# ---- design 1 ----
Design 1, placement view:
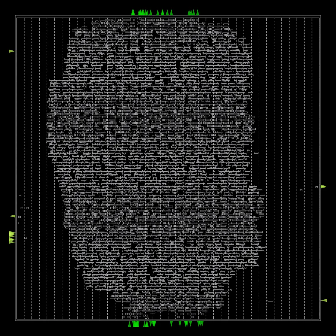
Design 1, wire density map:
28 x 28 tiles, from dark blue (low) to red (high), scaled to the fullest tile. Values are wire area over tile area, all layers added.
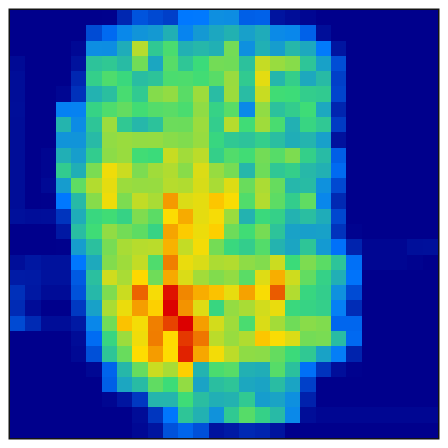
`src/rtl/pack_ram_ctrl.sv`:
```
// Byte packer feeding a word RAM, with a burst read port (IDLE -> FETCH -> OUT).
// Incoming bytes are assembled into BPW-byte words and written at wr_ptr; reads return
// rd_len+1 consecutive words starting at addr, wrapping at DEPTH.
module pack_ram_ctrl #(
    parameter int BYTE_W = 8,
    parameter int BPW    = 4,
    parameter int DEPTH  = 64,
    parameter int ENDIAN = 0,
    parameter int LEN_W  = 3,
    localparam int ADDR_W = $clog2(DEPTH),
    localparam int WORD_W = BYTE_W * BPW
) (
    input  logic              clk,
    input  logic              rst_n,
    input  logic              in_valid,
    input  logic [BYTE_W-1:0] in_data,
    input  logic              addr_valid,
    input  logic [ADDR_W-1:0] addr,
    input  logic [LEN_W-1:0]  rd_len,
    output logic              out_valid,
    output logic [WORD_W-1:0] out_data,
    output logic              busy,
    output logic [ADDR_W-1:0] wr_ptr
);

    localparam int               CNT_W = $clog2(BPW);
    localparam logic [CNT_W-1:0] LAST  = CNT_W'(BPW - 1);

    typedef enum logic [1:0] {IDLE, FETCH, OUT} state_t;

    state_t            state_q, state_d;
    logic [CNT_W-1:0]  cnt_q, cnt_d;
    logic [CNT_W-1:0]  lane;
    logic [WORD_W-1:0] word_q, word_d;
    logic [ADDR_W-1:0] wr_ptr_q, wr_ptr_d;
    logic [ADDR_W-1:0] rd_addr_q, rd_addr_d;
    logic [LEN_W-1:0]  len_q, len_d;
    logic              mem_we;
    logic [WORD_W-1:0] mem_q [DEPTH];

    // Byte k of a word lands in lane k, or in the mirrored lane for big-endian packing.
    always_comb lane = (ENDIAN != 0) ? LAST - cnt_q : cnt_q;

    always_comb begin
        // NOTE: every signal gets a default first so no path through this block infers a latch.
        state_d   = state_q;
        cnt_d     = cnt_q;
        word_d    = word_q;
        wr_ptr_d  = wr_ptr_q;
        rd_addr_d = rd_addr_q;
        len_d     = len_q;
        mem_we    = 1'b0;

        // Bytes are only taken while idle; the counter survives gaps in in_valid.
        if (in_valid && state_q == IDLE) begin
            word_d[int'(lane)*BYTE_W +: BYTE_W] = in_data;
            cnt_d = cnt_q + CNT_W'(1);
            if (cnt_q == LAST) begin
                mem_we   = 1'b1;
                wr_ptr_d = wr_ptr_q + ADDR_W'(1);
            end
        end

        unique case (state_q)
            IDLE: begin
                // A byte in the same cycle wins; the read request is dropped.
                if (addr_valid && !in_valid) begin
                    state_d   = FETCH;
                    rd_addr_d = addr;
                    len_d     = rd_len;
                end
            end
            FETCH: state_d = OUT;
            OUT: begin
                if (len_q == '0) begin
                    state_d = IDLE;
                end else begin
                    len_d     = len_q - LEN_W'(1);
                    rd_addr_d = rd_addr_q + ADDR_W'(1);
                end
            end
            default: state_d = IDLE;
        endcase
    end

    // NOTE: state registers use non-blocking assignments so every flop samples pre-edge values.
    always_ff @(posedge clk or negedge rst_n) begin
        if (!rst_n) begin
            state_q   <= IDLE;
            cnt_q     <= '0;
            word_q    <= '0;
            wr_ptr_q  <= '0;
            rd_addr_q <= '0;
            len_q     <= '0;
        end else begin
            state_q   <= state_d;
            cnt_q     <= cnt_d;
            word_q    <= word_d;
            wr_ptr_q  <= wr_ptr_d;
            rd_addr_q <= rd_addr_d;
            len_q     <= len_d;
        end
    end

    // NOTE: the storage must read back zero after reset, so it is built from resettable flops
    // rather than a RAM macro, which cannot be cleared asynchronously.
    always_ff @(posedge clk or negedge rst_n) begin
        if (!rst_n) begin
            for (int i = 0; i < DEPTH; i++) begin
                mem_q[i] <= '0;
            end
        end else if (mem_we) begin
            mem_q[wr_ptr_q] <= word_d;
        end
    end

    assign busy      = (state_q != IDLE);
    assign out_valid = (state_q == OUT);
    assign out_data  = out_valid ? mem_q[rd_addr_q] : '0;
    assign wr_ptr    = wr_ptr_q;

endmodule

```
`config.mk`:
```
export PLATFORM = sky130hd
export DESIGN_NAME = pack_ram_ctrl
export DESIGN_NICKNAME = d
export VERILOG_FILES = /design/src/rtl/pack_ram_ctrl.sv
export SDC_FILE = /design/constraint.sdc
export NUM_CORES = 2
export LEC_CHECK = 0
export CAP_MARGIN = 25
export CORE_MARGIN = 2
export CORE_UTILIZATION = 30
export CTS_BUF_LIST = sky130_fd_sc_hd__clkbuf_8
export DETAILED_ROUTE_END_ITERATION = 12
export PLACE_DENSITY = 0.54
export SLEW_MARGIN = 25
export SYNTH_ARGS = -nofsm -noshare
export SYNTH_HDL_FRONTEND = slang
export SYNTH_SLANG_ARGS = --single-unit
```
`constraint.sdc`:
```
create_clock -name clk -period 7.9 [get_ports clk]
set_input_delay 2.37 -clock clk [delete_from_list [all_inputs] [get_ports clk]]
set_output_delay 2.37 -clock clk [all_outputs]
set_load 0.02 [all_outputs]
```
==> run notes <==
## Synth
- yosys synthesis warning count: 0
- Compound Share, Synth: 14.86%
- sequential-to-total area share from yosys stat: 57.31%
- fraction of registers with async set/reset: 100.0%
- mean post-synth cell area: 10.72 um2
- Main logic family: AND-OR/OR-AND gates
- cell with the most instances after synthesis: sky130_fd_sc_hd__dfrtp_1
- XORs/XNORs by Area: 0.04778%
- area fraction in and, or, nand and nor cells: 10.38%
- FA/HA/MAJ Cells, Area Fraction: 0.1229%
- summed standard-cell area reported by yosys: 91640 um2
- count of library flops with an enable pin: 0

## Cells and area
- fraction of layout cells with a size suffix above 1: 15.46%
- area of the multi-input gates: 35880 um2
- largest registers: mem_q: 2048 flops, word_q: 32 flops
- flop share of the area: 50.62%
- share of the core filled with cells in the final layout: 34.23%
- number of multi-input logic gates: 5558
- area share of buffers outside the clock network: 3.197%
- Non-clock buffers: 313
- final design instance area without fill: 103800 um2
- sequential cell area in the final layout: 52550 um2
- combinational fraction of the cell area: 34.56%
- clock-cell share of area: 6.670%
- clk_buf instances: 443
- Top cell excl fill/tap: sky130_fd_sc_hd__dfrtp_1
- diodes inserted: 5
- max reg flops: 2048

## Flow run
- number of max-capacitance violations reported: 0

## Outcome
- outcome: completed

## Power and ir drop
- power after layout: 30.63 mW
- Net Switching: 11.34 mW
- power of the clock network: 9.69 mW
- Switching Share: 37.01%
- share of power burned in the clock network: 31.6%

## Worst setup path
- worst path arrival time: 5170 ps
- total number of cells along the worst setup path: 9
- Worst setup endpoint: out_data[26]
- kind of start point of the critical path: register
- Crit path buffers/inverters: 4
- maximum fanout along the worst path: 39
- Slowest cell on crit path: sky130_fd_sc_hd__dfrtp_4
- r2r startpoint: cnt_q[0]$_DFFE_PN0P_

## Detailed routing
- 1st-iter DRT viols: 6503
- Vias per Instance: 5.298
- met2 wire len: 150000 um
- metal1 wirelength: 132200 um

## Global routing
- fraction of met2 tracks used by global routing: 33.20%
- met3 Use GR: 3.685%
- via count of the first global-routing pass: 66730
- first-pass GRT wire length: 472300 um
- routing layer with the top usage in global route: met2
- number of antenna violations at the first check in global routing: 18
- GRT Residual Overflow: 0

## Place
- pre-CTS setup slack: 1432 ps
- Final GP Congestion: 0.8381
- cell area reported after detailed placement: 96770 um2

## Clock tree
- clock latency at the later pin of the worst-skew pair: 1000 ps
- TritonCTS clock tree: built

## Min path
- worst hold stages: 2

## Floorplanning
- overall chip area: 309900 um2
- die span in x: 556.7 um

## Timing
- smallest hold slack: 474.4 ps

About 'placement view' of design 1:
count of standard-cell rows: 202
core region area: 303300 um2
flip-flop and latch count: 2099
Fillers: 30100

About 'wire density map' of design 1:
fullest tile: 0.57
mean over tiles: 0.17
tiles over half the peak: 30%
densest ninth of the die: middle


# ---- design 2 ----
## config.mk

```make
export PLATFORM = sky130hd
export DESIGN_NAME = spi_xfer_ctrl
export DESIGN_NICKNAME = d
export VERILOG_FILES = /design/src/rtl/spi_xfer_ctrl.sv
export SDC_FILE = /design/constraint.sdc
export NUM_CORES = 1
export LEC_CHECK = 0
export CAP_MARGIN = 20
export CORE_UTILIZATION = 35
export CTS_CLUSTER_SIZE = 16
export DETAILED_ROUTE_END_ITERATION = 8
export GPL_TIMING_DRIVEN = 1
export PLACE_DENSITY = 0.53
export REMOVE_ABC_BUFFERS = 1
export SYNTH_ARGS = -nofsm -noshare
export SYNTH_HDL_FRONTEND = slang
export SYNTH_SLANG_ARGS = --single-unit
```

## constraint.sdc

```tcl
create_clock -name clk_i -period 4.6 [get_ports clk_i]
set_clock_uncertainty 0.05 [all_clocks]
set_input_delay 0.46 -clock clk_i [delete_from_list [all_inputs] [get_ports clk_i]]
set_output_delay 0.46 -clock clk_i [all_outputs]
set_load 0.1 [all_outputs]
```

## src/rtl/spi_xfer_ctrl.sv

```systemverilog
// spi_xfer_ctrl
//   Master-mode SPI transfer sequencer. Accepts one transfer request while idle,
//   latches its configuration, generates SCK from a programmable divider, drives
//   NSS/MOSI, samples MISO and returns the received word with done/busy status.
//
// Ports
//   clk_i, rst_i        block clock, synchronous active-high reset
//   start_i, abort_i    transfer request (idle only) / abort of a running transfer
//   div_i               SCK half-period = div_i+1 clk_i cycles
//   dtb_i               transfer length N = 8*(dtb_i+1) bits
//   lsb_i               1: bit0 first, 0: bit N-1 first (TX and RX)
//   cpol_i, cpha_i      SCK idle level / sampling edge select
//   ass_i               1: NSS from nss_sel_i (latched), 0: NSS = ~nss_man_i (live)
//   nss_sel_i           automatic slave-select mask
//   nss_man_i           manual slave-select mask
//   tx_data_i           transmit word (low N bits used)
//   spi_miso_i          serial input
//   spi_sck_o           serial clock
//   spi_nss_o           slave selects, active low
//   spi_mosi_o          serial output
//   rx_data_o           received word, low N bits, upper bits zero
//   busy_o              high while a transfer is in progress
//   done_o              one-cycle completion pulse

module spi_xfer_ctrl #(
  parameter int unsigned NSS_NUM = 4
) (
  input  logic               clk_i,
  input  logic               rst_i,
  input  logic               start_i,
  input  logic               abort_i,
  input  logic [7:0]         div_i,
  input  logic [1:0]         dtb_i,
  input  logic               lsb_i,
  input  logic               cpol_i,
  input  logic               cpha_i,
  input  logic               ass_i,
  input  logic [NSS_NUM-1:0] nss_sel_i,
  input  logic [NSS_NUM-1:0] nss_man_i,
  input  logic [31:0]        tx_data_i,
  input  logic               spi_miso_i,
  output logic               spi_sck_o,
  output logic [NSS_NUM-1:0] spi_nss_o,
  output logic               spi_mosi_o,
  output logic [31:0]        rx_data_o,
  output logic               busy_o,
  output logic               done_o
);

  localparam int unsigned DW = 32;
  localparam int unsigned EW = 6;   // SCK edge counter, up to 2*32-1
  localparam int unsigned PW = 5;   // normalisation shift amount

  typedef enum logic [1:0] {
    ST_IDLE  = 2'd0,
    ST_SETUP = 2'd1,
    ST_XFER  = 2'd2,
    ST_HOLD  = 2'd3
  } state_t;

  state_t             state;
  logic [7:0]         div_lat;
  logic [7:0]         div_cnt;
  logic [1:0]         dtb_lat;
  logic               lsb_lat;
  logic               cpol_lat;
  logic               cpha_lat;
  logic               ass_lat;
  logic [NSS_NUM-1:0] sel_lat;
  logic [DW-1:0]      tx_sh;
  logic [DW-1:0]      rx_sh;
  logic [EW-1:0]      edge_cnt;

  logic               tick_c;
  logic [EW-1:0]      last_edge_c;
  logic               leading_c;
  logic [PW-1:0]      tx_pad_c;
  logic [PW-1:0]      rx_pad_c;
  logic [DW-1:0]      tx_norm_c;
  logic [DW-1:0]      rx_norm_c;
  logic               tx_first_c;
  logic               tx_head_c;
  logic               tx_next_c;
  logic [DW-1:0]      tx_shift_c;
  logic [DW-1:0]      rx_shift_c;
  logic [NSS_NUM-1:0] nss_run_c;

  // Datapath helpers. The TX word is normalised so the first bit to send always
  // sits at bit 0 (LSB-first) or bit 31 (MSB-first), whatever the length.
  always_comb begin
    tick_c      = (div_cnt == div_lat);
    last_edge_c = EW'((32'(dtb_lat) + 32'd1) * 32'd16 - 32'd1);
    leading_c   = ~edge_cnt[0];
    tx_pad_c    = PW'((32'd3 - 32'(dtb_i)) * 32'd8);
    rx_pad_c    = PW'((32'd3 - 32'(dtb_lat)) * 32'd8);
    tx_norm_c   = lsb_i ? tx_data_i : (tx_data_i << tx_pad_c);
    tx_first_c  = lsb_i ? tx_norm_c[0] : tx_norm_c[DW-1];
    // LSB-first RX shifts in from the top, so realign the N bits down to bit 0.
    rx_norm_c   = lsb_lat ? (rx_sh >> rx_pad_c) : rx_sh;
    tx_head_c   = lsb_lat ? tx_sh[0] : tx_sh[DW-1];
    tx_next_c   = lsb_lat ? tx_sh[1] : tx_sh[DW-2];
    tx_shift_c  = lsb_lat ? (tx_sh >> 1) : (tx_sh << 1);
    rx_shift_c  = lsb_lat ? {spi_miso_i, rx_sh[DW-1:1]} : {rx_sh[DW-2:0], spi_miso_i};
    nss_run_c   = ass_lat ? ~sel_lat : ~nss_man_i;
  end

  // Transfer sequencer: state, divider, shift registers and registered pins.
  always_ff @(posedge clk_i) begin
    if (rst_i) begin
      state      <= ST_IDLE;
      div_lat    <= '0;
      div_cnt    <= '0;
      dtb_lat    <= '0;
      lsb_lat    <= 1'b0;
      cpol_lat   <= 1'b0;
      cpha_lat   <= 1'b0;
      ass_lat    <= 1'b0;
      sel_lat    <= '0;
      tx_sh      <= '0;
      rx_sh      <= '0;
      edge_cnt   <= '0;
      spi_sck_o  <= 1'b0;
      spi_nss_o  <= '1;
      spi_mosi_o <= 1'b0;
      rx_data_o  <= '0;
      busy_o     <= 1'b0;
      done_o     <= 1'b0;
    end else begin
      done_o <= 1'b0;
      case (state)
        ST_IDLE: begin
          spi_nss_o <= ass_i ? '1 : ~nss_man_i;
          if (start_i) begin
            div_lat    <= div_i;
            dtb_lat    <= dtb_i;
            lsb_lat    <= lsb_i;
            cpol_lat   <= cpol_i;
            cpha_lat   <= cpha_i;
            ass_lat    <= ass_i;
            sel_lat    <= nss_sel_i;
            tx_sh      <= tx_norm_c;
            rx_sh      <= '0;
            div_cnt    <= '0;
            edge_cnt   <= '0;
            spi_sck_o  <= cpol_i;
            spi_nss_o  <= ass_i ? ~nss_sel_i : ~nss_man_i;
            // cpha=0 presents the first bit before the first leading edge.
            spi_mosi_o <= cpha_i ? 1'b0 : tx_first_c;
            busy_o     <= 1'b1;
            state      <= ST_SETUP;
          end
        end

        default: begin
          if (abort_i) begin
            spi_sck_o  <= cpol_lat;
            spi_nss_o  <= '1;
            spi_mosi_o <= 1'b0;
            busy_o     <= 1'b0;
            state      <= ST_IDLE;
          end else begin
            spi_nss_o <= nss_run_c;
            div_cnt   <= tick_c ? '0 : div_cnt + 8'd1;
            if (tick_c) begin
              case (state)
                ST_SETUP: state <= ST_XFER;

                ST_XFER: begin
                  spi_sck_o <= ~spi_sck_o;
                  edge_cnt  <= edge_cnt + EW'(1);
                  if (leading_c != cpha_lat) begin
                    rx_sh <= rx_shift_c;
                  end else if (cpha_lat) begin
                    // First leading edge drives the head bit; later ones advance.
                    if (edge_cnt == '0) begin
                      spi_mosi_o <= tx_head_c;
                    end else begin
                      spi_mosi_o <= tx_next_c;
                      tx_sh      <= tx_shift_c;
                    end
                  end else if (edge_cnt != last_edge_c) begin
                    spi_mosi_o <= tx_next_c;
                    tx_sh      <= tx_shift_c;
                  end
                  if (edge_cnt == last_edge_c) begin
                    state <= ST_HOLD;
                  end
                end

                ST_HOLD: begin
                  spi_nss_o <= ass_lat ? '1 : ~nss_man_i;
                  rx_data_o <= rx_norm_c;
                  busy_o    <= 1'b0;
                  done_o    <= 1'b1;
                  state     <= ST_IDLE;
                end

                default: state <= ST_IDLE;
              endcase
            end
          end
        end
      endcase
    end
  end

endmodule
```

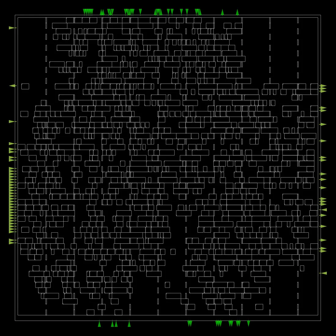
Design 2: placement view
tap cell instance count: 280
final cell count without fillers: 1221

==> run notes <==
## Synth
- largest cells by area after synthesis: sky130_fd_sc_hd__dfxtp_1, sky130_fd_sc_hd__mux2i_1, sky130_fd_sc_hd__a211oi_1
- library cell with the largest summed area after synthesis: sky130_fd_sc_hd__dfxtp_1
- ys flop type: sky130_fd_sc_hd__dfxtp_1
- cell with the most instances after synthesis: sky130_fd_sc_hd__dfxtp_1
- cell count after synthesis: 887
- mean post-synth cell area: 8.743 um2
- Main logic family: AND-OR/OR-AND gates
- fraction of registers with async set/reset: 0%
- ys flops: 138

## Cells and area
- Post-layout nets: 994
- Fillers: 2185
- number of multi-input logic gates: 644
- area share of buffers outside the clock network: 11.99%
- fraction of layout cells with a size suffix above 1: 7.864%
- Top cell excl fill/tap: sky130_fd_sc_hd__dfxtp_1
- share of the core filled with cells in the final layout: 43.82%
- Non-clock buffers: 116
- diodes inserted: 0

## Timing
- post-layout period usage: 63.25%
- slew of the pin with the lowest slew margin: 1087 ps
- pins over their slew limit: 0
- normalized max-slew margin: 27.26%
- post-layout minimum cycle time: 2909 ps
- smallest hold slack: 413.0 ps
- final-layout setup total negative slack: 0 ps

## Global routing
- fraction of met2 tracks used by global routing: 32.13%
- met1 Usage GRT: 29.16%
- first-pass GRT wire length: 37060 um

## Power and ir drop
- largest vdd supply drop: 0.0002596 V
- power of the clock network: 1.54 mW
- proportion of power drawn by combinational gates: 21.4%
- sequential group share of total power: 36.6%
- Switching Share: 30.67%

## Detailed routing
- iteration count of the initial detailed-routing pass: 5
- topmost layer with routed signal wires: met4
- metal1 wirelength: 11240 um
- amount of wire on met3 after detailed routing: 913 um
- final WL: 22950 um

## Clock tree
- total clock buffers created by CTS: 17
- post-cts gate resize count: 0

## Min path
- class of the tightest hold or removal check: register to register

## Place
- sum of net half-perimeters after detailed placement: 14970 um
- cell area reported after detailed placement: 8874 um2

## Floorplanning
- count of standard-cell rows: 54
- core region area: 21760 um2

## Worst setup path
- kind of start point of the critical path: register
- required time of the worst setup path: 4880 ps
- worst setup path start: state[0]$_SDFFE_PP0P_
- Worst setup endpoint: rx_sh[20]$_SDFFE_PP0P_

## Flow run
- tally of OpenROAD warnings: 29

## Outcome
- outcome: completed

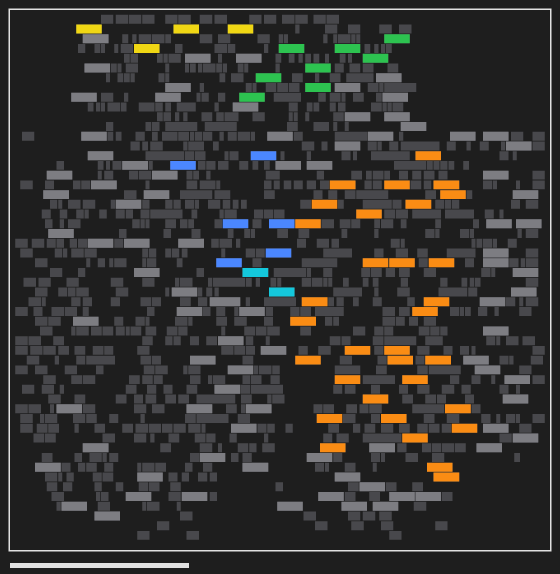
Design 2: register map, names as in the netlist
Bar = 50 um.
| colour | name in the netlist | sequential cells |
|---|---|---|
| orange | rx_sh | 32 |
| green | div_lat | 8 |
| cyan | dtb_lat | 2 |
| yellow | spi_nss_o | 4 |
| blue | edge_cnt | 6 |


# ---- design 3 ----
--- src/rtl/mul_seq.sv ---
// mul_seq: multi-cycle unsigned shift-add multiplier.
//
// A single N-bit adder (carry-in tied 0) is reused over N iterations to build
// a 2N-bit product. Operands are accepted with a valid/ready handshake and the
// registered product is offered with a second valid/ready handshake.
//
// Optional feature (compile-time macro MUL_SEQ_ZERO_SKIP_EN):
//   defined   - a zero operand goes straight from IDLE to DONE with product 0.
//   undefined - every operation takes the full N iterations.
//
// Ports:
//   clk        in   system clock, rising edge
//   rst        in   asynchronous active-high reset
//   in_valid   in   operands a/b valid
//   in_ready   out  operands accepted (IDLE only)
//   a          in   N-bit unsigned multiplicand
//   b          in   N-bit unsigned multiplier
//   out_valid  out  product valid (DONE only)
//   out_ready  in   consumer takes product
//   product    out  2N-bit registered product
//   busy       out  iteration in progress (RUN)
module mul_seq #(
    parameter int unsigned N = 32
) (
    input  logic           clk,
    input  logic           rst,
    input  logic           in_valid,
    output logic           in_ready,
    input  logic [N-1:0]   a,
    input  logic [N-1:0]   b,
    output logic           out_valid,
    input  logic           out_ready,
    output logic [2*N-1:0] product,
    output logic           busy
);

    localparam int unsigned CntW = $clog2(N + 1);

    typedef enum logic [1:0] {
        StIdle,
        StRun,
        StDone
    } state_e;

    state_e          state_q, state_d;
    logic [N-1:0]    hi_q, hi_d;
    logic [N-1:0]    lo_q, lo_d;
    logic [N-1:0]    areg_q, areg_d;
    logic [CntW-1:0] cnt_q, cnt_d;
    logic [2*N-1:0]  product_q, product_d;

    // Shared adder: {add_co, add_sum} = hi + areg + 0.
    logic [N:0]   add_full;
    logic [N-1:0] add_sum;
    logic         add_co;

    assign add_full = {1'b0, hi_q} + {1'b0, areg_q};
    assign add_sum  = add_full[N-1:0];
    assign add_co   = add_full[N];

    // One iteration: conditionally add, then shift {c, sum, lo} right by one.
    // The carry lands in bit N-1 of hi, so nothing is ever lost.
    logic [N-1:0] step_hi;
    logic         step_c;
    logic [N-1:0] hi_next;
    logic [N-1:0] lo_next;

    assign step_hi = lo_q[0] ? add_sum : hi_q;
    assign step_c  = lo_q[0] & add_co;
    assign hi_next = {step_c, step_hi[N-1:1]};
    assign lo_next = {step_hi[0], lo_q[N-1:1]};

    always_comb begin
        state_d   = state_q;
        hi_d      = hi_q;
        lo_d      = lo_q;
        areg_d    = areg_q;
        cnt_d     = cnt_q;
        product_d = product_q;

        unique case (state_q)
            StIdle: begin
                if (in_valid) begin
                    areg_d  = a;
                    hi_d    = '0;
                    lo_d    = b;
                    cnt_d   = CntW'(N);
                    state_d = StRun;
`ifdef MUL_SEQ_ZERO_SKIP_EN
                    if ((a == '0) || (b == '0)) begin
                        lo_d      = '0;
                        cnt_d     = '0;
                        product_d = '0;
                        state_d   = StDone;
                    end
`endif
                end
            end
            StRun: begin
                hi_d  = hi_next;
                lo_d  = lo_next;
                cnt_d = cnt_q - CntW'(1);
                if (cnt_q == CntW'(1)) begin
                    // Product register only updates on entry to DONE, so it
                    // keeps the previous result while a new operation runs.
                    product_d = {hi_next, lo_next};
                    state_d   = StDone;
                end
            end
            StDone: begin
                if (out_ready) begin
                    state_d = StIdle;
                end
            end
            default: begin
                state_d = StIdle;
            end
        endcase
    end

    always_ff @(posedge clk or posedge rst) begin
        if (rst) begin
            state_q   <= StIdle;
            hi_q      <= '0;
            lo_q      <= '0;
            areg_q    <= '0;
            cnt_q     <= '0;
            product_q <= '0;
        end else begin
            state_q   <= state_d;
            hi_q      <= hi_d;
            lo_q      <= lo_d;
            areg_q    <= areg_d;
            cnt_q     <= cnt_d;
            product_q <= product_d;
        end
    end

    assign in_ready  = (state_q == StIdle);
    assign out_valid = (state_q == StDone);
    assign busy      = (state_q == StRun);
    assign product   = product_q;

endmodule

--- config.mk ---
export PLATFORM = sky130hd
export DESIGN_NAME = mul_seq
export DESIGN_NICKNAME = d
export VERILOG_FILES = /design/src/rtl/mul_seq.sv
export SDC_FILE = /design/constraint.sdc
export NUM_CORES = 1
export LEC_CHECK = 0
export ABC_AREA = 1
export CORE_UTILIZATION = 55
export DETAILED_ROUTE_END_ITERATION = 7
export GPL_TIMING_DRIVEN = 0
export PLACE_DENSITY = 0.9
export SLEW_MARGIN = 10
export SYNTH_ARGS = -nofsm -noshare
export SYNTH_HDL_FRONTEND = slang
export SYNTH_SLANG_ARGS = --single-unit
--- constraint.sdc ---
create_clock -name clk -period 5.95 [get_ports clk]
set_input_delay 0.8925 -clock clk [delete_from_list [all_inputs] [get_ports clk]]
set_output_delay 0.8925 -clock clk [all_outputs]
set_load 0.02 [all_outputs]
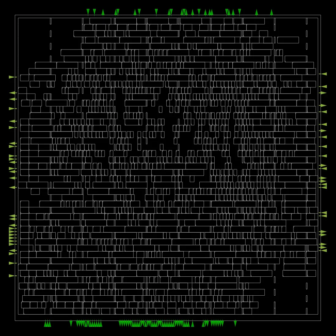
Design 3: placement view
core region area: 16520 um2
tap cell instance count: 220
flip-flop and latch count: 168
count of standard-cell rows: 47

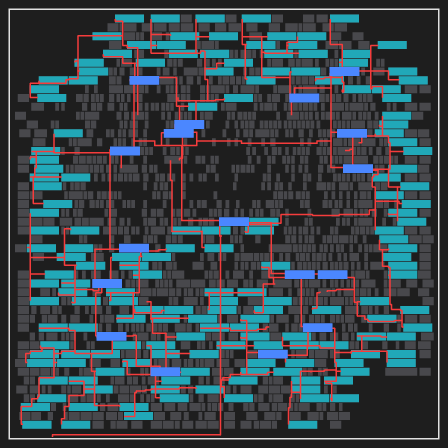
Design 3: routed clock nets over the placement
[cyan] flip-flops | count: 168
[blue] clock drivers | count: 17
[red] clock wires | length: 2040 um
routed clock nets: 18
flops lie: widely spread

==> run notes <==
## Synth
- cell with the most instances after synthesis: sky130_fd_sc_hd__nand2_1
- yosys synthesis warning count: 0
- ys flops: 168
- area fraction in and, or, nand and nor cells: 26.52%
- sequential-to-total area share from yosys stat: 45.34%
- library cell with the largest summed area after synthesis: sky130_fd_sc_hd__dfrtp_1
- FA/HA/MAJ Cells, Area Fraction: 4.804%
- Compound Share, Synth: 8.489%
- largest cells by area after synthesis: sky130_fd_sc_hd__dfrtp_1, sky130_fd_sc_hd__nand2_1, sky130_fd_sc_hd__inv_1

## Place
- cell area reported after detailed placement: 10910 um2
- pre-CTS setup slack: 2950 ps
- sum of net half-perimeters after detailed placement: 18900 um

## Worst setup path
- maximum fanout along the worst path: 10
- kind of start point of the critical path: register
- Slowest cell on crit path: sky130_fd_sc_hd__clkdlybuf4s50_1
- worst setup path start: state_q[0]$_DFFE_PP0P_
- CP cell instances: inv_2 -> nor2_2 -> buf_2 -> buf_1 -> clkdlybuf4s50_1

## Flow run
- number of max-capacitance violations reported: 0

## Detailed routing
- number of nets with antenna violations after detailed routing: 0
- Vias per Instance: 5.368
- count of vias placed by the detailed router: 8422

## Min path
- worst hold stages: 2
- hold-critical path endpoint: product[43]$_DFFE_PP0P_
- class of the tightest hold or removal check: register to register

## Global routing
- routing layer with the top usage in global route: met2
- number of antenna violations at the first check in global routing: 0
- GRT Residual Overflow: 0
- GRT Resource Usage Total: 30.17%
- pin count of the biggest net entering global routing: 110

## Power and ir drop
- Net Switching: 3.600 mW
- proportion of power drawn by combinational gates: 58.3%
- power after layout: 7.565 mW
- largest vdd supply drop: 0.0003111 V
- share of power burned in the clock network: 14.7%

## Clock tree
- clock latency at the later pin of the worst-skew pair: 450 ps
- TritonCTS clock tree: built
- clock transition time at the flip-flop clock pins of the worst setup and hold paths: 70 ps
- number of buffers inserted for hold repair after clock tree synthesis: 0
- number of setup buffers added after CTS: 0

## Floorplanning
- die span in x: 131.8 um
- count of pins on the block boundary: 135

## Cells and area
- clk_buf instances: 17
- commonest cells after routing, fill and taps aside: sky130_fd_sc_hd__nand2_1, sky130_fd_sc_hd__inv_1, sky130_fd_sc_hd__dfrtp_1, sky130_fd_sc_hd__clkdlybuf4s50_1, sky130_fd_sc_hd__nand3_1
- Top cell excl fill/tap: sky130_fd_sc_hd__nand2_1
- number of multi-input logic gates: 798

## Timing
- smallest hold slack: 480.8 ps
- post-layout minimum cycle time: 3517 ps
- slew of the pin with the lowest slew margin: 705.4 ps

## Outcome
- outcome: completed


# ---- design 4 ----
Design 4, wire density map:
15 x 15 tiles, from dark blue (low) to red (high), scaled to the fullest tile. Values are wire area over tile area, all layers added.
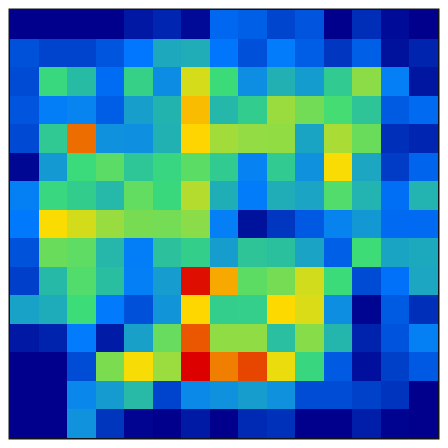
--- config.mk ---
export PLATFORM = sky130hd
export DESIGN_NAME = multicycle_control_unit
export DESIGN_NICKNAME = d
export VERILOG_FILES = /design/src/rtl/multicycle_control_unit.sv
export SDC_FILE = /design/constraint.sdc
export NUM_CORES = 1
export LEC_CHECK = 0
export CORE_MARGIN = 2
export CORE_UTILIZATION = 51
export CTS_BUF_LIST = sky130_fd_sc_hd__clkbuf_4
export DETAILED_ROUTE_END_ITERATION = 8
export PLACE_DENSITY_LB_ADDON = 0.12
export SLEW_MARGIN = 20
export SYNTH_ARGS = -nofsm -noshare
export SYNTH_HDL_FRONTEND = slang
export SYNTH_SLANG_ARGS = --single-unit
--- constraint.sdc ---
create_clock -name clk -period 2.65 [get_ports clk]
set_input_delay 0.265 -clock clk [delete_from_list [all_inputs] [get_ports clk]]
set_output_delay 0.265 -clock clk [all_outputs]
set_load 0.02 [all_outputs]
--- src/rtl/multicycle_control_unit.sv ---
// Moore control FSM for a multicycle MIPS-subset datapath with memory wait states
// and a retired-instruction counter. Define ILLEGAL_TRAP_EN to trap on illegal opcodes.
module multicycle_control_unit #(
  parameter int OPCODE_W = 6,
  parameter int ALUOP_W  = 2,
  parameter int CNT_W    = 32
) (
  input  logic                clk,
  input  logic                rst_n,
  input  logic [OPCODE_W-1:0] opcode,
  input  logic                mem_ready,
  input  logic                zero,
  output logic                pc_write,
  output logic                pc_write_cond,
  output logic                i_or_d,
  output logic                mem_read,
  output logic                mem_write,
  output logic                ir_write,
  output logic                mem_to_reg,
  output logic                reg_dst,
  output logic                reg_write,
  output logic                alu_src_a,
  output logic [1:0]          alu_src_b,
  output logic [ALUOP_W-1:0]  alu_op,
  output logic [1:0]          pc_source,
  output logic [CNT_W-1:0]    instr_count,
  output logic                trap
);

  localparam logic [OPCODE_W-1:0] OP_R    = OPCODE_W'(6'b000000);
  localparam logic [OPCODE_W-1:0] OP_ADDI = OPCODE_W'(6'b001000);
  localparam logic [OPCODE_W-1:0] OP_LW   = OPCODE_W'(6'b100011);
  localparam logic [OPCODE_W-1:0] OP_SW   = OPCODE_W'(6'b101011);
  localparam logic [OPCODE_W-1:0] OP_BEQ  = OPCODE_W'(6'b000100);
  localparam logic [OPCODE_W-1:0] OP_J    = OPCODE_W'(6'b000010);

  typedef enum logic [3:0] {
    sFetch, sDecode, sExecR, sWbR, sExecI, sWbI, sMemAddr,
    sMemRead, sMemWb, sMemWrite, sBranch, sJump
`ifdef ILLEGAL_TRAP_EN
    , sTrap
`endif
  } state_t;

  typedef struct packed {
    logic               pcWrite;
    logic               pcWriteCond;
    logic               iOrD;
    logic               memRead;
    logic               memWrite;
    logic               irWrite;
    logic               memToReg;
    logic               regDst;
    logic               regWrite;
    logic               aluSrcA;
    logic [1:0]         aluSrcB;
    logic [ALUOP_W-1:0] aluOp;
    logic [1:0]         pcSource;
`ifdef ILLEGAL_TRAP_EN
    logic               trap;
`endif
  } ctrl_t;

  state_t           state, stateNext;
  ctrl_t            ctrlQ, ctrlOut;
  logic             retire, stateKnown, fetchHold;
  logic [CNT_W-1:0] instrCount;
  logic             unusedZero;

  // zero only qualifies pc_write_cond in the datapath
  assign unusedZero = zero;

  function automatic ctrl_t ctrlOf(input state_t s);
    ctrl_t c;
    c = '0;
    case (s)
      sFetch:    begin c.memRead = 1'b1; c.irWrite = 1'b1; c.pcWrite = 1'b1; c.aluSrcB = 2'b01; end
      sDecode:   c.aluSrcB = 2'b11;
      sExecR:    begin c.aluSrcA = 1'b1; c.aluOp = ALUOP_W'(2'b10); end
      sWbR:      begin c.regDst = 1'b1; c.regWrite = 1'b1; end
      sExecI:    begin c.aluSrcA = 1'b1; c.aluSrcB = 2'b10; end
      sWbI:      c.regWrite = 1'b1;
      sMemAddr:  begin c.aluSrcA = 1'b1; c.aluSrcB = 2'b10; end
      sMemRead:  begin c.memRead = 1'b1; c.iOrD = 1'b1; end
      sMemWb:    begin c.regWrite = 1'b1; c.memToReg = 1'b1; end
      sMemWrite: begin c.memWrite = 1'b1; c.iOrD = 1'b1; end
      sBranch:   begin
        c.aluSrcA = 1'b1; c.aluOp = ALUOP_W'(2'b01);
        c.pcSource = 2'b01; c.pcWriteCond = 1'b1;
      end
      sJump:     begin c.pcSource = 2'b10; c.pcWrite = 1'b1; end
`ifdef ILLEGAL_TRAP_EN
      sTrap:     c.trap = 1'b1;
`endif
      default:   c = '0;
    endcase
    return c;
  endfunction

  always_comb begin
    stateNext  = state;
    retire     = 1'b0;
    stateKnown = 1'b1;
    case (state)
      sFetch:    if (mem_ready) stateNext = sDecode;
      sDecode: begin
        case (opcode)
          OP_R:         stateNext = sExecR;
          OP_ADDI:      stateNext = sExecI;
          OP_LW, OP_SW: stateNext = sMemAddr;
          OP_BEQ:       stateNext = sBranch;
          OP_J:         stateNext = sJump;
`ifdef ILLEGAL_TRAP_EN
          default:      stateNext = sTrap;
`else
          default:      stateNext = sFetch;
`endif
        endcase
      end
      sExecR:    stateNext = sWbR;
      sExecI:    stateNext = sWbI;
      sMemAddr:  stateNext = (opcode == OP_LW) ? sMemRead : sMemWrite;
      sMemRead:  if (mem_ready) stateNext = sMemWb;
      sMemWrite: if (mem_ready) begin stateNext = sFetch; retire = 1'b1; end
      sWbR, sWbI, sMemWb, sBranch, sJump: begin
        stateNext = sFetch;
        retire    = 1'b1;
      end
`ifdef ILLEGAL_TRAP_EN
      sTrap:     stateNext = sTrap;
`endif
      default: begin
        stateNext  = sFetch;
        stateKnown = 1'b0;
      end
    endcase
  end

  // Control word is registered from the next state so outputs depend on state only
  always_ff @(posedge clk) begin
    if (!rst_n) begin
      state      <= sFetch;
      ctrlQ      <= ctrlOf(sFetch);
      instrCount <= '0;
    end else begin
      state <= stateNext;
      ctrlQ <= ctrlOf(stateNext);
      if (retire) instrCount <= instrCount + CNT_W'(1);
    end
  end

  assign ctrlOut   = (rst_n && stateKnown) ? ctrlQ : '0;
  // A fetch that has not completed must not latch IR or advance the PC
  assign fetchHold = (state == sFetch) && !mem_ready;

  assign pc_write      = ctrlOut.pcWrite & ~fetchHold;
  assign ir_write      = ctrlOut.irWrite & ~fetchHold;
  assign pc_write_cond = ctrlOut.pcWriteCond;
  assign i_or_d        = ctrlOut.iOrD;
  assign mem_read      = ctrlOut.memRead;
  assign mem_write     = ctrlOut.memWrite;
  assign mem_to_reg    = ctrlOut.memToReg;
  assign reg_dst       = ctrlOut.regDst;
  assign reg_write     = ctrlOut.regWrite;
  assign alu_src_a     = ctrlOut.aluSrcA;
  assign alu_src_b     = ctrlOut.aluSrcB;
  assign alu_op        = ctrlOut.aluOp;
  assign pc_source     = ctrlOut.pcSource;
  assign instr_count   = instrCount;
`ifdef ILLEGAL_TRAP_EN
  assign trap          = ctrlOut.trap;
`else
  assign trap          = 1'b0;
`endif

endmodule
==> run notes <==
## Outcome
- outcome: completed

## Floorplanning
- count of pins on the block boundary: 59
- count of standard-cell rows: 25

## Synth
- Compound Share, Synth: 10.08%
- yosys synthesis warning count: 0
- largest cells by area after synthesis: sky130_fd_sc_hd__dfxtp_1, sky130_fd_sc_hd__and2_1, sky130_fd_sc_hd__xnor2_1
- ys flop type: sky130_fd_sc_hd__dfxtp_1
- sequential-to-total area share from yosys stat: 39.94%

## Timing
- final clock skew: 9.328 ps
- post-layout period usage: 87.35%

## Worst setup path
- Worst Setup End Kind: primary output
- kind of start point of the critical path: register
- maximum fanout along the worst path: 12

## Clock tree
- TritonCTS clock tree: built
- number of setup buffers added after CTS: 0

## Min path
- hold-critical path endpoint: instr_count[1]$_SDFFE_PN0P_

## Flow run
- number of max-capacitance violations reported: 0

## Cells and area
- Non-clock buffers: 64

## Global routing
- met1 Usage GRT: 26.45%

About 'wire density map' of design 4:
emptiest ninth of the die: bottom right
mean over tiles: 0.14
nearly empty tiles: 9.8%
tiles over half the peak: 22%


# ---- design 5 ----
Design 5, wire density map:
12 x 15 tiles, from dark blue (low) to red (high), scaled to the fullest tile. Values are wire area over tile area, all layers added.
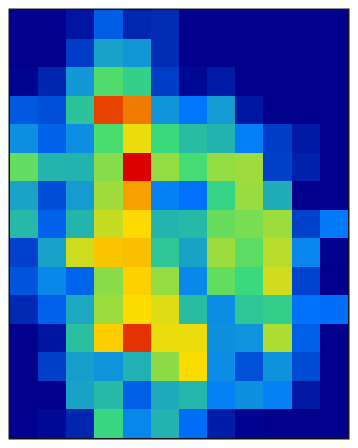
==> src/rtl/hazard_controller.sv <==
// Hazard controller for the 5-stage MIPS pipeline: forwarding selects,
// load-use / mult-div stalls, branch flush and pipeline-register enables.
module hazard_controller #(
  parameter int unsigned MD_LATENCY = 4
) (
  input  logic       clk,
  input  logic       reset,
  input  logic [4:0] id_rs,
  input  logic [4:0] id_rt,
  input  logic       id_use_rs,
  input  logic       id_use_rt,
  input  logic [4:0] id_dest,
  input  logic       id_reg_write,
  input  logic       id_mem_read,
  input  logic       id_md_start,
  input  logic       id_use_hilo,
  input  logic       branch_taken,
  output logic       pc_write_en,
  output logic       ifid_write_en,
  output logic       ifid_flush,
  output logic       idex_bubble,
  output logic [1:0] fwd_a,
  output logic [1:0] fwd_b,
  output logic       md_busy
);

  localparam int unsigned REG_W = 5;
  localparam int unsigned CNT_W = 4;

  typedef struct packed {
    logic [REG_W-1:0] rs;
    logic [REG_W-1:0] rt;
    logic [REG_W-1:0] dest;
    logic             rw;
    logic             mr;
  } ex_stage_t;

  ex_stage_t        ex_q;
  ex_stage_t        ex_d;
  logic [REG_W-1:0] mem_dest;
  logic             mem_rw;
  logic [REG_W-1:0] wb_dest;
  logic             wb_rw;
  logic [CNT_W-1:0] md_cnt;
  logic [CNT_W-1:0] md_cnt_d;
  logic             load_use;
  logic             md_hazard;
  logic             stall;

  // $0 is hardwired, so it never produces a hazard or a forward.
  function automatic logic reg_match(input logic [REG_W-1:0] dest,
                                     input logic [REG_W-1:0] src);
    return (dest != '0) && (dest == src);
  endfunction

  // Youngest producer wins: MEM result before WB result.
  function automatic logic [1:0] fwd_sel(input logic [REG_W-1:0] src,
                                         input logic             m_rw,
                                         input logic [REG_W-1:0] m_dest,
                                         input logic             w_rw,
                                         input logic [REG_W-1:0] w_dest);
    if (m_rw && reg_match(m_dest, src)) return 2'b10;
    if (w_rw && reg_match(w_dest, src)) return 2'b01;
    return 2'b00;
  endfunction

  always_comb begin
    md_busy   = (md_cnt != '0);
    load_use  = ex_q.mr &
                ((reg_match(ex_q.dest, id_rs) & id_use_rs) |
                 (reg_match(ex_q.dest, id_rt) & id_use_rt));
    md_hazard = md_busy & id_use_hilo;
    stall     = load_use | md_hazard;

    pc_write_en   = ~stall;
    ifid_write_en = ~stall;
    idex_bubble   = stall;
    ifid_flush    = branch_taken & ~stall;

    fwd_a = fwd_sel(ex_q.rs, mem_rw, mem_dest, wb_rw, wb_dest);
    fwd_b = fwd_sel(ex_q.rt, mem_rw, mem_dest, wb_rw, wb_dest);

    ex_d = '0;
    if (!stall) begin
      ex_d.rs   = id_rs;
      ex_d.rt   = id_rt;
      ex_d.dest = id_dest;
      ex_d.rw   = id_reg_write;
      ex_d.mr   = id_mem_read;
    end

    md_cnt_d = md_cnt;
    if (id_md_start && !stall) md_cnt_d = CNT_W'(MD_LATENCY);
    else if (md_busy)          md_cnt_d = md_cnt - CNT_W'(1);
  end

  // Shadow pipeline advances every cycle; a stall inserts a bubble into EX.
  always_ff @(posedge clk) begin
    if (reset) begin
      ex_q     <= '0;
      mem_dest <= '0;
      mem_rw   <= 1'b0;
      wb_dest  <= '0;
      wb_rw    <= 1'b0;
      md_cnt   <= '0;
    end else begin
      ex_q     <= ex_d;
      mem_dest <= ex_q.dest;
      mem_rw   <= ex_q.rw;
      wb_dest  <= mem_dest;
      wb_rw    <= mem_rw;
      md_cnt   <= md_cnt_d;
    end
  end

endmodule

==> config.mk <==
export PLATFORM = sky130hd
export DESIGN_NAME = hazard_controller
export DESIGN_NICKNAME = d
export VERILOG_FILES = /design/src/rtl/hazard_controller.sv
export SDC_FILE = /design/constraint.sdc
export NUM_CORES = 1
export LEC_CHECK = 0
export CAP_MARGIN = 20
export CORE_AREA = 2 2 58 74
export DETAILED_ROUTE_END_ITERATION = 10
export DIE_AREA = 0 0 60 76
export GPL_TIMING_DRIVEN = 0
export PLACE_DENSITY = 0.7
export SLEW_MARGIN = 20
export SYNTH_ARGS = -nofsm -noshare
export SYNTH_HDL_FRONTEND = slang
export SYNTH_SLANG_ARGS = --single-unit
==> constraint.sdc <==
create_clock -name clk -period 1.6 [get_ports clk]
set_input_delay 0.32 -clock clk [delete_from_list [all_inputs] [get_ports clk]]
set_output_delay 0.32 -clock clk [all_outputs]
set_load 0.01 [all_outputs]
==> run notes <==
## Global routing
- GRT Residual Overflow: 0
- fraction of met2 tracks used by global routing: 30.65%
- first-pass GRT wire length: 5802 um
- GRT Resource Usage Total: 17.28%
- via count of the first global-routing pass: 1241
- routing layer with the top usage in global route: met2

## Synth
- post-synthesis cell area: 1411 um2
- cell count after synthesis: 139
- Main logic family: simple AND/OR/NAND/NOR gates
- count of library flops with an enable pin: 0
- sequential-to-total area share from yosys stat: 46.81%
- fraction of registers with async set/reset: 0%
- Netlist cell types: 27
- FA/HA/MAJ Cells, Area Fraction: 0.8865%
- XORs/XNORs by Area: 19.24%

## Cells and area
- max reg flops: 17
- nonclk inv count: 5
- flip-flop and latch count: 33
- clock-cell share of area: 3.685%
- Non-clock buffers: 51
- top register by number of flip-flops: ex_q
- largest registers: ex_q: 17 flops, mem_dest: 5 flops, wb_dest: 5 flops
- fraction of layout cells with a size suffix above 1: 43.08%
- clk_buf instances: 6
- Area Growth Syn to Fin: 58.78%
- final design instance area without fill: 2241 um2
- number of multi-input logic gates: 98

## Power and ir drop
- Switching Share: 33.07%
- static leakage: 0.9491 nW
- power after layout: 3.042 mW
- sequential group share of total power: 36.0%

## Worst setup path
- Slowest cell on crit path: sky130_fd_sc_hd__or4_4
- startpoint-to-endpoint class of the critical path: register to primary output
- r2r startpoint: ex_q[3]$_SDFF_PP0_
- required time of the worst setup path: 1280 ps
- Worst setup endpoint: ifid_flush
- Critical R2R Capture: ex_q[3]$_SDFF_PP0_
- cell family contributing the most delay on the critical path: simple AND/OR/NAND/NOR gates
- r2r setup slk: -540 ps
- maximum fanout along the worst path: 3

## Place
- pre-CTS setup slack: -1098 ps
- cell area reported after detailed placement: 1864 um2

## Outcome
- outcome: finished, violations left
- violations in the final reports: negative setup slack

## Detailed routing
- WL/cell: 14.08 um
- metal1 wirelength: 1303 um
- count of vias placed by the detailed router: 1135
- 1st-iter DRT viols: 29
- number of nets with antenna violations after detailed routing: 0

## Timing
- final setup violating endpoints: 29
- Worst Slack Setup Final: -627.9 ps
- post-layout minimum cycle time: 2228 ps
- pins over their slew limit: 0
- setup repair after global routing missed its margin: yes

## Clock tree
- root buf cell: sky130_fd_sc_hd__clkbuf_8

## Floorplanning
- die span in x: 60 um
- overall chip area: 4560 um2
- count of standard-cell rows: 26

## Flow run
- tally of OpenROAD warnings: 29

## Picture notes: 'wire density map' of design 5
tiles over half the peak: 23%
nearly empty tiles: 24%
densest ninth of the die: middle
mean over tiles: 0.12


# ---- design 6 ----
<file path="src/rtl/ifu_fetch_arbiter_pkg.sv">
// Shared types and defaults for the two-way instruction fetch arbiter.
package ifu_fetch_arbiter_pkg;

  typedef enum logic [1:0] {
    IDLE    = 2'd0,
    REQ     = 2'd1,
    WAIT    = 2'd2,
    DISCARD = 2'd3
  } arb_state_e;

  localparam logic WAY0 = 1'b0;
  localparam logic WAY1 = 1'b1;

  localparam int ADDR_W_DEF  = 32;
  localparam int DATA_W_DEF  = 32;
  localparam int TIMEOUT_DEF = 255;

endpackage

</file>
<file path="src/rtl/ifu_fetch_arbiter_if.sv">
// Fetch-way, instruction-bus and status signals of the fetch arbiter.
// Perf counter outputs exist only when IFU_ARB_PERF_EN is defined.
interface ifu_fetch_arbiter_if
  import ifu_fetch_arbiter_pkg::*;
#(
  parameter int ADDR_W = ADDR_W_DEF,
  parameter int DATA_W = DATA_W_DEF
) ();

  logic              way0_req_i;
  logic [ADDR_W-1:0] way0_addr_i;
  logic              way1_req_i;
  logic [ADDR_W-1:0] way1_addr_i;
  logic              jumpFlag_i;
  logic              mem_req_o;
  logic [ADDR_W-1:0] mem_addr_o;
  logic              mem_ack_i;
  logic              mem_dataOk_i;
  logic [DATA_W-1:0] mem_rdata_i;
  logic              way0_dataOk_o;
  logic              way1_dataOk_o;
  logic [DATA_W-1:0] inst_o;
  logic              busy_o;
  logic              err_o;
`ifdef IFU_ARB_PERF_EN
  logic [31:0]       way0_grants_o;
  logic [31:0]       way1_grants_o;
  logic [31:0]       flush_cnt_o;

  modport slave (
    input  way0_req_i, way0_addr_i, way1_req_i, way1_addr_i, jumpFlag_i,
           mem_ack_i, mem_dataOk_i, mem_rdata_i,
    output mem_req_o, mem_addr_o, way0_dataOk_o, way1_dataOk_o, inst_o,
           busy_o, err_o, way0_grants_o, way1_grants_o, flush_cnt_o
  );

  modport master (
    output way0_req_i, way0_addr_i, way1_req_i, way1_addr_i, jumpFlag_i,
           mem_ack_i, mem_dataOk_i, mem_rdata_i,
    input  mem_req_o, mem_addr_o, way0_dataOk_o, way1_dataOk_o, inst_o,
           busy_o, err_o, way0_grants_o, way1_grants_o, flush_cnt_o
  );
`else
  modport slave (
    input  way0_req_i, way0_addr_i, way1_req_i, way1_addr_i, jumpFlag_i,
           mem_ack_i, mem_dataOk_i, mem_rdata_i,
    output mem_req_o, mem_addr_o, way0_dataOk_o, way1_dataOk_o, inst_o,
           busy_o, err_o
  );

  modport master (
    output way0_req_i, way0_addr_i, way1_req_i, way1_addr_i, jumpFlag_i,
           mem_ack_i, mem_dataOk_i, mem_rdata_i,
    input  mem_req_o, mem_addr_o, way0_dataOk_o, way1_dataOk_o, inst_o,
           busy_o, err_o
  );
`endif

endinterface

</file>
<file path="src/rtl/ifu_rr_picker.sv">
// Combinational two-way round-robin picker: on a tie the way not granted last wins.
module ifu_rr_picker
  import ifu_fetch_arbiter_pkg::*;
(
  input  logic i_req0,
  input  logic i_req1,
  input  logic i_last_grant,
  output logic o_grant_valid,
  output logic o_grant_id
);

  // Grant selection
  always_comb begin
    o_grant_valid = i_req0 | i_req1;
    o_grant_id    = WAY0;
    if (i_req0 && i_req1) begin
      o_grant_id = ~i_last_grant;
    end else if (i_req1) begin
      o_grant_id = WAY1;
    end else begin
      o_grant_id = WAY0;
    end
  end

endmodule

</file>
<file path="src/rtl/ifu_fetch_arbiter.sv">
// Shares one instruction-bus read port between two fetch ways, one transaction at a time,
// with jump flush and a WAIT/DISCARD watchdog. Perf counters under IFU_ARB_PERF_EN.
module ifu_fetch_arbiter
  import ifu_fetch_arbiter_pkg::*;
#(
  parameter int ADDR_W  = ADDR_W_DEF,
  parameter int DATA_W  = DATA_W_DEF,
  parameter int TIMEOUT = TIMEOUT_DEF
) (
  input logic                clk,
  input logic                reset_n,
  ifu_fetch_arbiter_if.slave bus
);

  localparam int              CNT_W     = $clog2(TIMEOUT + 1);
  localparam logic [CNT_W-1:0] TIMEOUT_C = CNT_W'(TIMEOUT);

  arb_state_e        r_state;
  arb_state_e        w_state_nxt;
  logic              r_last_grant;
  logic              r_owner;
  logic              r_mem_req;
  logic [ADDR_W-1:0] r_mem_addr;
  logic              r_way0_ok;
  logic              r_way1_ok;
  logic [DATA_W-1:0] r_inst;
  logic              r_busy;
  logic              r_err;
  logic [CNT_W-1:0]  r_cnt;

  logic              w_grant_valid;
  logic              w_grant_id;
  logic [ADDR_W-1:0] w_grant_addr;
  logic              w_grant;
  logic              w_deliver;
  logic              w_timeout;
  logic              w_flush;
  logic              w_cnt_clr;

  ifu_rr_picker u_picker (
    .i_req0        (bus.way0_req_i),
    .i_req1        (bus.way1_req_i),
    .i_last_grant  (r_last_grant),
    .o_grant_valid (w_grant_valid),
    .o_grant_id    (w_grant_id)
  );

  assign w_grant_addr = (w_grant_id == WAY1) ? bus.way1_addr_i : bus.way0_addr_i;

  // Next-state and transaction event decode
  always_comb begin
    w_state_nxt = r_state;
    w_grant     = 1'b0;
    w_deliver   = 1'b0;
    w_timeout   = 1'b0;
    w_flush     = 1'b0;
    case (r_state)
      IDLE: begin
        if (w_grant_valid && !bus.jumpFlag_i) begin
          w_grant     = 1'b1;
          w_state_nxt = REQ;
        end else begin
          w_state_nxt = IDLE;
        end
      end
      REQ: begin
        if (bus.jumpFlag_i) begin
          w_flush     = 1'b1;
          w_state_nxt = bus.mem_ack_i ? DISCARD : IDLE;
        end else if (bus.mem_ack_i) begin
          w_state_nxt = WAIT;
        end else begin
          w_state_nxt = REQ;
        end
      end
      WAIT: begin
        if (bus.mem_dataOk_i) begin
          w_deliver   = ~bus.jumpFlag_i;
          w_state_nxt = IDLE;
        end else if (bus.jumpFlag_i) begin
          w_flush     = 1'b1;
          w_state_nxt = DISCARD;
        end else if (r_cnt == TIMEOUT_C) begin
          w_timeout   = 1'b1;
          w_state_nxt = IDLE;
        end else begin
          w_state_nxt = WAIT;
        end
      end
      DISCARD: begin
        if (bus.mem_dataOk_i) begin
          w_state_nxt = IDLE;
        end else if (r_cnt == TIMEOUT_C) begin
          w_timeout   = 1'b1;
          w_state_nxt = IDLE;
        end else begin
          w_state_nxt = DISCARD;
        end
      end
      default: begin
        w_state_nxt = IDLE;
      end
    endcase
  end

  // Watchdog restarts on every fresh entry into WAIT or DISCARD
  always_comb begin
    w_cnt_clr = 1'b0;
    if ((w_state_nxt == WAIT || w_state_nxt == DISCARD) && (w_state_nxt != r_state)) begin
      w_cnt_clr = 1'b1;
    end else begin
      w_cnt_clr = 1'b0;
    end
  end

  // State, arbitration history and owner
  always_ff @(posedge clk or negedge reset_n) begin
    if (!reset_n) begin
      r_state      <= IDLE;
      r_last_grant <= WAY1;
      r_owner      <= WAY0;
      r_busy       <= 1'b0;
    end else begin
      r_state <= w_state_nxt;
      r_busy  <= (w_state_nxt != IDLE);
      if (w_grant) begin
        r_last_grant <= w_grant_id;
        r_owner      <= w_grant_id;
      end else begin
        r_last_grant <= r_last_grant;
        r_owner      <= r_owner;
      end
    end
  end

  // Bus request side: address latched at grant, held through REQ
  always_ff @(posedge clk or negedge reset_n) begin
    if (!reset_n) begin
      r_mem_req  <= 1'b0;
      r_mem_addr <= {ADDR_W{1'b0}};
    end else begin
      r_mem_req <= (w_state_nxt == REQ);
      if (w_grant) begin
        r_mem_addr <= w_grant_addr;
      end else begin
        r_mem_addr <= r_mem_addr;
      end
    end
  end

  // Response side: one-cycle pulse to the owner, instruction held between pulses
  always_ff @(posedge clk or negedge reset_n) begin
    if (!reset_n) begin
      r_way0_ok <= 1'b0;
      r_way1_ok <= 1'b0;
      r_inst    <= {DATA_W{1'b0}};
    end else begin
      r_way0_ok <= w_deliver && (r_owner == WAY0);
      r_way1_ok <= w_deliver && (r_owner == WAY1);
      if (w_deliver) begin
        r_inst <= bus.mem_rdata_i;
      end else begin
        r_inst <= r_inst;
      end
    end
  end

  // Watchdog counter and sticky error
  always_ff @(posedge clk or negedge reset_n) begin
    if (!reset_n) begin
      r_cnt <= {CNT_W{1'b0}};
      r_err <= 1'b0;
    end else begin
      r_err <= r_err | w_timeout;
      if (w_cnt_clr) begin
        r_cnt <= {CNT_W{1'b0}};
      end else if (r_state == WAIT || r_state == DISCARD) begin
        r_cnt <= r_cnt + CNT_W'(1);
      end else begin
        r_cnt <= r_cnt;
      end
    end
  end

  assign bus.mem_req_o     = r_mem_req;
  assign bus.mem_addr_o    = r_mem_addr;
  assign bus.way0_dataOk_o = r_way0_ok;
  assign bus.way1_dataOk_o = r_way1_ok;
  assign bus.inst_o        = r_inst;
  assign bus.busy_o        = r_busy;
  assign bus.err_o         = r_err;

`ifdef IFU_ARB_PERF_EN
  logic [31:0] r_way0_grants;
  logic [31:0] r_way1_grants;
  logic [31:0] r_flush_cnt;

  // Free-running wrap-around performance counters
  always_ff @(posedge clk or negedge reset_n) begin
    if (!reset_n) begin
      r_way0_grants <= 32'd0;
      r_way1_grants <= 32'd0;
      r_flush_cnt   <= 32'd0;
    end else begin
      r_way0_grants <= r_way0_grants + {31'd0, (w_grant && (w_grant_id == WAY0))};
      r_way1_grants <= r_way1_grants + {31'd0, (w_grant && (w_grant_id == WAY1))};
      r_flush_cnt   <= r_flush_cnt + {31'd0, w_flush};
    end
  end

  assign bus.way0_grants_o = r_way0_grants;
  assign bus.way1_grants_o = r_way1_grants;
  assign bus.flush_cnt_o   = r_flush_cnt;
`endif

endmodule
</file>
<file path="src/flat_wrapper.sv">
// flat-port wrapper written by rule: the top's interface ports become plain ports
module ifu_fetch_arbiter_flat import ifu_fetch_arbiter_pkg::*;
#(
  parameter int ADDR_W  = ADDR_W_DEF,
  parameter int DATA_W  = DATA_W_DEF,
  parameter int TIMEOUT = TIMEOUT_DEF
)
  (clk, reset_n, bus_way0_req_i, bus_way0_addr_i, bus_way1_req_i, bus_way1_addr_i, bus_jumpFlag_i, bus_mem_ack_i, bus_mem_dataOk_i, bus_mem_rdata_i, bus_mem_req_o, bus_mem_addr_o, bus_way0_dataOk_o, bus_way1_dataOk_o, bus_inst_o, bus_busy_o, bus_err_o);
  ifu_fetch_arbiter_if #(.ADDR_W(ADDR_W), .DATA_W(DATA_W)) bus_i ();
  input logic clk;
  input logic reset_n;
  input wire logic [$bits(bus_i.way0_req_i)-1:0] bus_way0_req_i;
  input wire logic [$bits(bus_i.way0_addr_i)-1:0] bus_way0_addr_i;
  input wire logic [$bits(bus_i.way1_req_i)-1:0] bus_way1_req_i;
  input wire logic [$bits(bus_i.way1_addr_i)-1:0] bus_way1_addr_i;
  input wire logic [$bits(bus_i.jumpFlag_i)-1:0] bus_jumpFlag_i;
  input wire logic [$bits(bus_i.mem_ack_i)-1:0] bus_mem_ack_i;
  input wire logic [$bits(bus_i.mem_dataOk_i)-1:0] bus_mem_dataOk_i;
  input wire logic [$bits(bus_i.mem_rdata_i)-1:0] bus_mem_rdata_i;
  output wire logic [$bits(bus_i.mem_req_o)-1:0] bus_mem_req_o;
  output wire logic [$bits(bus_i.mem_addr_o)-1:0] bus_mem_addr_o;
  output wire logic [$bits(bus_i.way0_dataOk_o)-1:0] bus_way0_dataOk_o;
  output wire logic [$bits(bus_i.way1_dataOk_o)-1:0] bus_way1_dataOk_o;
  output wire logic [$bits(bus_i.inst_o)-1:0] bus_inst_o;
  output wire logic [$bits(bus_i.busy_o)-1:0] bus_busy_o;
  output wire logic [$bits(bus_i.err_o)-1:0] bus_err_o;
  assign bus_i.way0_req_i = bus_way0_req_i;
  assign bus_i.way0_addr_i = bus_way0_addr_i;
  assign bus_i.way1_req_i = bus_way1_req_i;
  assign bus_i.way1_addr_i = bus_way1_addr_i;
  assign bus_i.jumpFlag_i = bus_jumpFlag_i;
  assign bus_i.mem_ack_i = bus_mem_ack_i;
  assign bus_i.mem_dataOk_i = bus_mem_dataOk_i;
  assign bus_i.mem_rdata_i = bus_mem_rdata_i;
  assign bus_mem_req_o = bus_i.mem_req_o;
  assign bus_mem_addr_o = bus_i.mem_addr_o;
  assign bus_way0_dataOk_o = bus_i.way0_dataOk_o;
  assign bus_way1_dataOk_o = bus_i.way1_dataOk_o;
  assign bus_inst_o = bus_i.inst_o;
  assign bus_busy_o = bus_i.busy_o;
  assign bus_err_o = bus_i.err_o;
  ifu_fetch_arbiter #(.ADDR_W(ADDR_W), .DATA_W(DATA_W), .TIMEOUT(TIMEOUT)) u_core (.clk(clk), .reset_n(reset_n), .bus(bus_i));
endmodule
</file>
<file path="config.mk">
export PLATFORM = sky130hd
export DESIGN_NAME = ifu_fetch_arbiter_flat
export DESIGN_NICKNAME = d
export VERILOG_FILES = /design/src/rtl/ifu_fetch_arbiter_pkg.sv /design/src/rtl/ifu_fetch_arbiter_if.sv /design/src/rtl/ifu_rr_picker.sv /design/src/rtl/ifu_fetch_arbiter.sv /design/src/flat_wrapper.sv
export SDC_FILE = /design/constraint.sdc
export NUM_CORES = 1
export LEC_CHECK = 0
export CAP_MARGIN = 10
export CORE_AREA = 2 2 105 107
export DETAILED_ROUTE_END_ITERATION = 16
export DIE_AREA = 0 0 107 109
export PLACE_DENSITY_LB_ADDON = 0.08
export SYNTH_ARGS = -nofsm -noshare
export SYNTH_HDL_FRONTEND = slang
export SYNTH_SLANG_ARGS = --single-unit
</file>
<file path="constraint.sdc">
create_clock -name clk -period 1.7 [get_ports clk]
set_clock_uncertainty 0.2 [all_clocks]
set_input_delay 0.34 -clock clk [delete_from_list [all_inputs] [get_ports clk]]
set_output_delay 0.34 -clock clk [all_outputs]
set_load 0.02 [all_outputs]
</file>
==> run notes <==
## Outcome
- violations in the final reports: negative setup slack
- outcome: finished, violations left

## Detailed routing
- iteration count of the initial detailed-routing pass: 4
- met2 wire len: 4328 um
- 1st-iter DRT viols: 26

## Synth
- fraction of registers with async set/reset: 100.0%
- sequential-to-total area share from yosys stat: 56.42%
- Main logic family: multiplexers
- FA/HA/MAJ Cells, Area Fraction: 0.3481%
- ys flops: 81

## Clock tree
- root buf cell: sky130_fd_sc_hd__clkbuf_8
- clk buf depth: 2

## Power and ir drop
- largest vdd supply drop: 0.0007085 V
- Net Switching: 3.229 mW
- static leakage: 2.638 nW
- dominant power group: combinational cells

## Global routing
- GRT Resource Usage Total: 15.52%
- met1 Usage GRT: 19.34%
- number of antenna violations at the first check in global routing: 0
- GRT Residual Overflow: 0

## Flow run
- number of max-capacitance violations reported: 0

## Cells and area
- clk_buf instances: 11
- flop share of the area: 34.15%
- sequential cell area in the final layout: 2031 um2
- diodes inserted: 0
- clock-cell share of area: 3.997%

## Timing
- Worst Slack Setup Final: -52.44 ps
- final setup violating endpoints: 32
- pins over their slew limit: 0
- post-layout period usage: 103.1%
- slew of the pin with the lowest slew margin: 282.7 ps
- final hold violation count: 0

## Worst setup path
- r2r setup slk: -50 ps
- Worst setup endpoint: u_core.bus.mem_addr_o[16]$_DFFE_PN0P_
- required time of the worst setup path: 1740 ps

## Floorplanning
- count of pins on the block boundary: 172
- die boundary height: 109 um
- core region area: 10600 um2

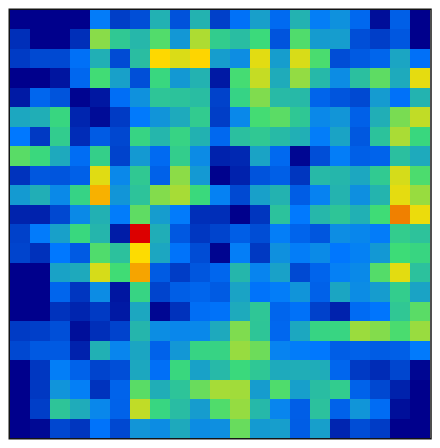
Design 6: wire density map
21 x 22 tiles, from dark blue (low) to red (high), scaled to the fullest tile. Values are wire area over tile area, all layers added.
mean over tiles: 0.12
fullest tile: 0.40
nearly empty tiles: 6.9%

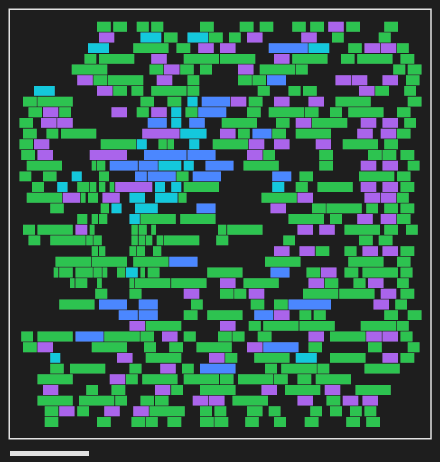
Design 6: drive-strength map
Bar = 20 um.
| colour | size | cells |
|---|---|---|
| purple | _2 cells | 95 |
| cyan | _3 and _4 cells | 26 |
| blue | _6 and larger | 28 |
| green | _0 and _1 cells | 297 |


# ---- design 7 ----
Design 7, placement view:
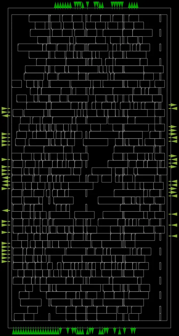
Design 7, wire density map:
12 x 24 tiles, from dark blue (low) to red (high), scaled to the fullest tile. Values are wire area over tile area, all layers added.
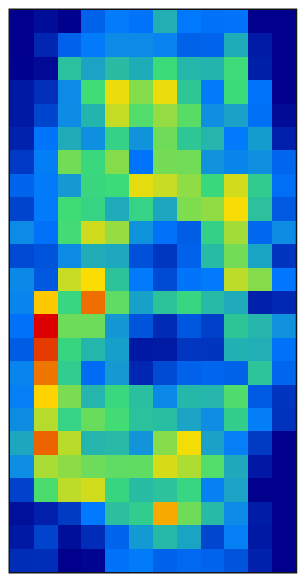
Design 7, register map, names as in the netlist:
Bar = 20 um.
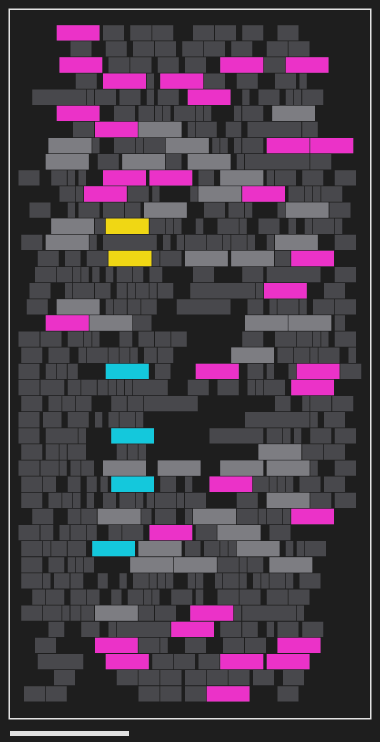
**config.mk**
```make
export PLATFORM = sky130hd
export DESIGN_NAME = alu_op_issue
export DESIGN_NICKNAME = d
export VERILOG_FILES = /design/src/rtl/alu_op_pkg.sv /design/src/rtl/alu_op_decode.sv /design/src/rtl/alu_op_issue.sv
export SDC_FILE = /design/constraint.sdc
export NUM_CORES = 1
export LEC_CHECK = 0
export CORE_ASPECT_RATIO = 2
export CORE_MARGIN = 1
export CORE_UTILIZATION = 50
export CTS_CLUSTER_DIAMETER = 100
export DETAILED_ROUTE_END_ITERATION = 16
export PLACE_DENSITY = 0.95
export SLEW_MARGIN = 15
export SYNTH_ARGS = -nofsm -noshare
export SYNTH_HDL_FRONTEND = slang
export SYNTH_SLANG_ARGS = --single-unit
```
**constraint.sdc**
```tcl
create_clock -name clk -period 2.7 [get_ports clk]
set_clock_uncertainty 0.05 [all_clocks]
set_input_delay 0.405 -clock clk [delete_from_list [all_inputs] [get_ports clk]]
set_output_delay 0.405 -clock clk [all_outputs]
set_load 0.05 [all_outputs]
```
**src/rtl/alu_op_pkg.sv**
```systemverilog
// -----------------------------------------------------------------------------
// alu_op_pkg
// Shared constants for the ALU operation issue block:
//   - 4-bit ALU operation codes produced by the decoder
//   - RV32I major opcodes, funct3 and funct7 field values
//   - state enum of the 2-entry issue FIFO
// Build option: ALU_OP_ILLEGAL_EN (see alu_op_decode / alu_op_issue).
// -----------------------------------------------------------------------------
package alu_op_pkg;

    // ALU operation codes
    localparam logic [3:0] ALU_AND  = 4'b0000;
    localparam logic [3:0] ALU_OR   = 4'b0001;
    localparam logic [3:0] ALU_ADD  = 4'b0010;
    localparam logic [3:0] ALU_XOR  = 4'b0011;
    localparam logic [3:0] ALU_SLL  = 4'b0100;
    localparam logic [3:0] ALU_SRL  = 4'b0101;
    localparam logic [3:0] ALU_SUB  = 4'b0110;
    localparam logic [3:0] ALU_SRA  = 4'b0111;
    localparam logic [3:0] ALU_EQ   = 4'b1000;
    localparam logic [3:0] ALU_SLT  = 4'b1100;
    localparam logic [3:0] ALU_ADDI = 4'b1101;
    localparam logic [3:0] ALU_SLTI = 4'b1110;

    // RV32I major opcodes (instr[6:0])
    localparam logic [6:0] OPC_OP     = 7'b0110011;
    localparam logic [6:0] OPC_OP_IMM = 7'b0010011;
    localparam logic [6:0] OPC_BRANCH = 7'b1100011;
    localparam logic [6:0] OPC_LOAD   = 7'b0000011;
    localparam logic [6:0] OPC_STORE  = 7'b0100011;
    localparam logic [6:0] OPC_JAL    = 7'b1101111;
    localparam logic [6:0] OPC_JALR   = 7'b1100111;
    localparam logic [6:0] OPC_LUI    = 7'b0110111;
    localparam logic [6:0] OPC_AUIPC  = 7'b0010111;

    // funct3 values (instr[14:12])
    localparam logic [2:0] F3_ADD_SUB = 3'b000;
    localparam logic [2:0] F3_SLL     = 3'b001;
    localparam logic [2:0] F3_SLT     = 3'b010;
    localparam logic [2:0] F3_SLTU    = 3'b011;
    localparam logic [2:0] F3_XOR     = 3'b100;
    localparam logic [2:0] F3_SRL_SRA = 3'b101;
    localparam logic [2:0] F3_OR      = 3'b110;
    localparam logic [2:0] F3_AND     = 3'b111;
    localparam logic [2:0] F3_BEQ     = 3'b000;
    localparam logic [2:0] F3_BNE     = 3'b001;
    localparam logic [2:0] F3_BLT     = 3'b100;

    // funct7 values (instr[31:25])
    localparam logic [6:0] F7_BASE = 7'h00;
    localparam logic [6:0] F7_ALT  = 7'h20;

    // Issue FIFO occupancy
    typedef enum logic [1:0] {
        ST_EMPTY = 2'd0,
        ST_ONE   = 2'd1,
        ST_FULL  = 2'd2
    } fifo_state_t;

endpackage

```
**src/rtl/alu_op_decode.sv**
```systemverilog
// -----------------------------------------------------------------------------
// alu_op_decode
// Combinational RV32I instruction -> ALU operation code decoder.
// Ports:
//   instr   [31:0]  RV32I instruction word
//   op      [3:0]   ALU operation code
//   illegal         instruction is not decodable
// Build option ALU_OP_ILLEGAL_EN:
//   defined   -> undecodable instructions give illegal=1, op=AND (0000)
//   undefined -> illegal is tied 0 and undecodable instructions give op=ADD
// -----------------------------------------------------------------------------
module alu_op_decode
    import alu_op_pkg::*;
(
    input  logic [31:0] instr,
    output logic [3:0]  op,
    output logic        illegal
);

    logic [6:0] opcode;
    logic [2:0] f3;
    logic [6:0] f7;
    logic [3:0] op_raw;
    logic       ill_raw;

    assign opcode = instr[6:0];
    assign f3     = instr[14:12];
    assign f7     = instr[31:25];

    // Register and immediate fields play no part in choosing the ALU operation.
    logic unused_fields;
    assign unused_fields = ^{instr[24:15], instr[11:7]};

    always_comb begin
        op_raw  = ALU_ADD;
        ill_raw = 1'b0;
        case (opcode)
            OPC_OP: begin
                case (f3)
                    F3_ADD_SUB: begin
                        if (f7 == F7_BASE)     op_raw = ALU_ADD;
                        else if (f7 == F7_ALT) op_raw = ALU_SUB;
                        else                   ill_raw = 1'b1;
                    end
                    F3_SRL_SRA: begin
                        if (f7 == F7_BASE)     op_raw = ALU_SRL;
                        else if (f7 == F7_ALT) op_raw = ALU_SRA;
                        else                   ill_raw = 1'b1;
                    end
                    F3_SLTU: ill_raw = 1'b1;
                    default: begin
                        // Remaining register ops have no alternate funct7 encoding.
                        if (f7 != F7_BASE) begin
                            ill_raw = 1'b1;
                        end else begin
                            case (f3)
                                F3_AND:  op_raw = ALU_AND;
                                F3_OR:   op_raw = ALU_OR;
                                F3_XOR:  op_raw = ALU_XOR;
                                F3_SLL:  op_raw = ALU_SLL;
                                F3_SLT:  op_raw = ALU_SLT;
                                default: ill_raw = 1'b1;
                            endcase
                        end
                    end
                endcase
            end
            OPC_OP_IMM: begin
                case (f3)
                    F3_ADD_SUB: op_raw = ALU_ADDI;
                    F3_SLT:     op_raw = ALU_SLTI;
                    F3_XOR:     op_raw = ALU_XOR;
                    F3_OR:      op_raw = ALU_OR;
                    F3_AND:     op_raw = ALU_AND;
                    F3_SLL:     op_raw = ALU_SLL;
                    // Arithmetic vs logical right shift selected by instr[30].
                    F3_SRL_SRA: op_raw = instr[30] ? ALU_SRA : ALU_SRL;
                    default:    ill_raw = 1'b1;
                endcase
            end
            OPC_BRANCH: begin
                case (f3)
                    F3_BEQ, F3_BNE: op_raw = ALU_EQ;
                    F3_BLT:         op_raw = ALU_SLT;
                    default:        ill_raw = 1'b1;
                endcase
            end
            // Address / link / upper-immediate computations all use the adder.
            OPC_LOAD, OPC_STORE, OPC_JAL, OPC_JALR, OPC_LUI, OPC_AUIPC: begin
                op_raw = ALU_ADD;
            end
            default: ill_raw = 1'b1;
        endcase
    end

`ifdef ALU_OP_ILLEGAL_EN
    assign illegal = ill_raw;
    assign op      = ill_raw ? ALU_AND : op_raw;
`else
    assign illegal = 1'b0;
    assign op      = ill_raw ? ALU_ADD : op_raw;
`endif

endmodule

```
**src/rtl/alu_op_issue.sv**
```systemverilog
// -----------------------------------------------------------------------------
// alu_op_issue
// Decodes RV32I instructions into ALU operation codes and queues them in a
// 2-entry FIFO in front of the ALU stage, with valid/ready handshakes on both
// sides. The head entry is held in registers that drive out_* directly.
// Parameters:
//   OPCODE_LENGTH  width of out_op (default 4)
//   TAG_WIDTH      width of the pass-through tag (default 32, normally PC)
// Ports:
//   clk, reset     clock; synchronous active-low reset
//   in_valid/in_ready, in_instr, in_tag         instruction input handshake
//   out_valid/out_ready, out_op, out_illegal, out_tag   head entry output
// Build option ALU_OP_ILLEGAL_EN: when defined, undecodable instructions are
// flagged on out_illegal; otherwise out_illegal is tied 0.
// -----------------------------------------------------------------------------
module alu_op_issue
    import alu_op_pkg::*;
#(
    parameter int OPCODE_LENGTH = 4,
    parameter int TAG_WIDTH     = 32
) (
    input  logic                     clk,
    input  logic                     reset,
    input  logic                     in_valid,
    output logic                     in_ready,
    input  logic [31:0]              in_instr,
    input  logic [TAG_WIDTH-1:0]     in_tag,
    output logic                     out_valid,
    input  logic                     out_ready,
    output logic [OPCODE_LENGTH-1:0] out_op,
    output logic                     out_illegal,
    output logic [TAG_WIDTH-1:0]     out_tag
);

    logic [3:0]               dec_op;
    logic                     dec_illegal;
    logic [OPCODE_LENGTH-1:0] new_op;

    alu_op_decode u_decode (
        .instr   (in_instr),
        .op      (dec_op),
        .illegal (dec_illegal)
    );

    assign new_op = OPCODE_LENGTH'(dec_op);

    fifo_state_t              state_reg;
    logic [OPCODE_LENGTH-1:0] head_op_reg,  tail_op_reg;
    logic                     head_ill_reg, tail_ill_reg;
    logic [TAG_WIDTH-1:0]     head_tag_reg, tail_tag_reg;

    logic push;
    logic pop;

    assign in_ready  = (state_reg != ST_FULL);
    assign out_valid = (state_reg != ST_EMPTY);
    assign push      = in_valid && in_ready;
    assign pop       = out_valid && out_ready;

    // Head slot is always the oldest entry; tail slot is only occupied in FULL.
    always_ff @(posedge clk) begin
        if (!reset) begin
            state_reg    <= ST_EMPTY;
            head_op_reg  <= '0;
            head_ill_reg <= 1'b0;
            head_tag_reg <= '0;
            tail_op_reg  <= '0;
            tail_ill_reg <= 1'b0;
            tail_tag_reg <= '0;
        end else begin
            case (state_reg)
                ST_EMPTY: begin
                    if (push) begin
                        head_op_reg  <= new_op;
                        head_ill_reg <= dec_illegal;
                        head_tag_reg <= in_tag;
                        state_reg    <= ST_ONE;
                    end
                end
                ST_ONE: begin
                    if (push && pop) begin
                        // Head leaves as the new entry arrives: it becomes head.
                        head_op_reg  <= new_op;
                        head_ill_reg <= dec_illegal;
                        head_tag_reg <= in_tag;
                    end else if (push) begin
                        tail_op_reg  <= new_op;
                        tail_ill_reg <= dec_illegal;
                        tail_tag_reg <= in_tag;
                        state_reg    <= ST_FULL;
                    end else if (pop) begin
                        state_reg    <= ST_EMPTY;
                    end
                end
                ST_FULL: begin
                    // in_ready is low here, so only a pop can happen.
                    if (pop) begin
                        head_op_reg  <= tail_op_reg;
                        head_ill_reg <= tail_ill_reg;
                        head_tag_reg <= tail_tag_reg;
                        state_reg    <= ST_ONE;
                    end
                end
                default: state_reg <= ST_EMPTY;
            endcase
        end
    end

    assign out_op  = head_op_reg;
    assign out_tag = head_tag_reg;

`ifdef ALU_OP_ILLEGAL_EN
    assign out_illegal = head_ill_reg;
`else
    assign out_illegal = 1'b0;
    // Flag is always 0 from the decoder in this build; the register is dropped.
    logic unused_ill;
    assign unused_ill = head_ill_reg;
`endif

endmodule

```
==> run notes <==
## Power and ir drop
- Switching Share: 26.76%
- proportion of power drawn by combinational gates: 19.3%
- internal power component: 2.305 mW
- combinational power: 0.608 mW
- share of power burned in the clock network: 42.7%
- dominant power group: clock
- largest vdd supply drop: 0.0005631 V

## Cells and area
- clk_buf instances: 9
- area of the multi-input gates: 1826 um2
- Non-clock buffers: 99
- top cell category: combinational gates
- area share of buffers outside the clock network: 20.32%
- clock-cell share of area: 7.230%

## Timing
- slew of the pin with the lowest slew margin: 606.8 ps
- smallest hold slack: 299.6 ps
- final setup violating endpoints: 0
- final hold violation count: 0
- setup repair after global routing missed its margin: no
- post-layout period usage: 79.86%
- final-layout setup total negative slack: 0 ps

## Worst setup path
- kind of start point of the critical path: register
- startpoint-to-endpoint class of the critical path: register to primary output
- r2r startpoint: state_reg[0]$_SDFFE_PN0P_

## Synth
- library cell with the largest summed area after synthesis: sky130_fd_sc_hd__dfxtp_1
- mean post-synth cell area: 8.730 um2
- fraction of registers with async set/reset: 0%
- cell with the most instances after synthesis: sky130_fd_sc_hd__nand2_1
- Compound Share, Synth: 23.62%
- post-synthesis cell area: 3448 um2
- multiplexer fraction of the synthesized cell area: 9.289%
- area fraction in and, or, nand and nor cells: 18.76%

## Detailed routing
- met2 wire len: 4654 um
- final WL: 8284 um
- amount of wire on met3 after detailed routing: 314 um
- 1st-iter DRT viols: 140

## Outcome
- outcome: completed

## Clock tree
- total clock buffers created by CTS: 9
- root buf cell: sky130_fd_sc_hd__clkbuf_16
- TritonCTS clock tree: built

## Global routing
- via count of the first global-routing pass: 3078
- GRT Residual Overflow: 0
- met3 Use GR: 6.080%
- fraction of met2 tracks used by global routing: 42.24%
- routing layer with the top usage in global route: met2
- GRT Resource Usage Total: 24.63%

## Min path
- class of the tightest hold or removal check: input pin to register

## Floorplanning
- count of pins on the block boundary: 107

## Place
- Port Buffer Count: 90

About 'placement view' of design 7:
core region area: 6621 um2
flip-flop and latch count: 74

About 'wire density map' of design 7:
mean over tiles: 0.18
fullest tile: 0.53
tiles over half the peak: 22%
nearly empty tiles: 6.2%

About 'register map, names as in the netlist' of design 7:
| colour | name in the netlist | sequential cells |
|---|---|---|
| cyan | tail_op_reg | 4 |
| magenta | out_tag | 32 |
| yellow | state_reg | 2 |
not coloured: 36


# ---- design 8 ----
### config.mk
export PLATFORM = sky130hd
export DESIGN_NAME = bus_uart_flat
export DESIGN_NICKNAME = d
export VERILOG_FILES = /design/src/rtl/bus_uart_pkg.sv /design/src/rtl/bus_uart_if.sv /design/src/rtl/bus_uart_rx_fifo.sv /design/src/rtl/bus_uart.sv /design/src/flat_wrapper.sv
export SDC_FILE = /design/constraint.sdc
export NUM_CORES = 1
export LEC_CHECK = 0
export ABC_AREA = 1
export CAP_MARGIN = 20
export CORE_ASPECT_RATIO = 1.75
export CORE_MARGIN = 2
export CORE_UTILIZATION = 30
export CTS_CLUSTER_SIZE = 14
export DETAILED_ROUTE_END_ITERATION = 16
export GPL_TIMING_DRIVEN = 0
export PLACE_DENSITY = 0.57
export SLEW_MARGIN = 20
export SYNTH_ARGS = -nofsm -noshare
export SYNTH_HDL_FRONTEND = slang
export SYNTH_HIERARCHICAL = 1
export SYNTH_SLANG_ARGS = --single-unit
### constraint.sdc
create_clock -name clk -period 2.05 [get_ports clk]
set_input_delay 0.205 -clock clk [delete_from_list [all_inputs] [get_ports clk]]
set_output_delay 0.205 -clock clk [all_outputs]
set_load 0.05 [all_outputs]
### src/rtl/bus_uart_pkg.sv
// Shared definitions for the bus_uart peripheral.
// Holds the register offsets, the STATUS and CONTROL bit positions, the serial FSM state type
// and the RX FIFO depth used when UART_FIFO_EN is defined.
package bus_uart_pkg;

  // Register offsets, decoded from address[1:0].
  localparam logic [1:0] REG_DATA   = 2'd0;
  localparam logic [1:0] REG_STATUS = 2'd1;
  localparam logic [1:0] REG_CTRL   = 2'd2;

  // STATUS bit indices.
  localparam int ST_RDRF    = 0;
  localparam int ST_TDRE    = 1;
  localparam int ST_OVR     = 2;
  localparam int ST_FE      = 3;
  localparam int ST_TX_BUSY = 4;
  localparam int ST_IRQ     = 7;

  // CONTROL bit indices.
  localparam int CTRL_RIE = 0;
  localparam int CTRL_TIE = 1;

  // Depth of the optional RX FIFO.
  localparam int FIFO_DEPTH = 8;

  // State type shared by the TX and RX serial FSMs.
  typedef enum logic [1:0] {
    S_IDLE  = 2'd0,
    S_START = 2'd1,
    S_DATA  = 2'd2,
    S_STOP  = 2'd3
  } uart_state_e;

endpackage

### src/rtl/bus_uart_if.sv
// CPU-side bus of the UART: chip select, register select, direction, data in and out, and the
// active-low interrupt line.
interface bus_uart_if;
  logic       cs;
  logic [1:0] rs;
  logic       rWb;
  logic [7:0] dataIn;
  logic [7:0] dataOut;
  logic       nIrq;

  modport master (output cs, rs, rWb, dataIn, input dataOut, nIrq);
  modport slave  (input cs, rs, rWb, dataIn, output dataOut, nIrq);
endinterface

### src/rtl/bus_uart_rx_fifo.sv
// 8-entry RX FIFO with 9-bit entries {fe, data}. It is used only when UART_FIFO_EN is defined.
// The instantiating logic must never pop when the FIFO is empty.
// It must also never push when the FIFO is full, unless a pop happens on the same edge.
module uart_rx_fifo
  import bus_uart_pkg::*;
(
  input  logic       clk,
  input  logic       reset,
  input  logic       push,
  input  logic       pop,
  input  logic [8:0] din,
  output logic [8:0] dout,
  output logic       empty,
  output logic       full
);

  logic [8:0] mem_q [FIFO_DEPTH];
  logic [2:0] wr_ptr_q, wr_ptr_d;
  logic [2:0] rd_ptr_q, rd_ptr_d;
  logic [3:0] count_q, count_d;

  // Pointer and occupancy update; 3-bit pointers wrap at 8 on their own.
  always_comb begin
    // NOTE: every always_comb output gets a default first, so no path can infer a latch.
    wr_ptr_d = wr_ptr_q;
    rd_ptr_d = rd_ptr_q;
    count_d  = count_q;
    if (push) wr_ptr_d = wr_ptr_q + 3'd1;
    if (pop)  rd_ptr_d = rd_ptr_q + 3'd1;
    unique case ({push, pop})
      2'b10:   count_d = count_q + 4'd1;
      2'b01:   count_d = count_q - 4'd1;
      default: count_d = count_q;
    endcase
  end

  // Pointer and count registers.
  always_ff @(posedge clk) begin
    if (reset) begin
      wr_ptr_q <= '0;
      rd_ptr_q <= '0;
      count_q  <= '0;
    end else begin
      wr_ptr_q <= wr_ptr_d;
      rd_ptr_q <= rd_ptr_d;
      count_q  <= count_d;
    end
  end

  // Storage write.
  // NOTE: the array has no reset. Its contents are only visible once count_q says they are valid.
  always_ff @(posedge clk) begin
    if (push) mem_q[wr_ptr_q] <= din;
  end

  assign dout  = mem_q[rd_ptr_q];
  assign empty = (count_q == 4'd0);
  assign full  = (count_q == 4'(FIFO_DEPTH));

endmodule

### src/rtl/bus_uart.sv
// bus_uart: byte-wide 8N1 UART peripheral on the 65C02 bus.
// Registers: DATA, STATUS, CONTROL. The interrupt output nIrq is active low.
// Optional feature macro UART_FIFO_EN: when defined, the single RX holding register is replaced
// by the 8-entry uart_rx_fifo. TX is single-buffered in both builds.
module bus_uart
  import bus_uart_pkg::*;
#(
  parameter int CLKS_PER_BIT = 104
) (
  input  logic         clk,
  input  logic         reset,
  bus_uart_if.slave    bus,
  input  logic         rxd,
  output logic         txd
);

  localparam logic [15:0] BIT_LAST  = 16'(CLKS_PER_BIT - 1);
  localparam logic [15:0] HALF_LAST = 16'(CLKS_PER_BIT / 2 - 1);

  // Bus decode: writes and read side effects commit on the edge where cs is high.
  logic wr_data, wr_ctrl, rd_data;
  assign wr_data = bus.cs & ~bus.rWb & (bus.rs == REG_DATA);
  assign wr_ctrl = bus.cs & ~bus.rWb & (bus.rs == REG_CTRL);
  assign rd_data = bus.cs &  bus.rWb & (bus.rs == REG_DATA);

  // ---------------- TX ----------------
  uart_state_e tx_state_q, tx_state_d;
  logic [15:0] tx_cnt_q, tx_cnt_d;
  logic [2:0]  tx_bit_q, tx_bit_d;
  logic [7:0]  tx_shift_q, tx_shift_d;
  logic [7:0]  tx_hold_q, tx_hold_d;
  logic        tdre_q, tdre_d;
  logic        txd_q, txd_d;
  logic [1:0]  ctrl_q, ctrl_d;

  // TX holding register, TX FSM and CONTROL next-state.
  // A load from the holding register requires tdre_q=0, and a CPU store requires tdre_q=1.
  // The two therefore never collide on tdre_d.
  always_comb begin
    tx_state_d = tx_state_q;
    tx_cnt_d   = tx_cnt_q;
    tx_bit_d   = tx_bit_q;
    tx_shift_d = tx_shift_q;
    tx_hold_d  = tx_hold_q;
    tdre_d     = tdre_q;
    txd_d      = txd_q;
    ctrl_d     = wr_ctrl ? bus.dataIn[1:0] : ctrl_q;
    if (wr_data && tdre_q) begin
      tx_hold_d = bus.dataIn;
      tdre_d    = 1'b0;
    end
    unique case (tx_state_q)
      S_IDLE: begin
        txd_d = 1'b1;
        if (!tdre_q) begin
          tx_shift_d = tx_hold_q;
          tdre_d     = 1'b1;
          tx_cnt_d   = '0;
          tx_state_d = S_START;
          txd_d      = 1'b0;
        end
      end
      S_START: begin
        if (tx_cnt_q == BIT_LAST) begin
          tx_cnt_d   = '0;
          tx_bit_d   = '0;
          tx_state_d = S_DATA;
          txd_d      = tx_shift_q[0];
        end else begin
          tx_cnt_d = tx_cnt_q + 16'd1;
        end
      end
      S_DATA: begin
        if (tx_cnt_q == BIT_LAST) begin
          tx_cnt_d = '0;
          if (tx_bit_q == 3'd7) begin
            tx_state_d = S_STOP;
            txd_d      = 1'b1;
          end else begin
            tx_bit_d   = tx_bit_q + 3'd1;
            tx_shift_d = {1'b0, tx_shift_q[7:1]};
            txd_d      = tx_shift_q[1];
          end
        end else begin
          tx_cnt_d = tx_cnt_q + 16'd1;
        end
      end
      S_STOP: begin
        if (tx_cnt_q == BIT_LAST) begin
          tx_cnt_d = '0;
          if (!tdre_q) begin
            // A byte is already waiting, so its start bit follows the stop bit with no idle gap.
            tx_shift_d = tx_hold_q;
            tdre_d     = 1'b1;
            tx_state_d = S_START;
            txd_d      = 1'b0;
          end else begin
            tx_state_d = S_IDLE;
          end
        end else begin
          tx_cnt_d = tx_cnt_q + 16'd1;
        end
      end
      default: tx_state_d = S_IDLE;
    endcase
  end

  // ---------------- RX ----------------
  logic        rx_s1_q, rx_s2_q, rx_prev_q;
  uart_state_e rx_state_q, rx_state_d;
  logic [15:0] rx_cnt_q, rx_cnt_d;
  logic [2:0]  rx_bit_q, rx_bit_d;
  logic [7:0]  rx_shift_q, rx_shift_d;
  logic        rx_deliver, rx_new_fe;

  // RX FSM on the synchronized line. It detects a falling edge, centres on the start bit and
  // then samples once per bit.
  always_comb begin
    rx_state_d = rx_state_q;
    rx_cnt_d   = rx_cnt_q;
    rx_bit_d   = rx_bit_q;
    rx_shift_d = rx_shift_q;
    rx_deliver = 1'b0;
    rx_new_fe  = 1'b0;
    unique case (rx_state_q)
      S_IDLE: begin
        if (rx_prev_q && !rx_s2_q) begin
          rx_cnt_d   = '0;
          rx_state_d = S_START;
        end
      end
      S_START: begin
        if (rx_cnt_q == HALF_LAST) begin
          rx_cnt_d   = '0;
          rx_bit_d   = '0;
          rx_state_d = rx_s2_q ? S_IDLE : S_DATA;
        end else begin
          rx_cnt_d = rx_cnt_q + 16'd1;
        end
      end
      S_DATA: begin
        if (rx_cnt_q == BIT_LAST) begin
          rx_cnt_d   = '0;
          rx_shift_d = {rx_s2_q, rx_shift_q[7:1]};
          if (rx_bit_q == 3'd7) rx_state_d = S_STOP;
          else                  rx_bit_d   = rx_bit_q + 3'd1;
        end else begin
          rx_cnt_d = rx_cnt_q + 16'd1;
        end
      end
      S_STOP: begin
        if (rx_cnt_q == BIT_LAST) begin
          rx_cnt_d   = '0;
          rx_state_d = S_IDLE;
          rx_deliver = 1'b1;
          rx_new_fe  = ~rx_s2_q;
        end else begin
          rx_cnt_d = rx_cnt_q + 16'd1;
        end
      end
      default: rx_state_d = S_IDLE;
    endcase
  end

  // ---------------- RX delivery and flags ----------------
  logic       rdrf, fe;
  logic [7:0] rx_byte;
  logic       ovr_q, ovr_d;

`ifdef UART_FIFO_EN
  logic       fifo_push, fifo_pop, fifo_empty, fifo_full;
  logic [8:0] fifo_head;

  // A pop on the same edge frees the slot, so a push into a full FIFO is accepted then.
  always_comb begin
    fifo_pop  = rd_data & ~fifo_empty;
    fifo_push = rx_deliver & (~fifo_full | fifo_pop);
    ovr_d     = rd_data ? 1'b0 : ovr_q;
    if (rx_deliver && fifo_full && !fifo_pop) ovr_d = 1'b1;
  end

  uart_rx_fifo u_rx_fifo (
    .clk   (clk),
    .reset (reset),
    .push  (fifo_push),
    .pop   (fifo_pop),
    .din   ({rx_new_fe, rx_shift_q}),
    .dout  (fifo_head),
    .empty (fifo_empty),
    .full  (fifo_full)
  );

  assign rdrf    = ~fifo_empty;
  assign fe      = fifo_head[8] & ~fifo_empty;
  assign rx_byte = fifo_head[7:0];
`else
  logic       rdrf_q, rdrf_d;
  logic       fe_q, fe_d;
  logic [7:0] rx_data_q, rx_data_d;

  // Single holding register. A DATA read on the same edge as a delivery makes room for the new
  // byte, so no overrun is flagged.
  always_comb begin
    rdrf_d    = rdrf_q;
    ovr_d     = ovr_q;
    fe_d      = fe_q;
    rx_data_d = rx_data_q;
    if (rd_data) begin
      rdrf_d = 1'b0;
      ovr_d  = 1'b0;
      fe_d   = 1'b0;
    end
    if (rx_deliver) begin
      if (!rdrf_q || rd_data) begin
        rx_data_d = rx_shift_q;
        rdrf_d    = 1'b1;
        fe_d      = rx_new_fe;
      end else begin
        ovr_d = 1'b1;
      end
    end
  end

  // Holding register and flags.
  always_ff @(posedge clk) begin
    if (reset) begin
      rdrf_q    <= 1'b0;
      fe_q      <= 1'b0;
      rx_data_q <= '0;
    end else begin
      rdrf_q    <= rdrf_d;
      fe_q      <= fe_d;
      rx_data_q <= rx_data_d;
    end
  end

  assign rdrf    = rdrf_q;
  assign fe      = fe_q;
  assign rx_byte = rx_data_q;
`endif

  // ---------------- State registers ----------------
  // TX, RX, synchronizer, CONTROL and OVR registers. Reset aborts any frame in flight.
  always_ff @(posedge clk) begin
    // NOTE: sequential state uses non-blocking assignments so every flop samples pre-edge values.
    if (reset) begin
      tx_state_q <= S_IDLE;
      tx_cnt_q   <= '0;
      tx_bit_q   <= '0;
      tx_shift_q <= '0;
      tx_hold_q  <= '0;
      tdre_q     <= 1'b1;
      txd_q      <= 1'b1;
      ctrl_q     <= '0;
      rx_s1_q    <= 1'b1;
      rx_s2_q    <= 1'b1;
      rx_prev_q  <= 1'b1;
      rx_state_q <= S_IDLE;
      rx_cnt_q   <= '0;
      rx_bit_q   <= '0;
      rx_shift_q <= '0;
      ovr_q      <= 1'b0;
    end else begin
      tx_state_q <= tx_state_d;
      tx_cnt_q   <= tx_cnt_d;
      tx_bit_q   <= tx_bit_d;
      tx_shift_q <= tx_shift_d;
      tx_hold_q  <= tx_hold_d;
      tdre_q     <= tdre_d;
      txd_q      <= txd_d;
      ctrl_q     <= ctrl_d;
      rx_s1_q    <= rxd;
      rx_s2_q    <= rx_s1_q;
      rx_prev_q  <= rx_s2_q;
      rx_state_q <= rx_state_d;
      rx_cnt_q   <= rx_cnt_d;
      rx_bit_q   <= rx_bit_d;
      rx_shift_q <= rx_shift_d;
      ovr_q      <= ovr_d;
    end
  end

  // ---------------- Bus read side ----------------
  logic       irq, tx_busy;
  logic [7:0] status;

  assign tx_busy = (tx_state_q != S_IDLE);
  assign irq     = (ctrl_q[CTRL_RIE] & rdrf) | (ctrl_q[CTRL_TIE] & tdre_q);

  // Assemble STATUS from the registered flags.
  always_comb begin
    status             = 8'h00;
    status[ST_RDRF]    = rdrf;
    status[ST_TDRE]    = tdre_q;
    status[ST_OVR]     = ovr_q;
    status[ST_FE]      = fe;
    status[ST_TX_BUSY] = tx_busy;
    status[ST_IRQ]     = irq;
  end

  // Read mux: combinational from rs, and zero whenever the chip is not selected.
  always_comb begin
    bus.dataOut = 8'h00;
    if (bus.cs) begin
      unique case (bus.rs)
        REG_DATA:   bus.dataOut = rx_byte;
        REG_STATUS: bus.dataOut = status;
        REG_CTRL:   bus.dataOut = {6'b0, ctrl_q};
        default:    bus.dataOut = 8'h00;
      endcase
    end
  end

  assign bus.nIrq = ~irq;
  assign txd      = txd_q;

endmodule

### src/flat_wrapper.sv
// flat-port wrapper written by rule: the top's interface ports become plain ports
module bus_uart_flat import bus_uart_pkg::*;
#(
  parameter int CLKS_PER_BIT = 104
)
  (clk, reset, rxd, txd, bus_cs, bus_rs, bus_rWb, bus_dataIn, bus_dataOut, bus_nIrq);
  bus_uart_if bus_i ();
  input  logic clk;
  input  logic reset;
  input  logic rxd;
  output logic txd;
  input wire logic [$bits(bus_i.cs)-1:0] bus_cs;
  input wire logic [$bits(bus_i.rs)-1:0] bus_rs;
  input wire logic [$bits(bus_i.rWb)-1:0] bus_rWb;
  input wire logic [$bits(bus_i.dataIn)-1:0] bus_dataIn;
  output wire logic [$bits(bus_i.dataOut)-1:0] bus_dataOut;
  output wire logic [$bits(bus_i.nIrq)-1:0] bus_nIrq;
  assign bus_i.cs = bus_cs;
  assign bus_i.rs = bus_rs;
  assign bus_i.rWb = bus_rWb;
  assign bus_i.dataIn = bus_dataIn;
  assign bus_dataOut = bus_i.dataOut;
  assign bus_nIrq = bus_i.nIrq;
  bus_uart #(.CLKS_PER_BIT(CLKS_PER_BIT)) u_core (.clk(clk), .reset(reset), .bus(bus_i), .rxd(rxd), .txd(txd));
endmodule
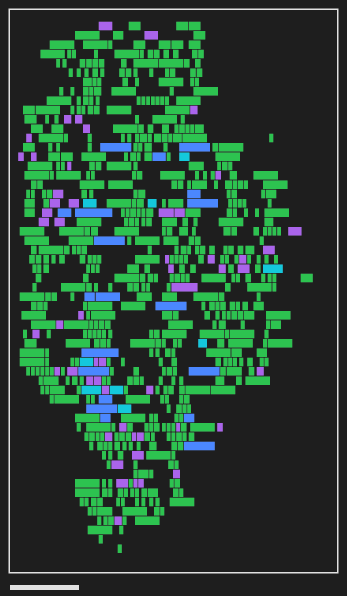
Design 8: drive-strength map
Bar = 20 um.
| colour | size | cells |
|---|---|---|
| green | _0 and _1 cells | 584 |
| purple | _2 cells | 53 |
| blue | _6 and larger | 19 |
| cyan | _3 and _4 cells | 9 |

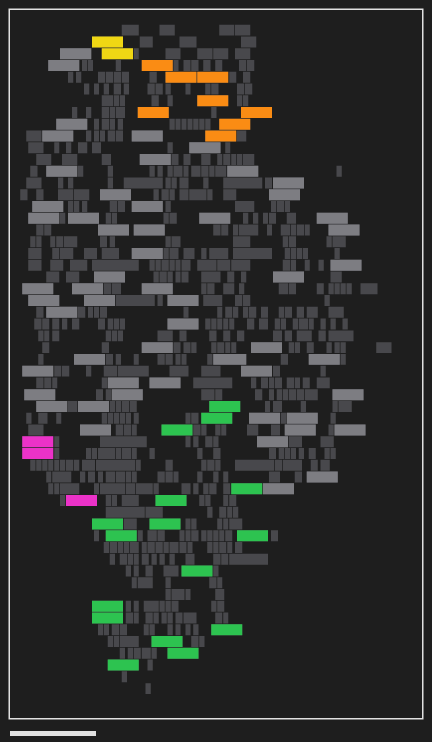
Design 8: register map, names as in the netlist
Bar = 20 um.
| colour | name in the netlist | sequential cells |
|---|---|---|
| green | u_core/rx_cnt_q | 16 |
| magenta | u_core/rx_bit_q | 3 |
| orange | u_core/tx_hold_q | 8 |
| yellow | u_core/ctrl_q | 2 |
not coloured: 55

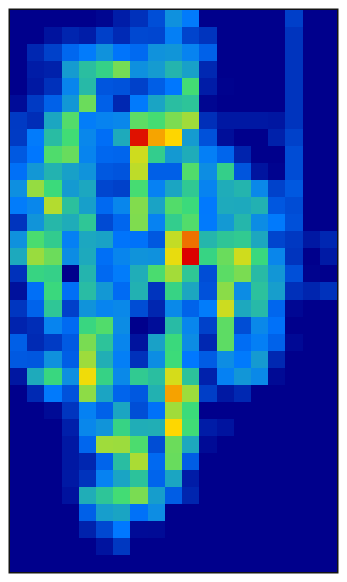
Design 8: wire density map
19 x 33 tiles, from dark blue (low) to red (high), scaled to the fullest tile. Values are wire area over tile area, all layers added.
mean over tiles: 0.11
tiles over half the peak: 9.6%
emptiest ninth of the die: bottom right
densest ninth of the die: middle
fullest tile: 0.55
nearly empty tiles: 35%

==> run notes <==
## Synth
- yosys synthesis warning count: 6
- cell total in the yosys stat output: 626
- multiplexer fraction of the synthesized cell area: 0%
- Nets at Floorplan: 653
- Netlist cell types: 42
- cell with the most instances after synthesis: sky130_fd_sc_hd__nand2_1

## Clock tree
- post-cts gate resize count: 19
- sink count of the clock tree: 84
- H-tree level count: 3
- clk buf depth: 2
- total clock buffers created by CTS: 9

## Outcome
- outcome: completed

## Min path
- worst hold stages: 2
- hold-critical path endpoint: u_core/rx_s2_q$_SDFF_PP1_

## Global routing
- GRT Resource Usage Total: 14.60%
- first-pass GRT wire length: 17650 um
- routing layer with the top usage in global route: met2
- met1 Usage GRT: 15.00%

## Floorplanning
- die boundary height: 163.8 um

## Timing
- final setup violating endpoints: 0
- pins over their slew limit: 0
- slew of the pin with the lowest slew margin: 665.2 ps
- post-layout period usage: 95.11%

## Cells and area
- clk_buf instances: 9
- flip-flop and latch count: 84

## Detailed routing
- post-detailed-route DRC marker count: 0
- met2 wire len: 5877 um
- metal1 wirelength: 4263 um

## Worst setup path
- startpoint-to-endpoint class of the critical path: input pin to primary output
- highest cell delay on the worst timing path: 500 ps
- worst path arrival time: 1740 ps
- maximum fanout along the worst path: 5
- CP cell instances: clkdlybuf4s50_1 -> inv_1 -> nor2_1 -> nand2_1 -> o211ai_1 -> nand2_1 -> inv_1 -> clkdlybuf4s15_2
- depth of the most critical reg-to-reg path: 8

## Flow run
- tally of OpenROAD warnings: 31


# ---- design 9 ----
Design 9, register map, names as in the netlist:
Bar = 100 um.
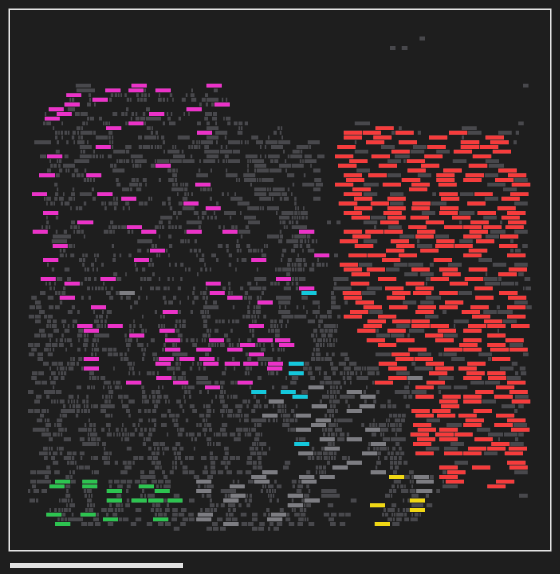
**config.mk**
```make
export PLATFORM = sky130hd
export DESIGN_NAME = scan_fault_logger
export DESIGN_NICKNAME = d
export VERILOG_FILES = /design/src/rtl/scan_fault_logger_pkg.sv /design/src/rtl/scan_fault_logger_fifo.sv /design/src/rtl/scan_fault_logger.sv
export SDC_FILE = /design/constraint.sdc
export NUM_CORES = 1
export LEC_CHECK = 0
export CAP_MARGIN = 20
export CORE_MARGIN = 10
export CORE_UTILIZATION = 30
export DETAILED_ROUTE_END_ITERATION = 8
export GPL_ROUTABILITY_DRIVEN = 1
export PLACE_DENSITY = 0.46
export SLEW_MARGIN = 10
export SYNTH_ARGS = -nofsm -noshare
export SYNTH_HDL_FRONTEND = slang
export SYNTH_SLANG_ARGS = --single-unit
```
**constraint.sdc**
```tcl
create_clock -name clk -period 9.7 [get_ports clk]
set_clock_uncertainty 0.2 [all_clocks]
set_input_delay 0.97 -clock clk [delete_from_list [all_inputs] [get_ports clk]]
set_output_delay 0.97 -clock clk [all_outputs]
set_load 0.03 [all_outputs]
```
**src/rtl/scan_fault_logger_pkg.sv**
```systemverilog
`default_nettype none
// ============================================================================
//  Package     : scan_pkg
//  Description : Types, widths and helpers shared by the continuity scanner
//                and the scan fault logger: fault kind encoding, the fault
//                record layout, logger FSM states, and the lowest-set-bit and
//                population-count helpers.
//  Revision    : 1.0 - initial release
// ============================================================================
package scan_pkg;

    localparam int N_PAIR = 86;     // scanned pin pairs
    localparam int IDX_W  = 7;      // 2**IDX_W >= N_PAIR
    localparam int KIND_W = 2;

    typedef enum logic [KIND_W-1:0] {
        KIND_OPEN  = 2'd0,          // driven pin read back 1
        KIND_SHORT = 2'd1,          // undriven pin read back 0
        KIND_TRUNC = 2'd2           // stands in for the truncated tail of a step
    } kind_t;

    typedef struct packed {
        kind_t            kind;
        logic [IDX_W-1:0] drive_idx;
        logic [IDX_W-1:0] fault_idx;
    } rec_t;

    localparam int REC_W = $bits(rec_t);

    typedef enum logic [0:0] {
        ST_IDLE = 1'b0,
        ST_EMIT = 1'b1
    } state_t;

    // Index of the lowest set bit; 0 when the vector is empty. Scanning from
    // the top down lets the last hit (the lowest bit) win.
    function automatic logic [IDX_W-1:0] lowest_set(input logic [N_PAIR-1:0] vec);
        logic [IDX_W-1:0] idx;
        idx = '0;
        for (int i = N_PAIR - 1; i >= 0; i--) begin
            if (vec[i]) begin
                idx = IDX_W'(i);
            end
        end
        return idx;
    endfunction

    // Number of set bits; one extra bit of headroom so the caller can detect
    // counts that do not fit in a fault_idx field.
    function automatic logic [IDX_W:0] pop_count(input logic [N_PAIR-1:0] vec);
        logic [IDX_W:0] cnt;
        cnt = '0;
        for (int i = 0; i < N_PAIR; i++) begin
            cnt = cnt + (IDX_W+1)'(vec[i]);
        end
        return cnt;
    endfunction

endpackage
`default_nettype wire

```
**src/rtl/scan_fault_logger_fifo.sv**
```systemverilog
`default_nettype none
// ============================================================================
//  Module      : fault_fifo
//  Description : First-word-fall-through FIFO. The head entry is presented on
//                data_o whenever the FIFO is not empty and stays stable until
//                popped. A push into a full FIFO is accepted only if a pop
//                happens in the same cycle. clear_i empties the FIFO and
//                overrides push/pop.
//  Ports       : clk, reset_n (async, active-low), clear_i, push_i/data_i,
//                pop_i, data_o (head, 0 when empty), count_o, full_o, empty_o
//  Revision    : 1.0 - initial release
// ============================================================================
module fault_fifo #(
    parameter int WIDTH = 16,
    parameter int DEPTH = 16        // power of two
) (
    input  logic                    clk,
    input  logic                    reset_n,
    input  logic                    clear_i,
    input  logic                    push_i,
    input  logic [WIDTH-1:0]        data_i,
    input  logic                    pop_i,
    output logic [WIDTH-1:0]        data_o,
    output logic [$clog2(DEPTH):0]  count_o,
    output logic                    full_o,
    output logic                    empty_o
);

    localparam int PTR_W = $clog2(DEPTH);

    logic [WIDTH-1:0] mem_q [DEPTH];
    logic [PTR_W-1:0] wr_ptr_q;
    logic [PTR_W-1:0] rd_ptr_q;
    logic [PTR_W:0]   count_q;
    logic             w_do_pop;
    logic             w_do_push;

    assign empty_o   = (count_q == '0);
    assign full_o    = (count_q == (PTR_W+1)'(DEPTH));
    assign w_do_pop  = pop_i && !empty_o;
    assign w_do_push = push_i && (!full_o || w_do_pop);

    // Pointers wrap naturally because DEPTH is a power of two.
    always_ff @(posedge clk or negedge reset_n) begin
        if (!reset_n) begin
            wr_ptr_q <= '0;
            rd_ptr_q <= '0;
            count_q  <= '0;
        end else if (clear_i) begin
            wr_ptr_q <= '0;
            rd_ptr_q <= '0;
            count_q  <= '0;
        end else begin
            if (w_do_push) begin
                wr_ptr_q <= wr_ptr_q + PTR_W'(1);
            end
            if (w_do_pop) begin
                rd_ptr_q <= rd_ptr_q + PTR_W'(1);
            end
            count_q <= count_q + (PTR_W+1)'(w_do_push) - (PTR_W+1)'(w_do_pop);
        end
    end

    // Storage needs no reset: entries are only observed once written.
    always_ff @(posedge clk) begin
        if (w_do_push && !clear_i) begin
            mem_q[wr_ptr_q] <= data_i;
        end
    end

    assign data_o  = empty_o ? '0 : mem_q[rd_ptr_q];
    assign count_o = count_q;

endmodule
`default_nettype wire

```
**src/rtl/scan_fault_logger.sv**
```systemverilog
`default_nettype none
// ============================================================================
//  Module      : scan_fault_logger
//  Description : Turns each scan step's sampled pin vector into fault
//                records {kind, drive_idx, fault_idx}, one per cycle, buffers
//                them in a FWFT FIFO for the host, and keeps saturating
//                fault / drop / sweep counters plus a sticky fault flag.
//  Ports       : clk, reset_n (async, active-low)
//                step_valid, drive_idx, sample : scan step input
//                clear                         : sync clear of FIFO/counters
//                busy                          : serialiser active
//                rec_valid, rec_ready, rec_data: record output handshake
//                fault_cnt, drop_cnt, sweep_cnt: statistics (saturating)
//                any_fault                     : sticky fault flag
//  Revision    : 1.0 - initial release
// ============================================================================
module scan_fault_logger
    import scan_pkg::*;
#(
    parameter int DEPTH        = 16,
    parameter int MAX_PER_STEP = 8,
    parameter int CNT_W        = 16
) (
    input  logic              clk,
    input  logic              reset_n,
    input  logic              step_valid,
    input  logic [IDX_W-1:0]  drive_idx,
    input  logic [N_PAIR-1:0] sample,
    input  logic              clear,
    output logic              busy,
    output logic              rec_valid,
    input  logic              rec_ready,
    output logic [REC_W-1:0]  rec_data,
    output logic [CNT_W-1:0]  fault_cnt,
    output logic [CNT_W-1:0]  drop_cnt,
    output logic [CNT_W-1:0]  sweep_cnt,
    output logic              any_fault
);

    localparam int                STEP_W = $clog2(MAX_PER_STEP + 1);
    localparam logic [N_PAIR-1:0] BIT0   = N_PAIR'(1);

    state_t              state_q,     state_d;
    logic [N_PAIR-1:0]   mask_q,      mask_d;
    logic [IDX_W-1:0]    drv_q,       drv_d;
    logic [STEP_W-1:0]   step_cnt_q,  step_cnt_d;
    logic [CNT_W-1:0]    fault_cnt_q, fault_cnt_d;
    logic [CNT_W-1:0]    drop_cnt_q,  drop_cnt_d;
    logic [CNT_W-1:0]    sweep_cnt_q, sweep_cnt_d;
    logic                any_fault_q, any_fault_d;

    logic                w_step_ok;
    logic [N_PAIR-1:0]   w_step_mask;
    logic [IDX_W-1:0]    w_low_idx;
    rec_t                w_rec;
    logic                w_gen_push;
    logic                w_gen_fault;
    logic                w_overrun;
    logic [IDX_W:0]      w_trunc_rem;
    logic                w_sweep_hit;
    logic                w_fifo_full;
    logic                w_fifo_empty;
    logic                w_pop;
    logic                w_push_drop;
    logic [CNT_W-1:0]    w_drop_inc;
    logic [$clog2(DEPTH):0] w_fifo_count;
    logic                w_unused_count;

    function automatic logic [CNT_W-1:0] sat_add(input logic [CNT_W-1:0] a,
                                                 input logic [CNT_W-1:0] b);
        logic [CNT_W:0] sum;
        sum = {1'b0, a} + {1'b0, b};
        return sum[CNT_W] ? '1 : sum[CNT_W-1:0];
    endfunction

    // Out-of-range drive positions are not scan steps at all.
    assign w_step_ok   = step_valid && (drive_idx < IDX_W'(N_PAIR));
    // Expected vector is all ones with a zero at the driven position.
    assign w_step_mask = sample ^ ~(BIT0 << drive_idx);
    assign w_low_idx   = lowest_set(mask_q);
    assign w_pop       = rec_valid && rec_ready;

    always_ff @(posedge clk or negedge reset_n) begin
        if (!reset_n) begin
            state_q     <= ST_IDLE;
            mask_q      <= '0;
            drv_q       <= '0;
            step_cnt_q  <= '0;
            fault_cnt_q <= '0;
            drop_cnt_q  <= '0;
            sweep_cnt_q <= '0;
            any_fault_q <= 1'b0;
        end else begin
            state_q     <= state_d;
            mask_q      <= mask_d;
            drv_q       <= drv_d;
            step_cnt_q  <= step_cnt_d;
            fault_cnt_q <= fault_cnt_d;
            drop_cnt_q  <= drop_cnt_d;
            sweep_cnt_q <= sweep_cnt_d;
            any_fault_q <= any_fault_d;
        end
    end

    always_comb begin
        state_d     = state_q;
        mask_d      = mask_q;
        drv_d       = drv_q;
        step_cnt_d  = step_cnt_q;
        w_rec       = '0;
        w_gen_push  = 1'b0;
        w_gen_fault = 1'b0;
        w_overrun   = 1'b0;
        w_trunc_rem = '0;
        w_sweep_hit = 1'b0;

        case (state_q)
            ST_IDLE: begin
                if (w_step_ok) begin
                    drv_d       = drive_idx;
                    mask_d      = w_step_mask;
                    step_cnt_d  = '0;
                    w_sweep_hit = (drive_idx == IDX_W'(N_PAIR - 1));
                    if (w_step_mask != '0) begin
                        state_d = ST_EMIT;
                    end
                end
            end
            ST_EMIT: begin
                // A new step cannot be latched mid-serialisation.
                w_overrun  = w_step_ok;
                w_gen_push = 1'b1;
                w_rec.drive_idx = drv_q;
                if (step_cnt_q == STEP_W'(MAX_PER_STEP)) begin
                    // Budget used up: one marker carries the leftover count.
                    w_trunc_rem     = pop_count(mask_q);
                    w_rec.kind      = KIND_TRUNC;
                    w_rec.fault_idx = w_trunc_rem[IDX_W] ? '1 : w_trunc_rem[IDX_W-1:0];
                    mask_d          = '0;
                    state_d         = ST_IDLE;
                end else begin
                    w_gen_fault     = 1'b1;
                    w_rec.kind      = (w_low_idx == drv_q) ? KIND_OPEN : KIND_SHORT;
                    w_rec.fault_idx = w_low_idx;
                    mask_d          = mask_q & ~(BIT0 << w_low_idx);
                    step_cnt_d      = step_cnt_q + STEP_W'(1);
                    if (mask_d == '0) begin
                        state_d = ST_IDLE;
                    end
                end
            end
            default: state_d = ST_IDLE;
        endcase

        // A record is lost when the FIFO is full and nothing leaves this cycle.
        w_push_drop = w_gen_push && w_fifo_full && !w_pop;
        w_drop_inc  = CNT_W'(w_overrun) + CNT_W'(w_push_drop) + CNT_W'(w_trunc_rem);

        fault_cnt_d = sat_add(fault_cnt_q, CNT_W'(w_gen_fault));
        drop_cnt_d  = sat_add(drop_cnt_q, w_drop_inc);
        sweep_cnt_d = sat_add(sweep_cnt_q, CNT_W'(w_sweep_hit));
        any_fault_d = any_fault_q || w_gen_fault;

        if (clear) begin
            state_d     = ST_IDLE;
            mask_d      = '0;
            step_cnt_d  = '0;
            fault_cnt_d = '0;
            drop_cnt_d  = '0;
            sweep_cnt_d = '0;
            any_fault_d = 1'b0;
        end
    end

    fault_fifo #(
        .WIDTH (REC_W),
        .DEPTH (DEPTH)
    ) u_fifo (
        .clk     (clk),
        .reset_n (reset_n),
        .clear_i (clear),
        .push_i  (w_gen_push && !clear),
        .data_i  (w_rec),
        .pop_i   (rec_ready),
        .data_o  (rec_data),
        .count_o (w_fifo_count),
        .full_o  (w_fifo_full),
        .empty_o (w_fifo_empty)
    );

    // Fill level is a debug aid of the FIFO; the logger only needs full/empty.
    assign w_unused_count = ^w_fifo_count;

    assign busy      = (state_q == ST_EMIT);
    assign rec_valid = !w_fifo_empty;
    assign fault_cnt = fault_cnt_q;
    assign drop_cnt  = drop_cnt_q;
    assign sweep_cnt = sweep_cnt_q;
    assign any_fault = any_fault_q;

endmodule
`default_nettype wire
```
==> run notes <==
## Worst setup path
- startpoint-to-endpoint class of the critical path: register to register
- cell family contributing the most delay on the critical path: adder cells
- Critical R2R Capture: drop_cnt[15]$_DFF_PN0_
- r2r setup slk: 460 ps
- Worst setup endpoint: drop_cnt[15]$_DFF_PN0_
- worst setup path start: mask_q[55]$_DFFE_PN0P_
- worst path arrival time: 9560 ps

## Timing
- normalized max-slew margin: 22.62%
- final-layout setup total negative slack: 0 ps

## Power and ir drop
- Pwr per Cell Area: 251.6 nW/um2
- power of the clock network: 1.91 mW
- static leakage: 10.87 nW
- power after layout: 7.600 mW
- share of power burned in the clock network: 25.1%

## Detailed routing
- metal1 wirelength: 42780 um
- 1st-iter DRT viols: 1958
- met2 wire len: 51980 um
- number of nets with antenna violations after detailed routing: 0

## Synth
- post-synthesis cell area: 25500 um2
- mean post-synth cell area: 10.84 um2
- ys flop type: sky130_fd_sc_hd__edfxtp_1
- cell count after synthesis: 2353
- yosys synthesis warning count: 0
- library cell with the largest summed area after synthesis: sky130_fd_sc_hd__edfxtp_1

## Outcome
- outcome: completed

## Global routing
- met3 Use GR: 3.440%
- routing layer with the top usage in global route: met2
- pin count of the biggest net entering global routing: 69

## Cells and area
- flip-flop and latch count: 416
- area share of buffers outside the clock network: 7.219%
- Top cell excl fill/tap: sky130_fd_sc_hd__edfxtp_1

## Clock tree
- TritonCTS clock tree: built
- clock transition time at the flip-flop clock pins of the worst setup and hold paths: 60 ps

## Place
- Post-Place Cells: 3593
- pre-CTS setup slack: 388.1 ps

## Floorplanning
- die span in x: 311.6 um

## Picture notes: 'register map, names as in the netlist' of design 9
| colour | name in the netlist | sequential cells |
|---|---|---|
| magenta | mask_q | 86 |
| cyan | drv_q | 7 |
| green | fault_cnt | 16 |
| red | u_fifo.mem_q | 256 |
| yellow | u_fifo.count_o | 5 |


# ---- design 10 ----
==> src/rtl/load_store_unit.sv <==
// load_store_unit
// Sits behind the ALU: uses the ALU result as an effective byte address and rs2
// as store data. It runs one access at a time on a word-wide req/ack memory bus,
// steers byte/half/word lanes, and sign- or zero-extends load results. While an
// access is outstanding it holds the core with stall.
//
// Ports
//   clk, reset          rising-edge clock, asynchronous active-high reset
//   mem_read, mem_write access request from the control unit (write wins if both)
//   funct3              access size/sign (instruction[14:12])
//   addr, store_data    effective byte address, rs2 value
//   load_data           extended load result to the write-back mux
//   stall               hold PC/pipeline this cycle
//   misaligned          combinational alignment fault, valid in IDLE only
//   bus_err             one-cycle pulse when an access is aborted on timeout
//   bus_req/we/addr/wdata/wstrb   memory request, held stable while BUSY
//   bus_ack, bus_rdata  memory completion and read word
//
// state | meaning
// IDLE  | waiting for an aligned access; stall raised combinationally on request
// BUSY  | bus_req high, waiting for bus_ack or timeout
// DONE  | access finished, stall low so the PC advances; back to IDLE next edge
module load_store_unit #(
   parameter int unsigned TIMEOUT = 255
) (
   input  logic        clk,
   input  logic        reset,
   input  logic        mem_read,
   input  logic        mem_write,
   input  logic [2:0]  funct3,
   input  logic [31:0] addr,
   input  logic [31:0] store_data,
   output logic [31:0] load_data,
   output logic        stall,
   output logic        misaligned,
   output logic        bus_err,
   output logic        bus_req,
   output logic        bus_we,
   output logic [31:0] bus_addr,
   output logic [31:0] bus_wdata,
   output logic [3:0]  bus_wstrb,
   input  logic        bus_ack,
   input  logic [31:0] bus_rdata
);

   typedef enum logic [1:0] {
      S_IDLE = 2'd0,
      S_BUSY = 2'd1,
      S_DONE = 2'd2
   } state_t;

   localparam logic [7:0] TIMEOUT_L = 8'(TIMEOUT);

   state_t      state_q, state_d;
   logic [31:0] load_data_q, load_data_d;
   logic        bus_err_q, bus_err_d;
   logic        bus_req_q, bus_req_d;
   logic        bus_we_q, bus_we_d;
   logic [31:0] bus_addr_q, bus_addr_d;
   logic [31:0] bus_wdata_q, bus_wdata_d;
   logic [3:0]  bus_wstrb_q, bus_wstrb_d;
   logic [2:0]  funct3_q, funct3_d;
   logic [1:0]  offset_q, offset_d;
   logic [7:0]  cnt_q, cnt_d;

   logic        access;
   logic        fault;
   logic [31:0] wdata_lane;
   logic [3:0]  wstrb_lane;
   logic [7:0]  rd_byte;
   logic [15:0] rd_half;
   logic [31:0] rd_ext;
   logic [7:0]  cnt_inc;
   logic        timeout_hit;

   // Alignment fault and request decode
   always_comb begin
      access = mem_read | mem_write;
      fault  = 1'b0;
      case (funct3[1:0])
         2'b00:   fault = 1'b0;
         2'b01:   fault = addr[0];
         default: fault = addr[1] | addr[0];
      endcase
   end

   assign misaligned = access & fault & (state_q == S_IDLE);

   // Stall covers the request cycle in IDLE plus every BUSY cycle, but never
   // while reset is held so the core is not frozen during reset.
   assign stall = ~reset &
                  (((state_q == S_IDLE) & access & ~fault) | (state_q == S_BUSY));

   // Store lane replication and byte enables
   always_comb begin
      wdata_lane = store_data;
      wstrb_lane = 4'b1111;
      case (funct3[1:0])
         2'b00: begin
            wdata_lane = {4{store_data[7:0]}};
            wstrb_lane = 4'b0001 << addr[1:0];
         end
         2'b01: begin
            wdata_lane = {2{store_data[15:0]}};
            wstrb_lane = addr[1] ? 4'b1100 : 4'b0011;
         end
         default: begin
            wdata_lane = store_data;
            wstrb_lane = 4'b1111;
         end
      endcase
   end

   // Load lane extraction uses the offset latched at request time, since the
   // core may already be presenting different inputs by the time ack arrives.
   always_comb begin
      rd_byte = bus_rdata[7:0];
      case (offset_q)
         2'd0: rd_byte = bus_rdata[7:0];
         2'd1: rd_byte = bus_rdata[15:8];
         2'd2: rd_byte = bus_rdata[23:16];
         default: rd_byte = bus_rdata[31:24];
      endcase
      rd_half = offset_q[1] ? bus_rdata[31:16] : bus_rdata[15:0];
      case (funct3_q)
         3'b000:  rd_ext = {{24{rd_byte[7]}}, rd_byte};
         3'b100:  rd_ext = {24'd0, rd_byte};
         3'b001:  rd_ext = {{16{rd_half[15]}}, rd_half};
         3'b101:  rd_ext = {16'd0, rd_half};
         default: rd_ext = bus_rdata;
      endcase
   end

   assign cnt_inc     = cnt_q + 8'd1;
   assign timeout_hit = (cnt_inc == TIMEOUT_L);

   // Next-state and registered-output logic
   always_comb begin
      state_d     = state_q;
      load_data_d = load_data_q;
      bus_err_d   = 1'b0;
      bus_req_d   = bus_req_q;
      bus_we_d    = bus_we_q;
      bus_addr_d  = bus_addr_q;
      bus_wdata_d = bus_wdata_q;
      bus_wstrb_d = bus_wstrb_q;
      funct3_d    = funct3_q;
      offset_d    = offset_q;
      cnt_d       = cnt_q;
      case (state_q)
         S_IDLE: begin
            if (access && !fault) begin
               state_d     = S_BUSY;
               bus_req_d   = 1'b1;
               bus_we_d    = mem_write;
               bus_addr_d  = {addr[31:2], 2'b00};
               bus_wdata_d = mem_write ? wdata_lane : 32'd0;
               bus_wstrb_d = mem_write ? wstrb_lane : 4'd0;
               funct3_d    = funct3;
               offset_d    = addr[1:0];
               cnt_d       = 8'd0;
            end
         end
         S_BUSY: begin
            cnt_d = cnt_inc;
            // A late ack on the timeout cycle still completes the access.
            if (bus_ack) begin
               bus_req_d = 1'b0;
               if (!bus_we_q) begin
                  load_data_d = rd_ext;
               end
               state_d = S_DONE;
            end else if (timeout_hit) begin
               bus_req_d   = 1'b0;
               load_data_d = 32'd0;
               bus_err_d   = 1'b1;
               state_d     = S_DONE;
            end
         end
         S_DONE: begin
            state_d = S_IDLE;
         end
         default: begin
            state_d   = S_IDLE;
            bus_req_d = 1'b0;
         end
      endcase
   end

   always_ff @(posedge clk or posedge reset) begin
      if (reset) begin
         state_q     <= S_IDLE;
         load_data_q <= 32'd0;
         bus_err_q   <= 1'b0;
         bus_req_q   <= 1'b0;
         bus_we_q    <= 1'b0;
         bus_addr_q  <= 32'd0;
         bus_wdata_q <= 32'd0;
         bus_wstrb_q <= 4'd0;
         funct3_q    <= 3'd0;
         offset_q    <= 2'd0;
         cnt_q       <= 8'd0;
      end else begin
         state_q     <= state_d;
         load_data_q <= load_data_d;
         bus_err_q   <= bus_err_d;
         bus_req_q   <= bus_req_d;
         bus_we_q    <= bus_we_d;
         bus_addr_q  <= bus_addr_d;
         bus_wdata_q <= bus_wdata_d;
         bus_wstrb_q <= bus_wstrb_d;
         funct3_q    <= funct3_d;
         offset_q    <= offset_d;
         cnt_q       <= cnt_d;
      end
   end

   assign load_data = load_data_q;
   assign bus_err   = bus_err_q;
   assign bus_req   = bus_req_q;
   assign bus_we    = bus_we_q;
   assign bus_addr  = bus_addr_q;
   assign bus_wdata = bus_wdata_q;
   assign bus_wstrb = bus_wstrb_q;

endmodule

==> config.mk <==
export PLATFORM = sky130hd
export DESIGN_NAME = load_store_unit
export DESIGN_NICKNAME = d
export VERILOG_FILES = /design/src/rtl/load_store_unit.sv
export SDC_FILE = /design/constraint.sdc
export NUM_CORES = 1
export LEC_CHECK = 0
export CORE_MARGIN = 2
export CORE_UTILIZATION = 45
export DETAILED_ROUTE_END_ITERATION = 10
export PLACE_DENSITY = 0.87
export SKIP_CTS_REPAIR_TIMING = 1
export SYNTH_ARGS = -nofsm -noshare
export SYNTH_HDL_FRONTEND = slang
export SYNTH_SLANG_ARGS = --single-unit
==> constraint.sdc <==
create_clock -name clk -period 9.3 [get_ports clk]
set_input_delay 1.395 -clock clk [delete_from_list [all_inputs] [get_ports clk]]
set_output_delay 1.395 -clock clk [all_outputs]
set_load 0.01 [all_outputs]
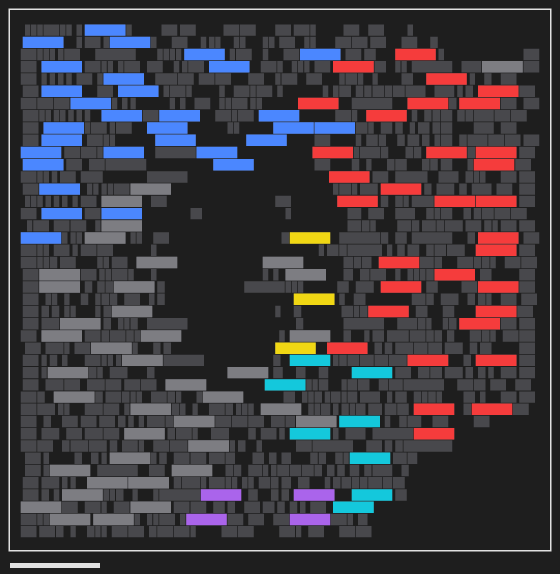
Design 10: register map, names as in the netlist
Bar = 20 um.
| colour | name in the netlist | sequential cells |
|---|---|---|
| purple | bus_wstrb | 4 |
| yellow | funct3_q | 3 |
| blue | bus_addr | 30 |
| red | load_data | 32 |
| cyan | cnt_q | 8 |

==> run notes <==
## Global routing
- met3 Use GR: 8.460%
- first-pass GRT wire length: 28850 um

## Worst setup path
- cell repeated most along the worst path: sky130_fd_sc_hd__clkdlybuf4s50_1
- r2r setup slk: 6630 ps
- required time of the worst setup path: 7910 ps
- Worst Setup End Kind: primary output
- worst setup path start: funct3[0]
- Critical R2R Capture: load_data[5]$_DFFE_PP0P_
- worst path arrival time: 3740 ps
- Crit path buffers/inverters: 2

## Synth
- Compound Share, Synth: 17.04%
- ys flops: 116
- yosys synthesis warning count: 0
- Netlist cell types: 48
- Main logic family: simple AND/OR/NAND/NOR gates
- summed standard-cell area reported by yosys: 6063 um2
- post-synthesis cell area: 6063 um2
- multiplexer fraction of the synthesized cell area: 5.964%

## Min path
- worst hold stages: 2
- hold-critical path endpoint: bus_wdata[8]$_DFFE_PP0P_

## Cells and area
- sequential cell area in the final layout: 2903 um2
- clock-cell share of area: 6.294%
- combinational fraction of the cell area: 32.90%
- flop share of the area: 33.49%
- top cell category: registers
- flip-flop and latch count: 116

## Timing
- final hold violation count: 0
- pins over their slew limit: 0
- slew of the pin with the lowest slew margin: 1040 ps
- setup repair after global routing missed its margin: no

## Detailed routing
- met2 wire len: 8669 um
- Vias per Instance: 5.430

## Clock tree
- total clock buffers created by CTS: 17
- H-tree level count: 4
- clock transition time at the flip-flop clock pins of the worst setup and hold paths: 50 ps

## Place
- sum of net half-perimeters after detailed placement: 12050 um

## Outcome
- outcome: completed

## Power and ir drop
- power after layout: 2.398 mW

## Floorplanning
- count of standard-cell rows: 42

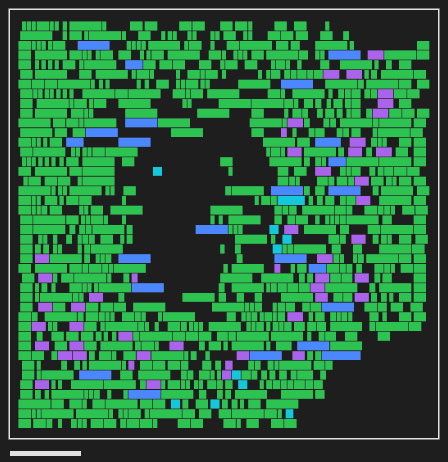
Design 10: drive-strength map
Bar = 20 um.
| colour | size | cells |
|---|---|---|
| cyan | _3 and _4 cells | 10 |
| green | _0 and _1 cells | 803 |
| blue | _6 and larger | 23 |
| purple | _2 cells | 47 |



==> gallery <==
Register map, names as in the netlist.
shot_01.png
Bar = 20 um.
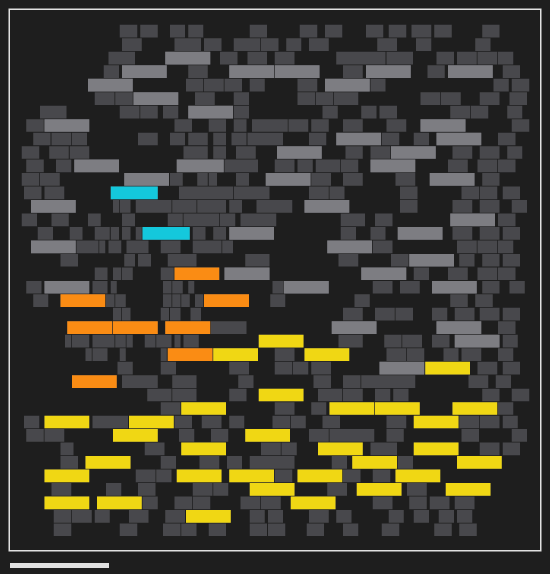
shot_02.png
Bar = 50 um.
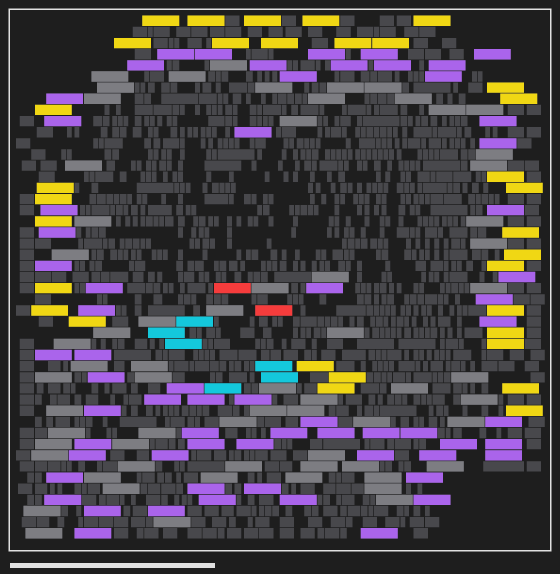
shot_03.png
Bar = 20 um.
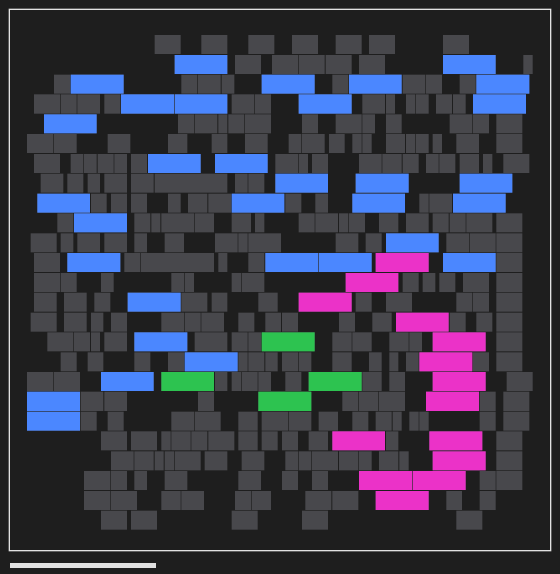
shot_04.png
Bar = 20 um.
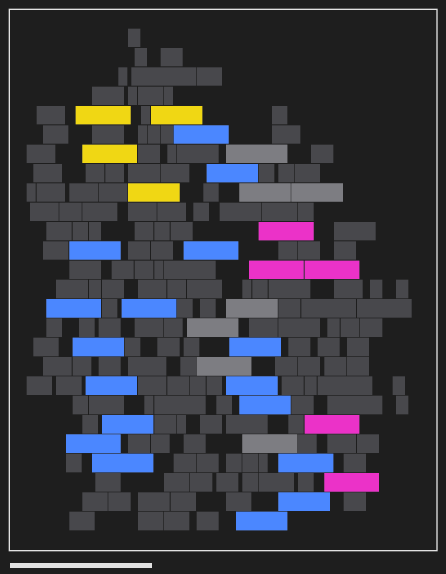
shot_05.png
Bar = 200 um.
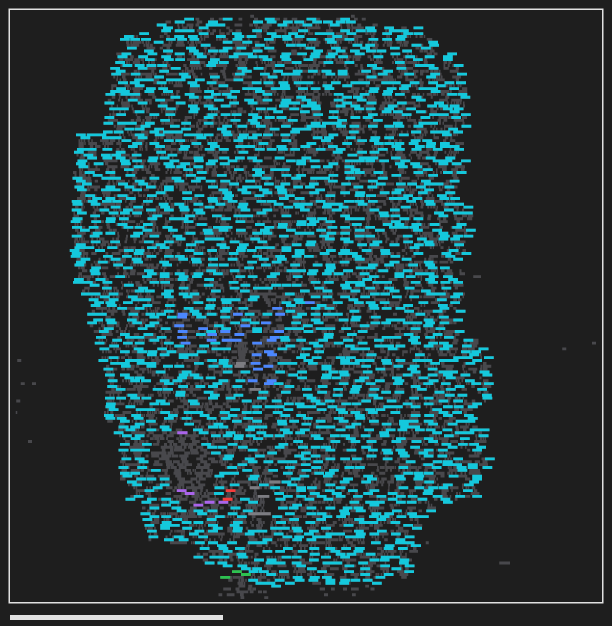
The one with the most cells is shot_05.png.
The one with the largest die is shot_05.png.
design 5 -> shot_04.png
design 1 -> shot_05.png
design 3 -> shot_02.png
design 6 -> shot_01.png
design 4 -> shot_03.png


## Gallery

Drive-strength map.
image #1
Bar = 50 um.
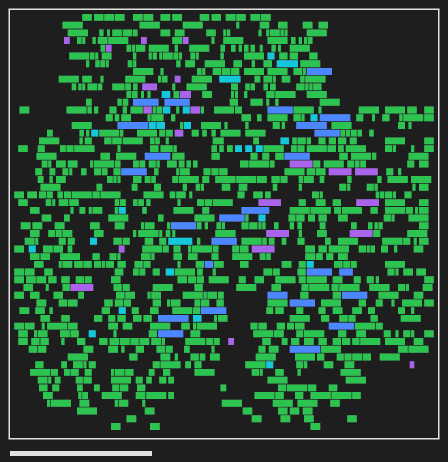
image #2
Bar = 100 um.
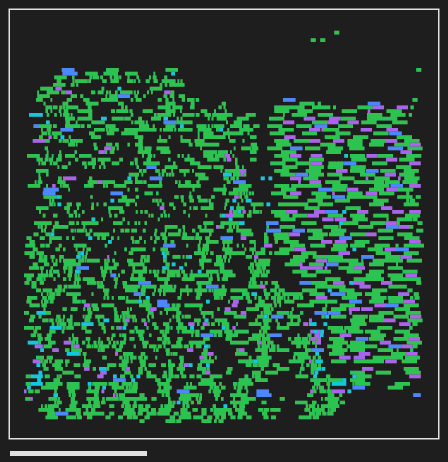
image #3
Bar = 20 um.
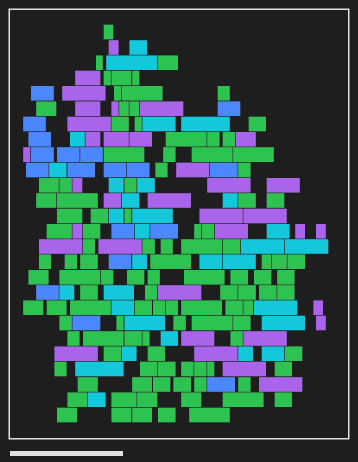
image #4
Bar = 20 um.
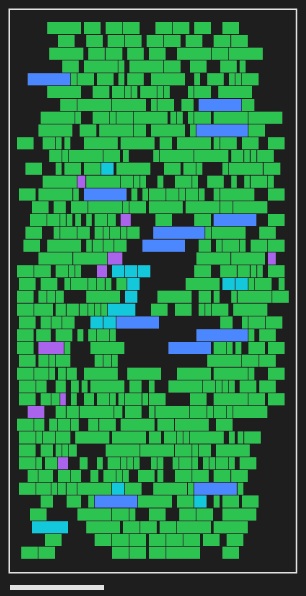
image #5
Bar = 50 um.
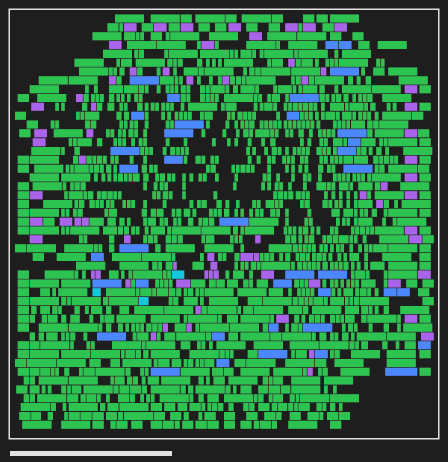
image #6
Bar = 20 um.
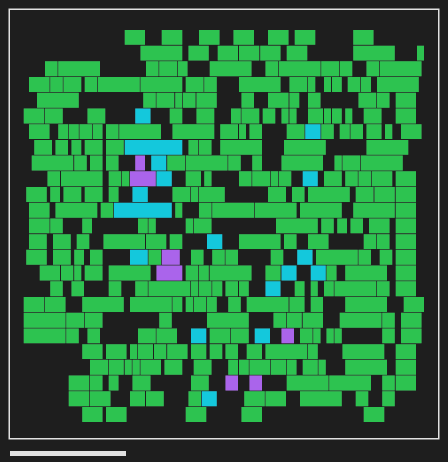
design 9 -> image #2
design 4 -> image #6
design 2 -> image #1
design 3 -> image #5
design 5 -> image #3
design 7 -> image #4

Power is estimated from default activity; no workload was simulated.
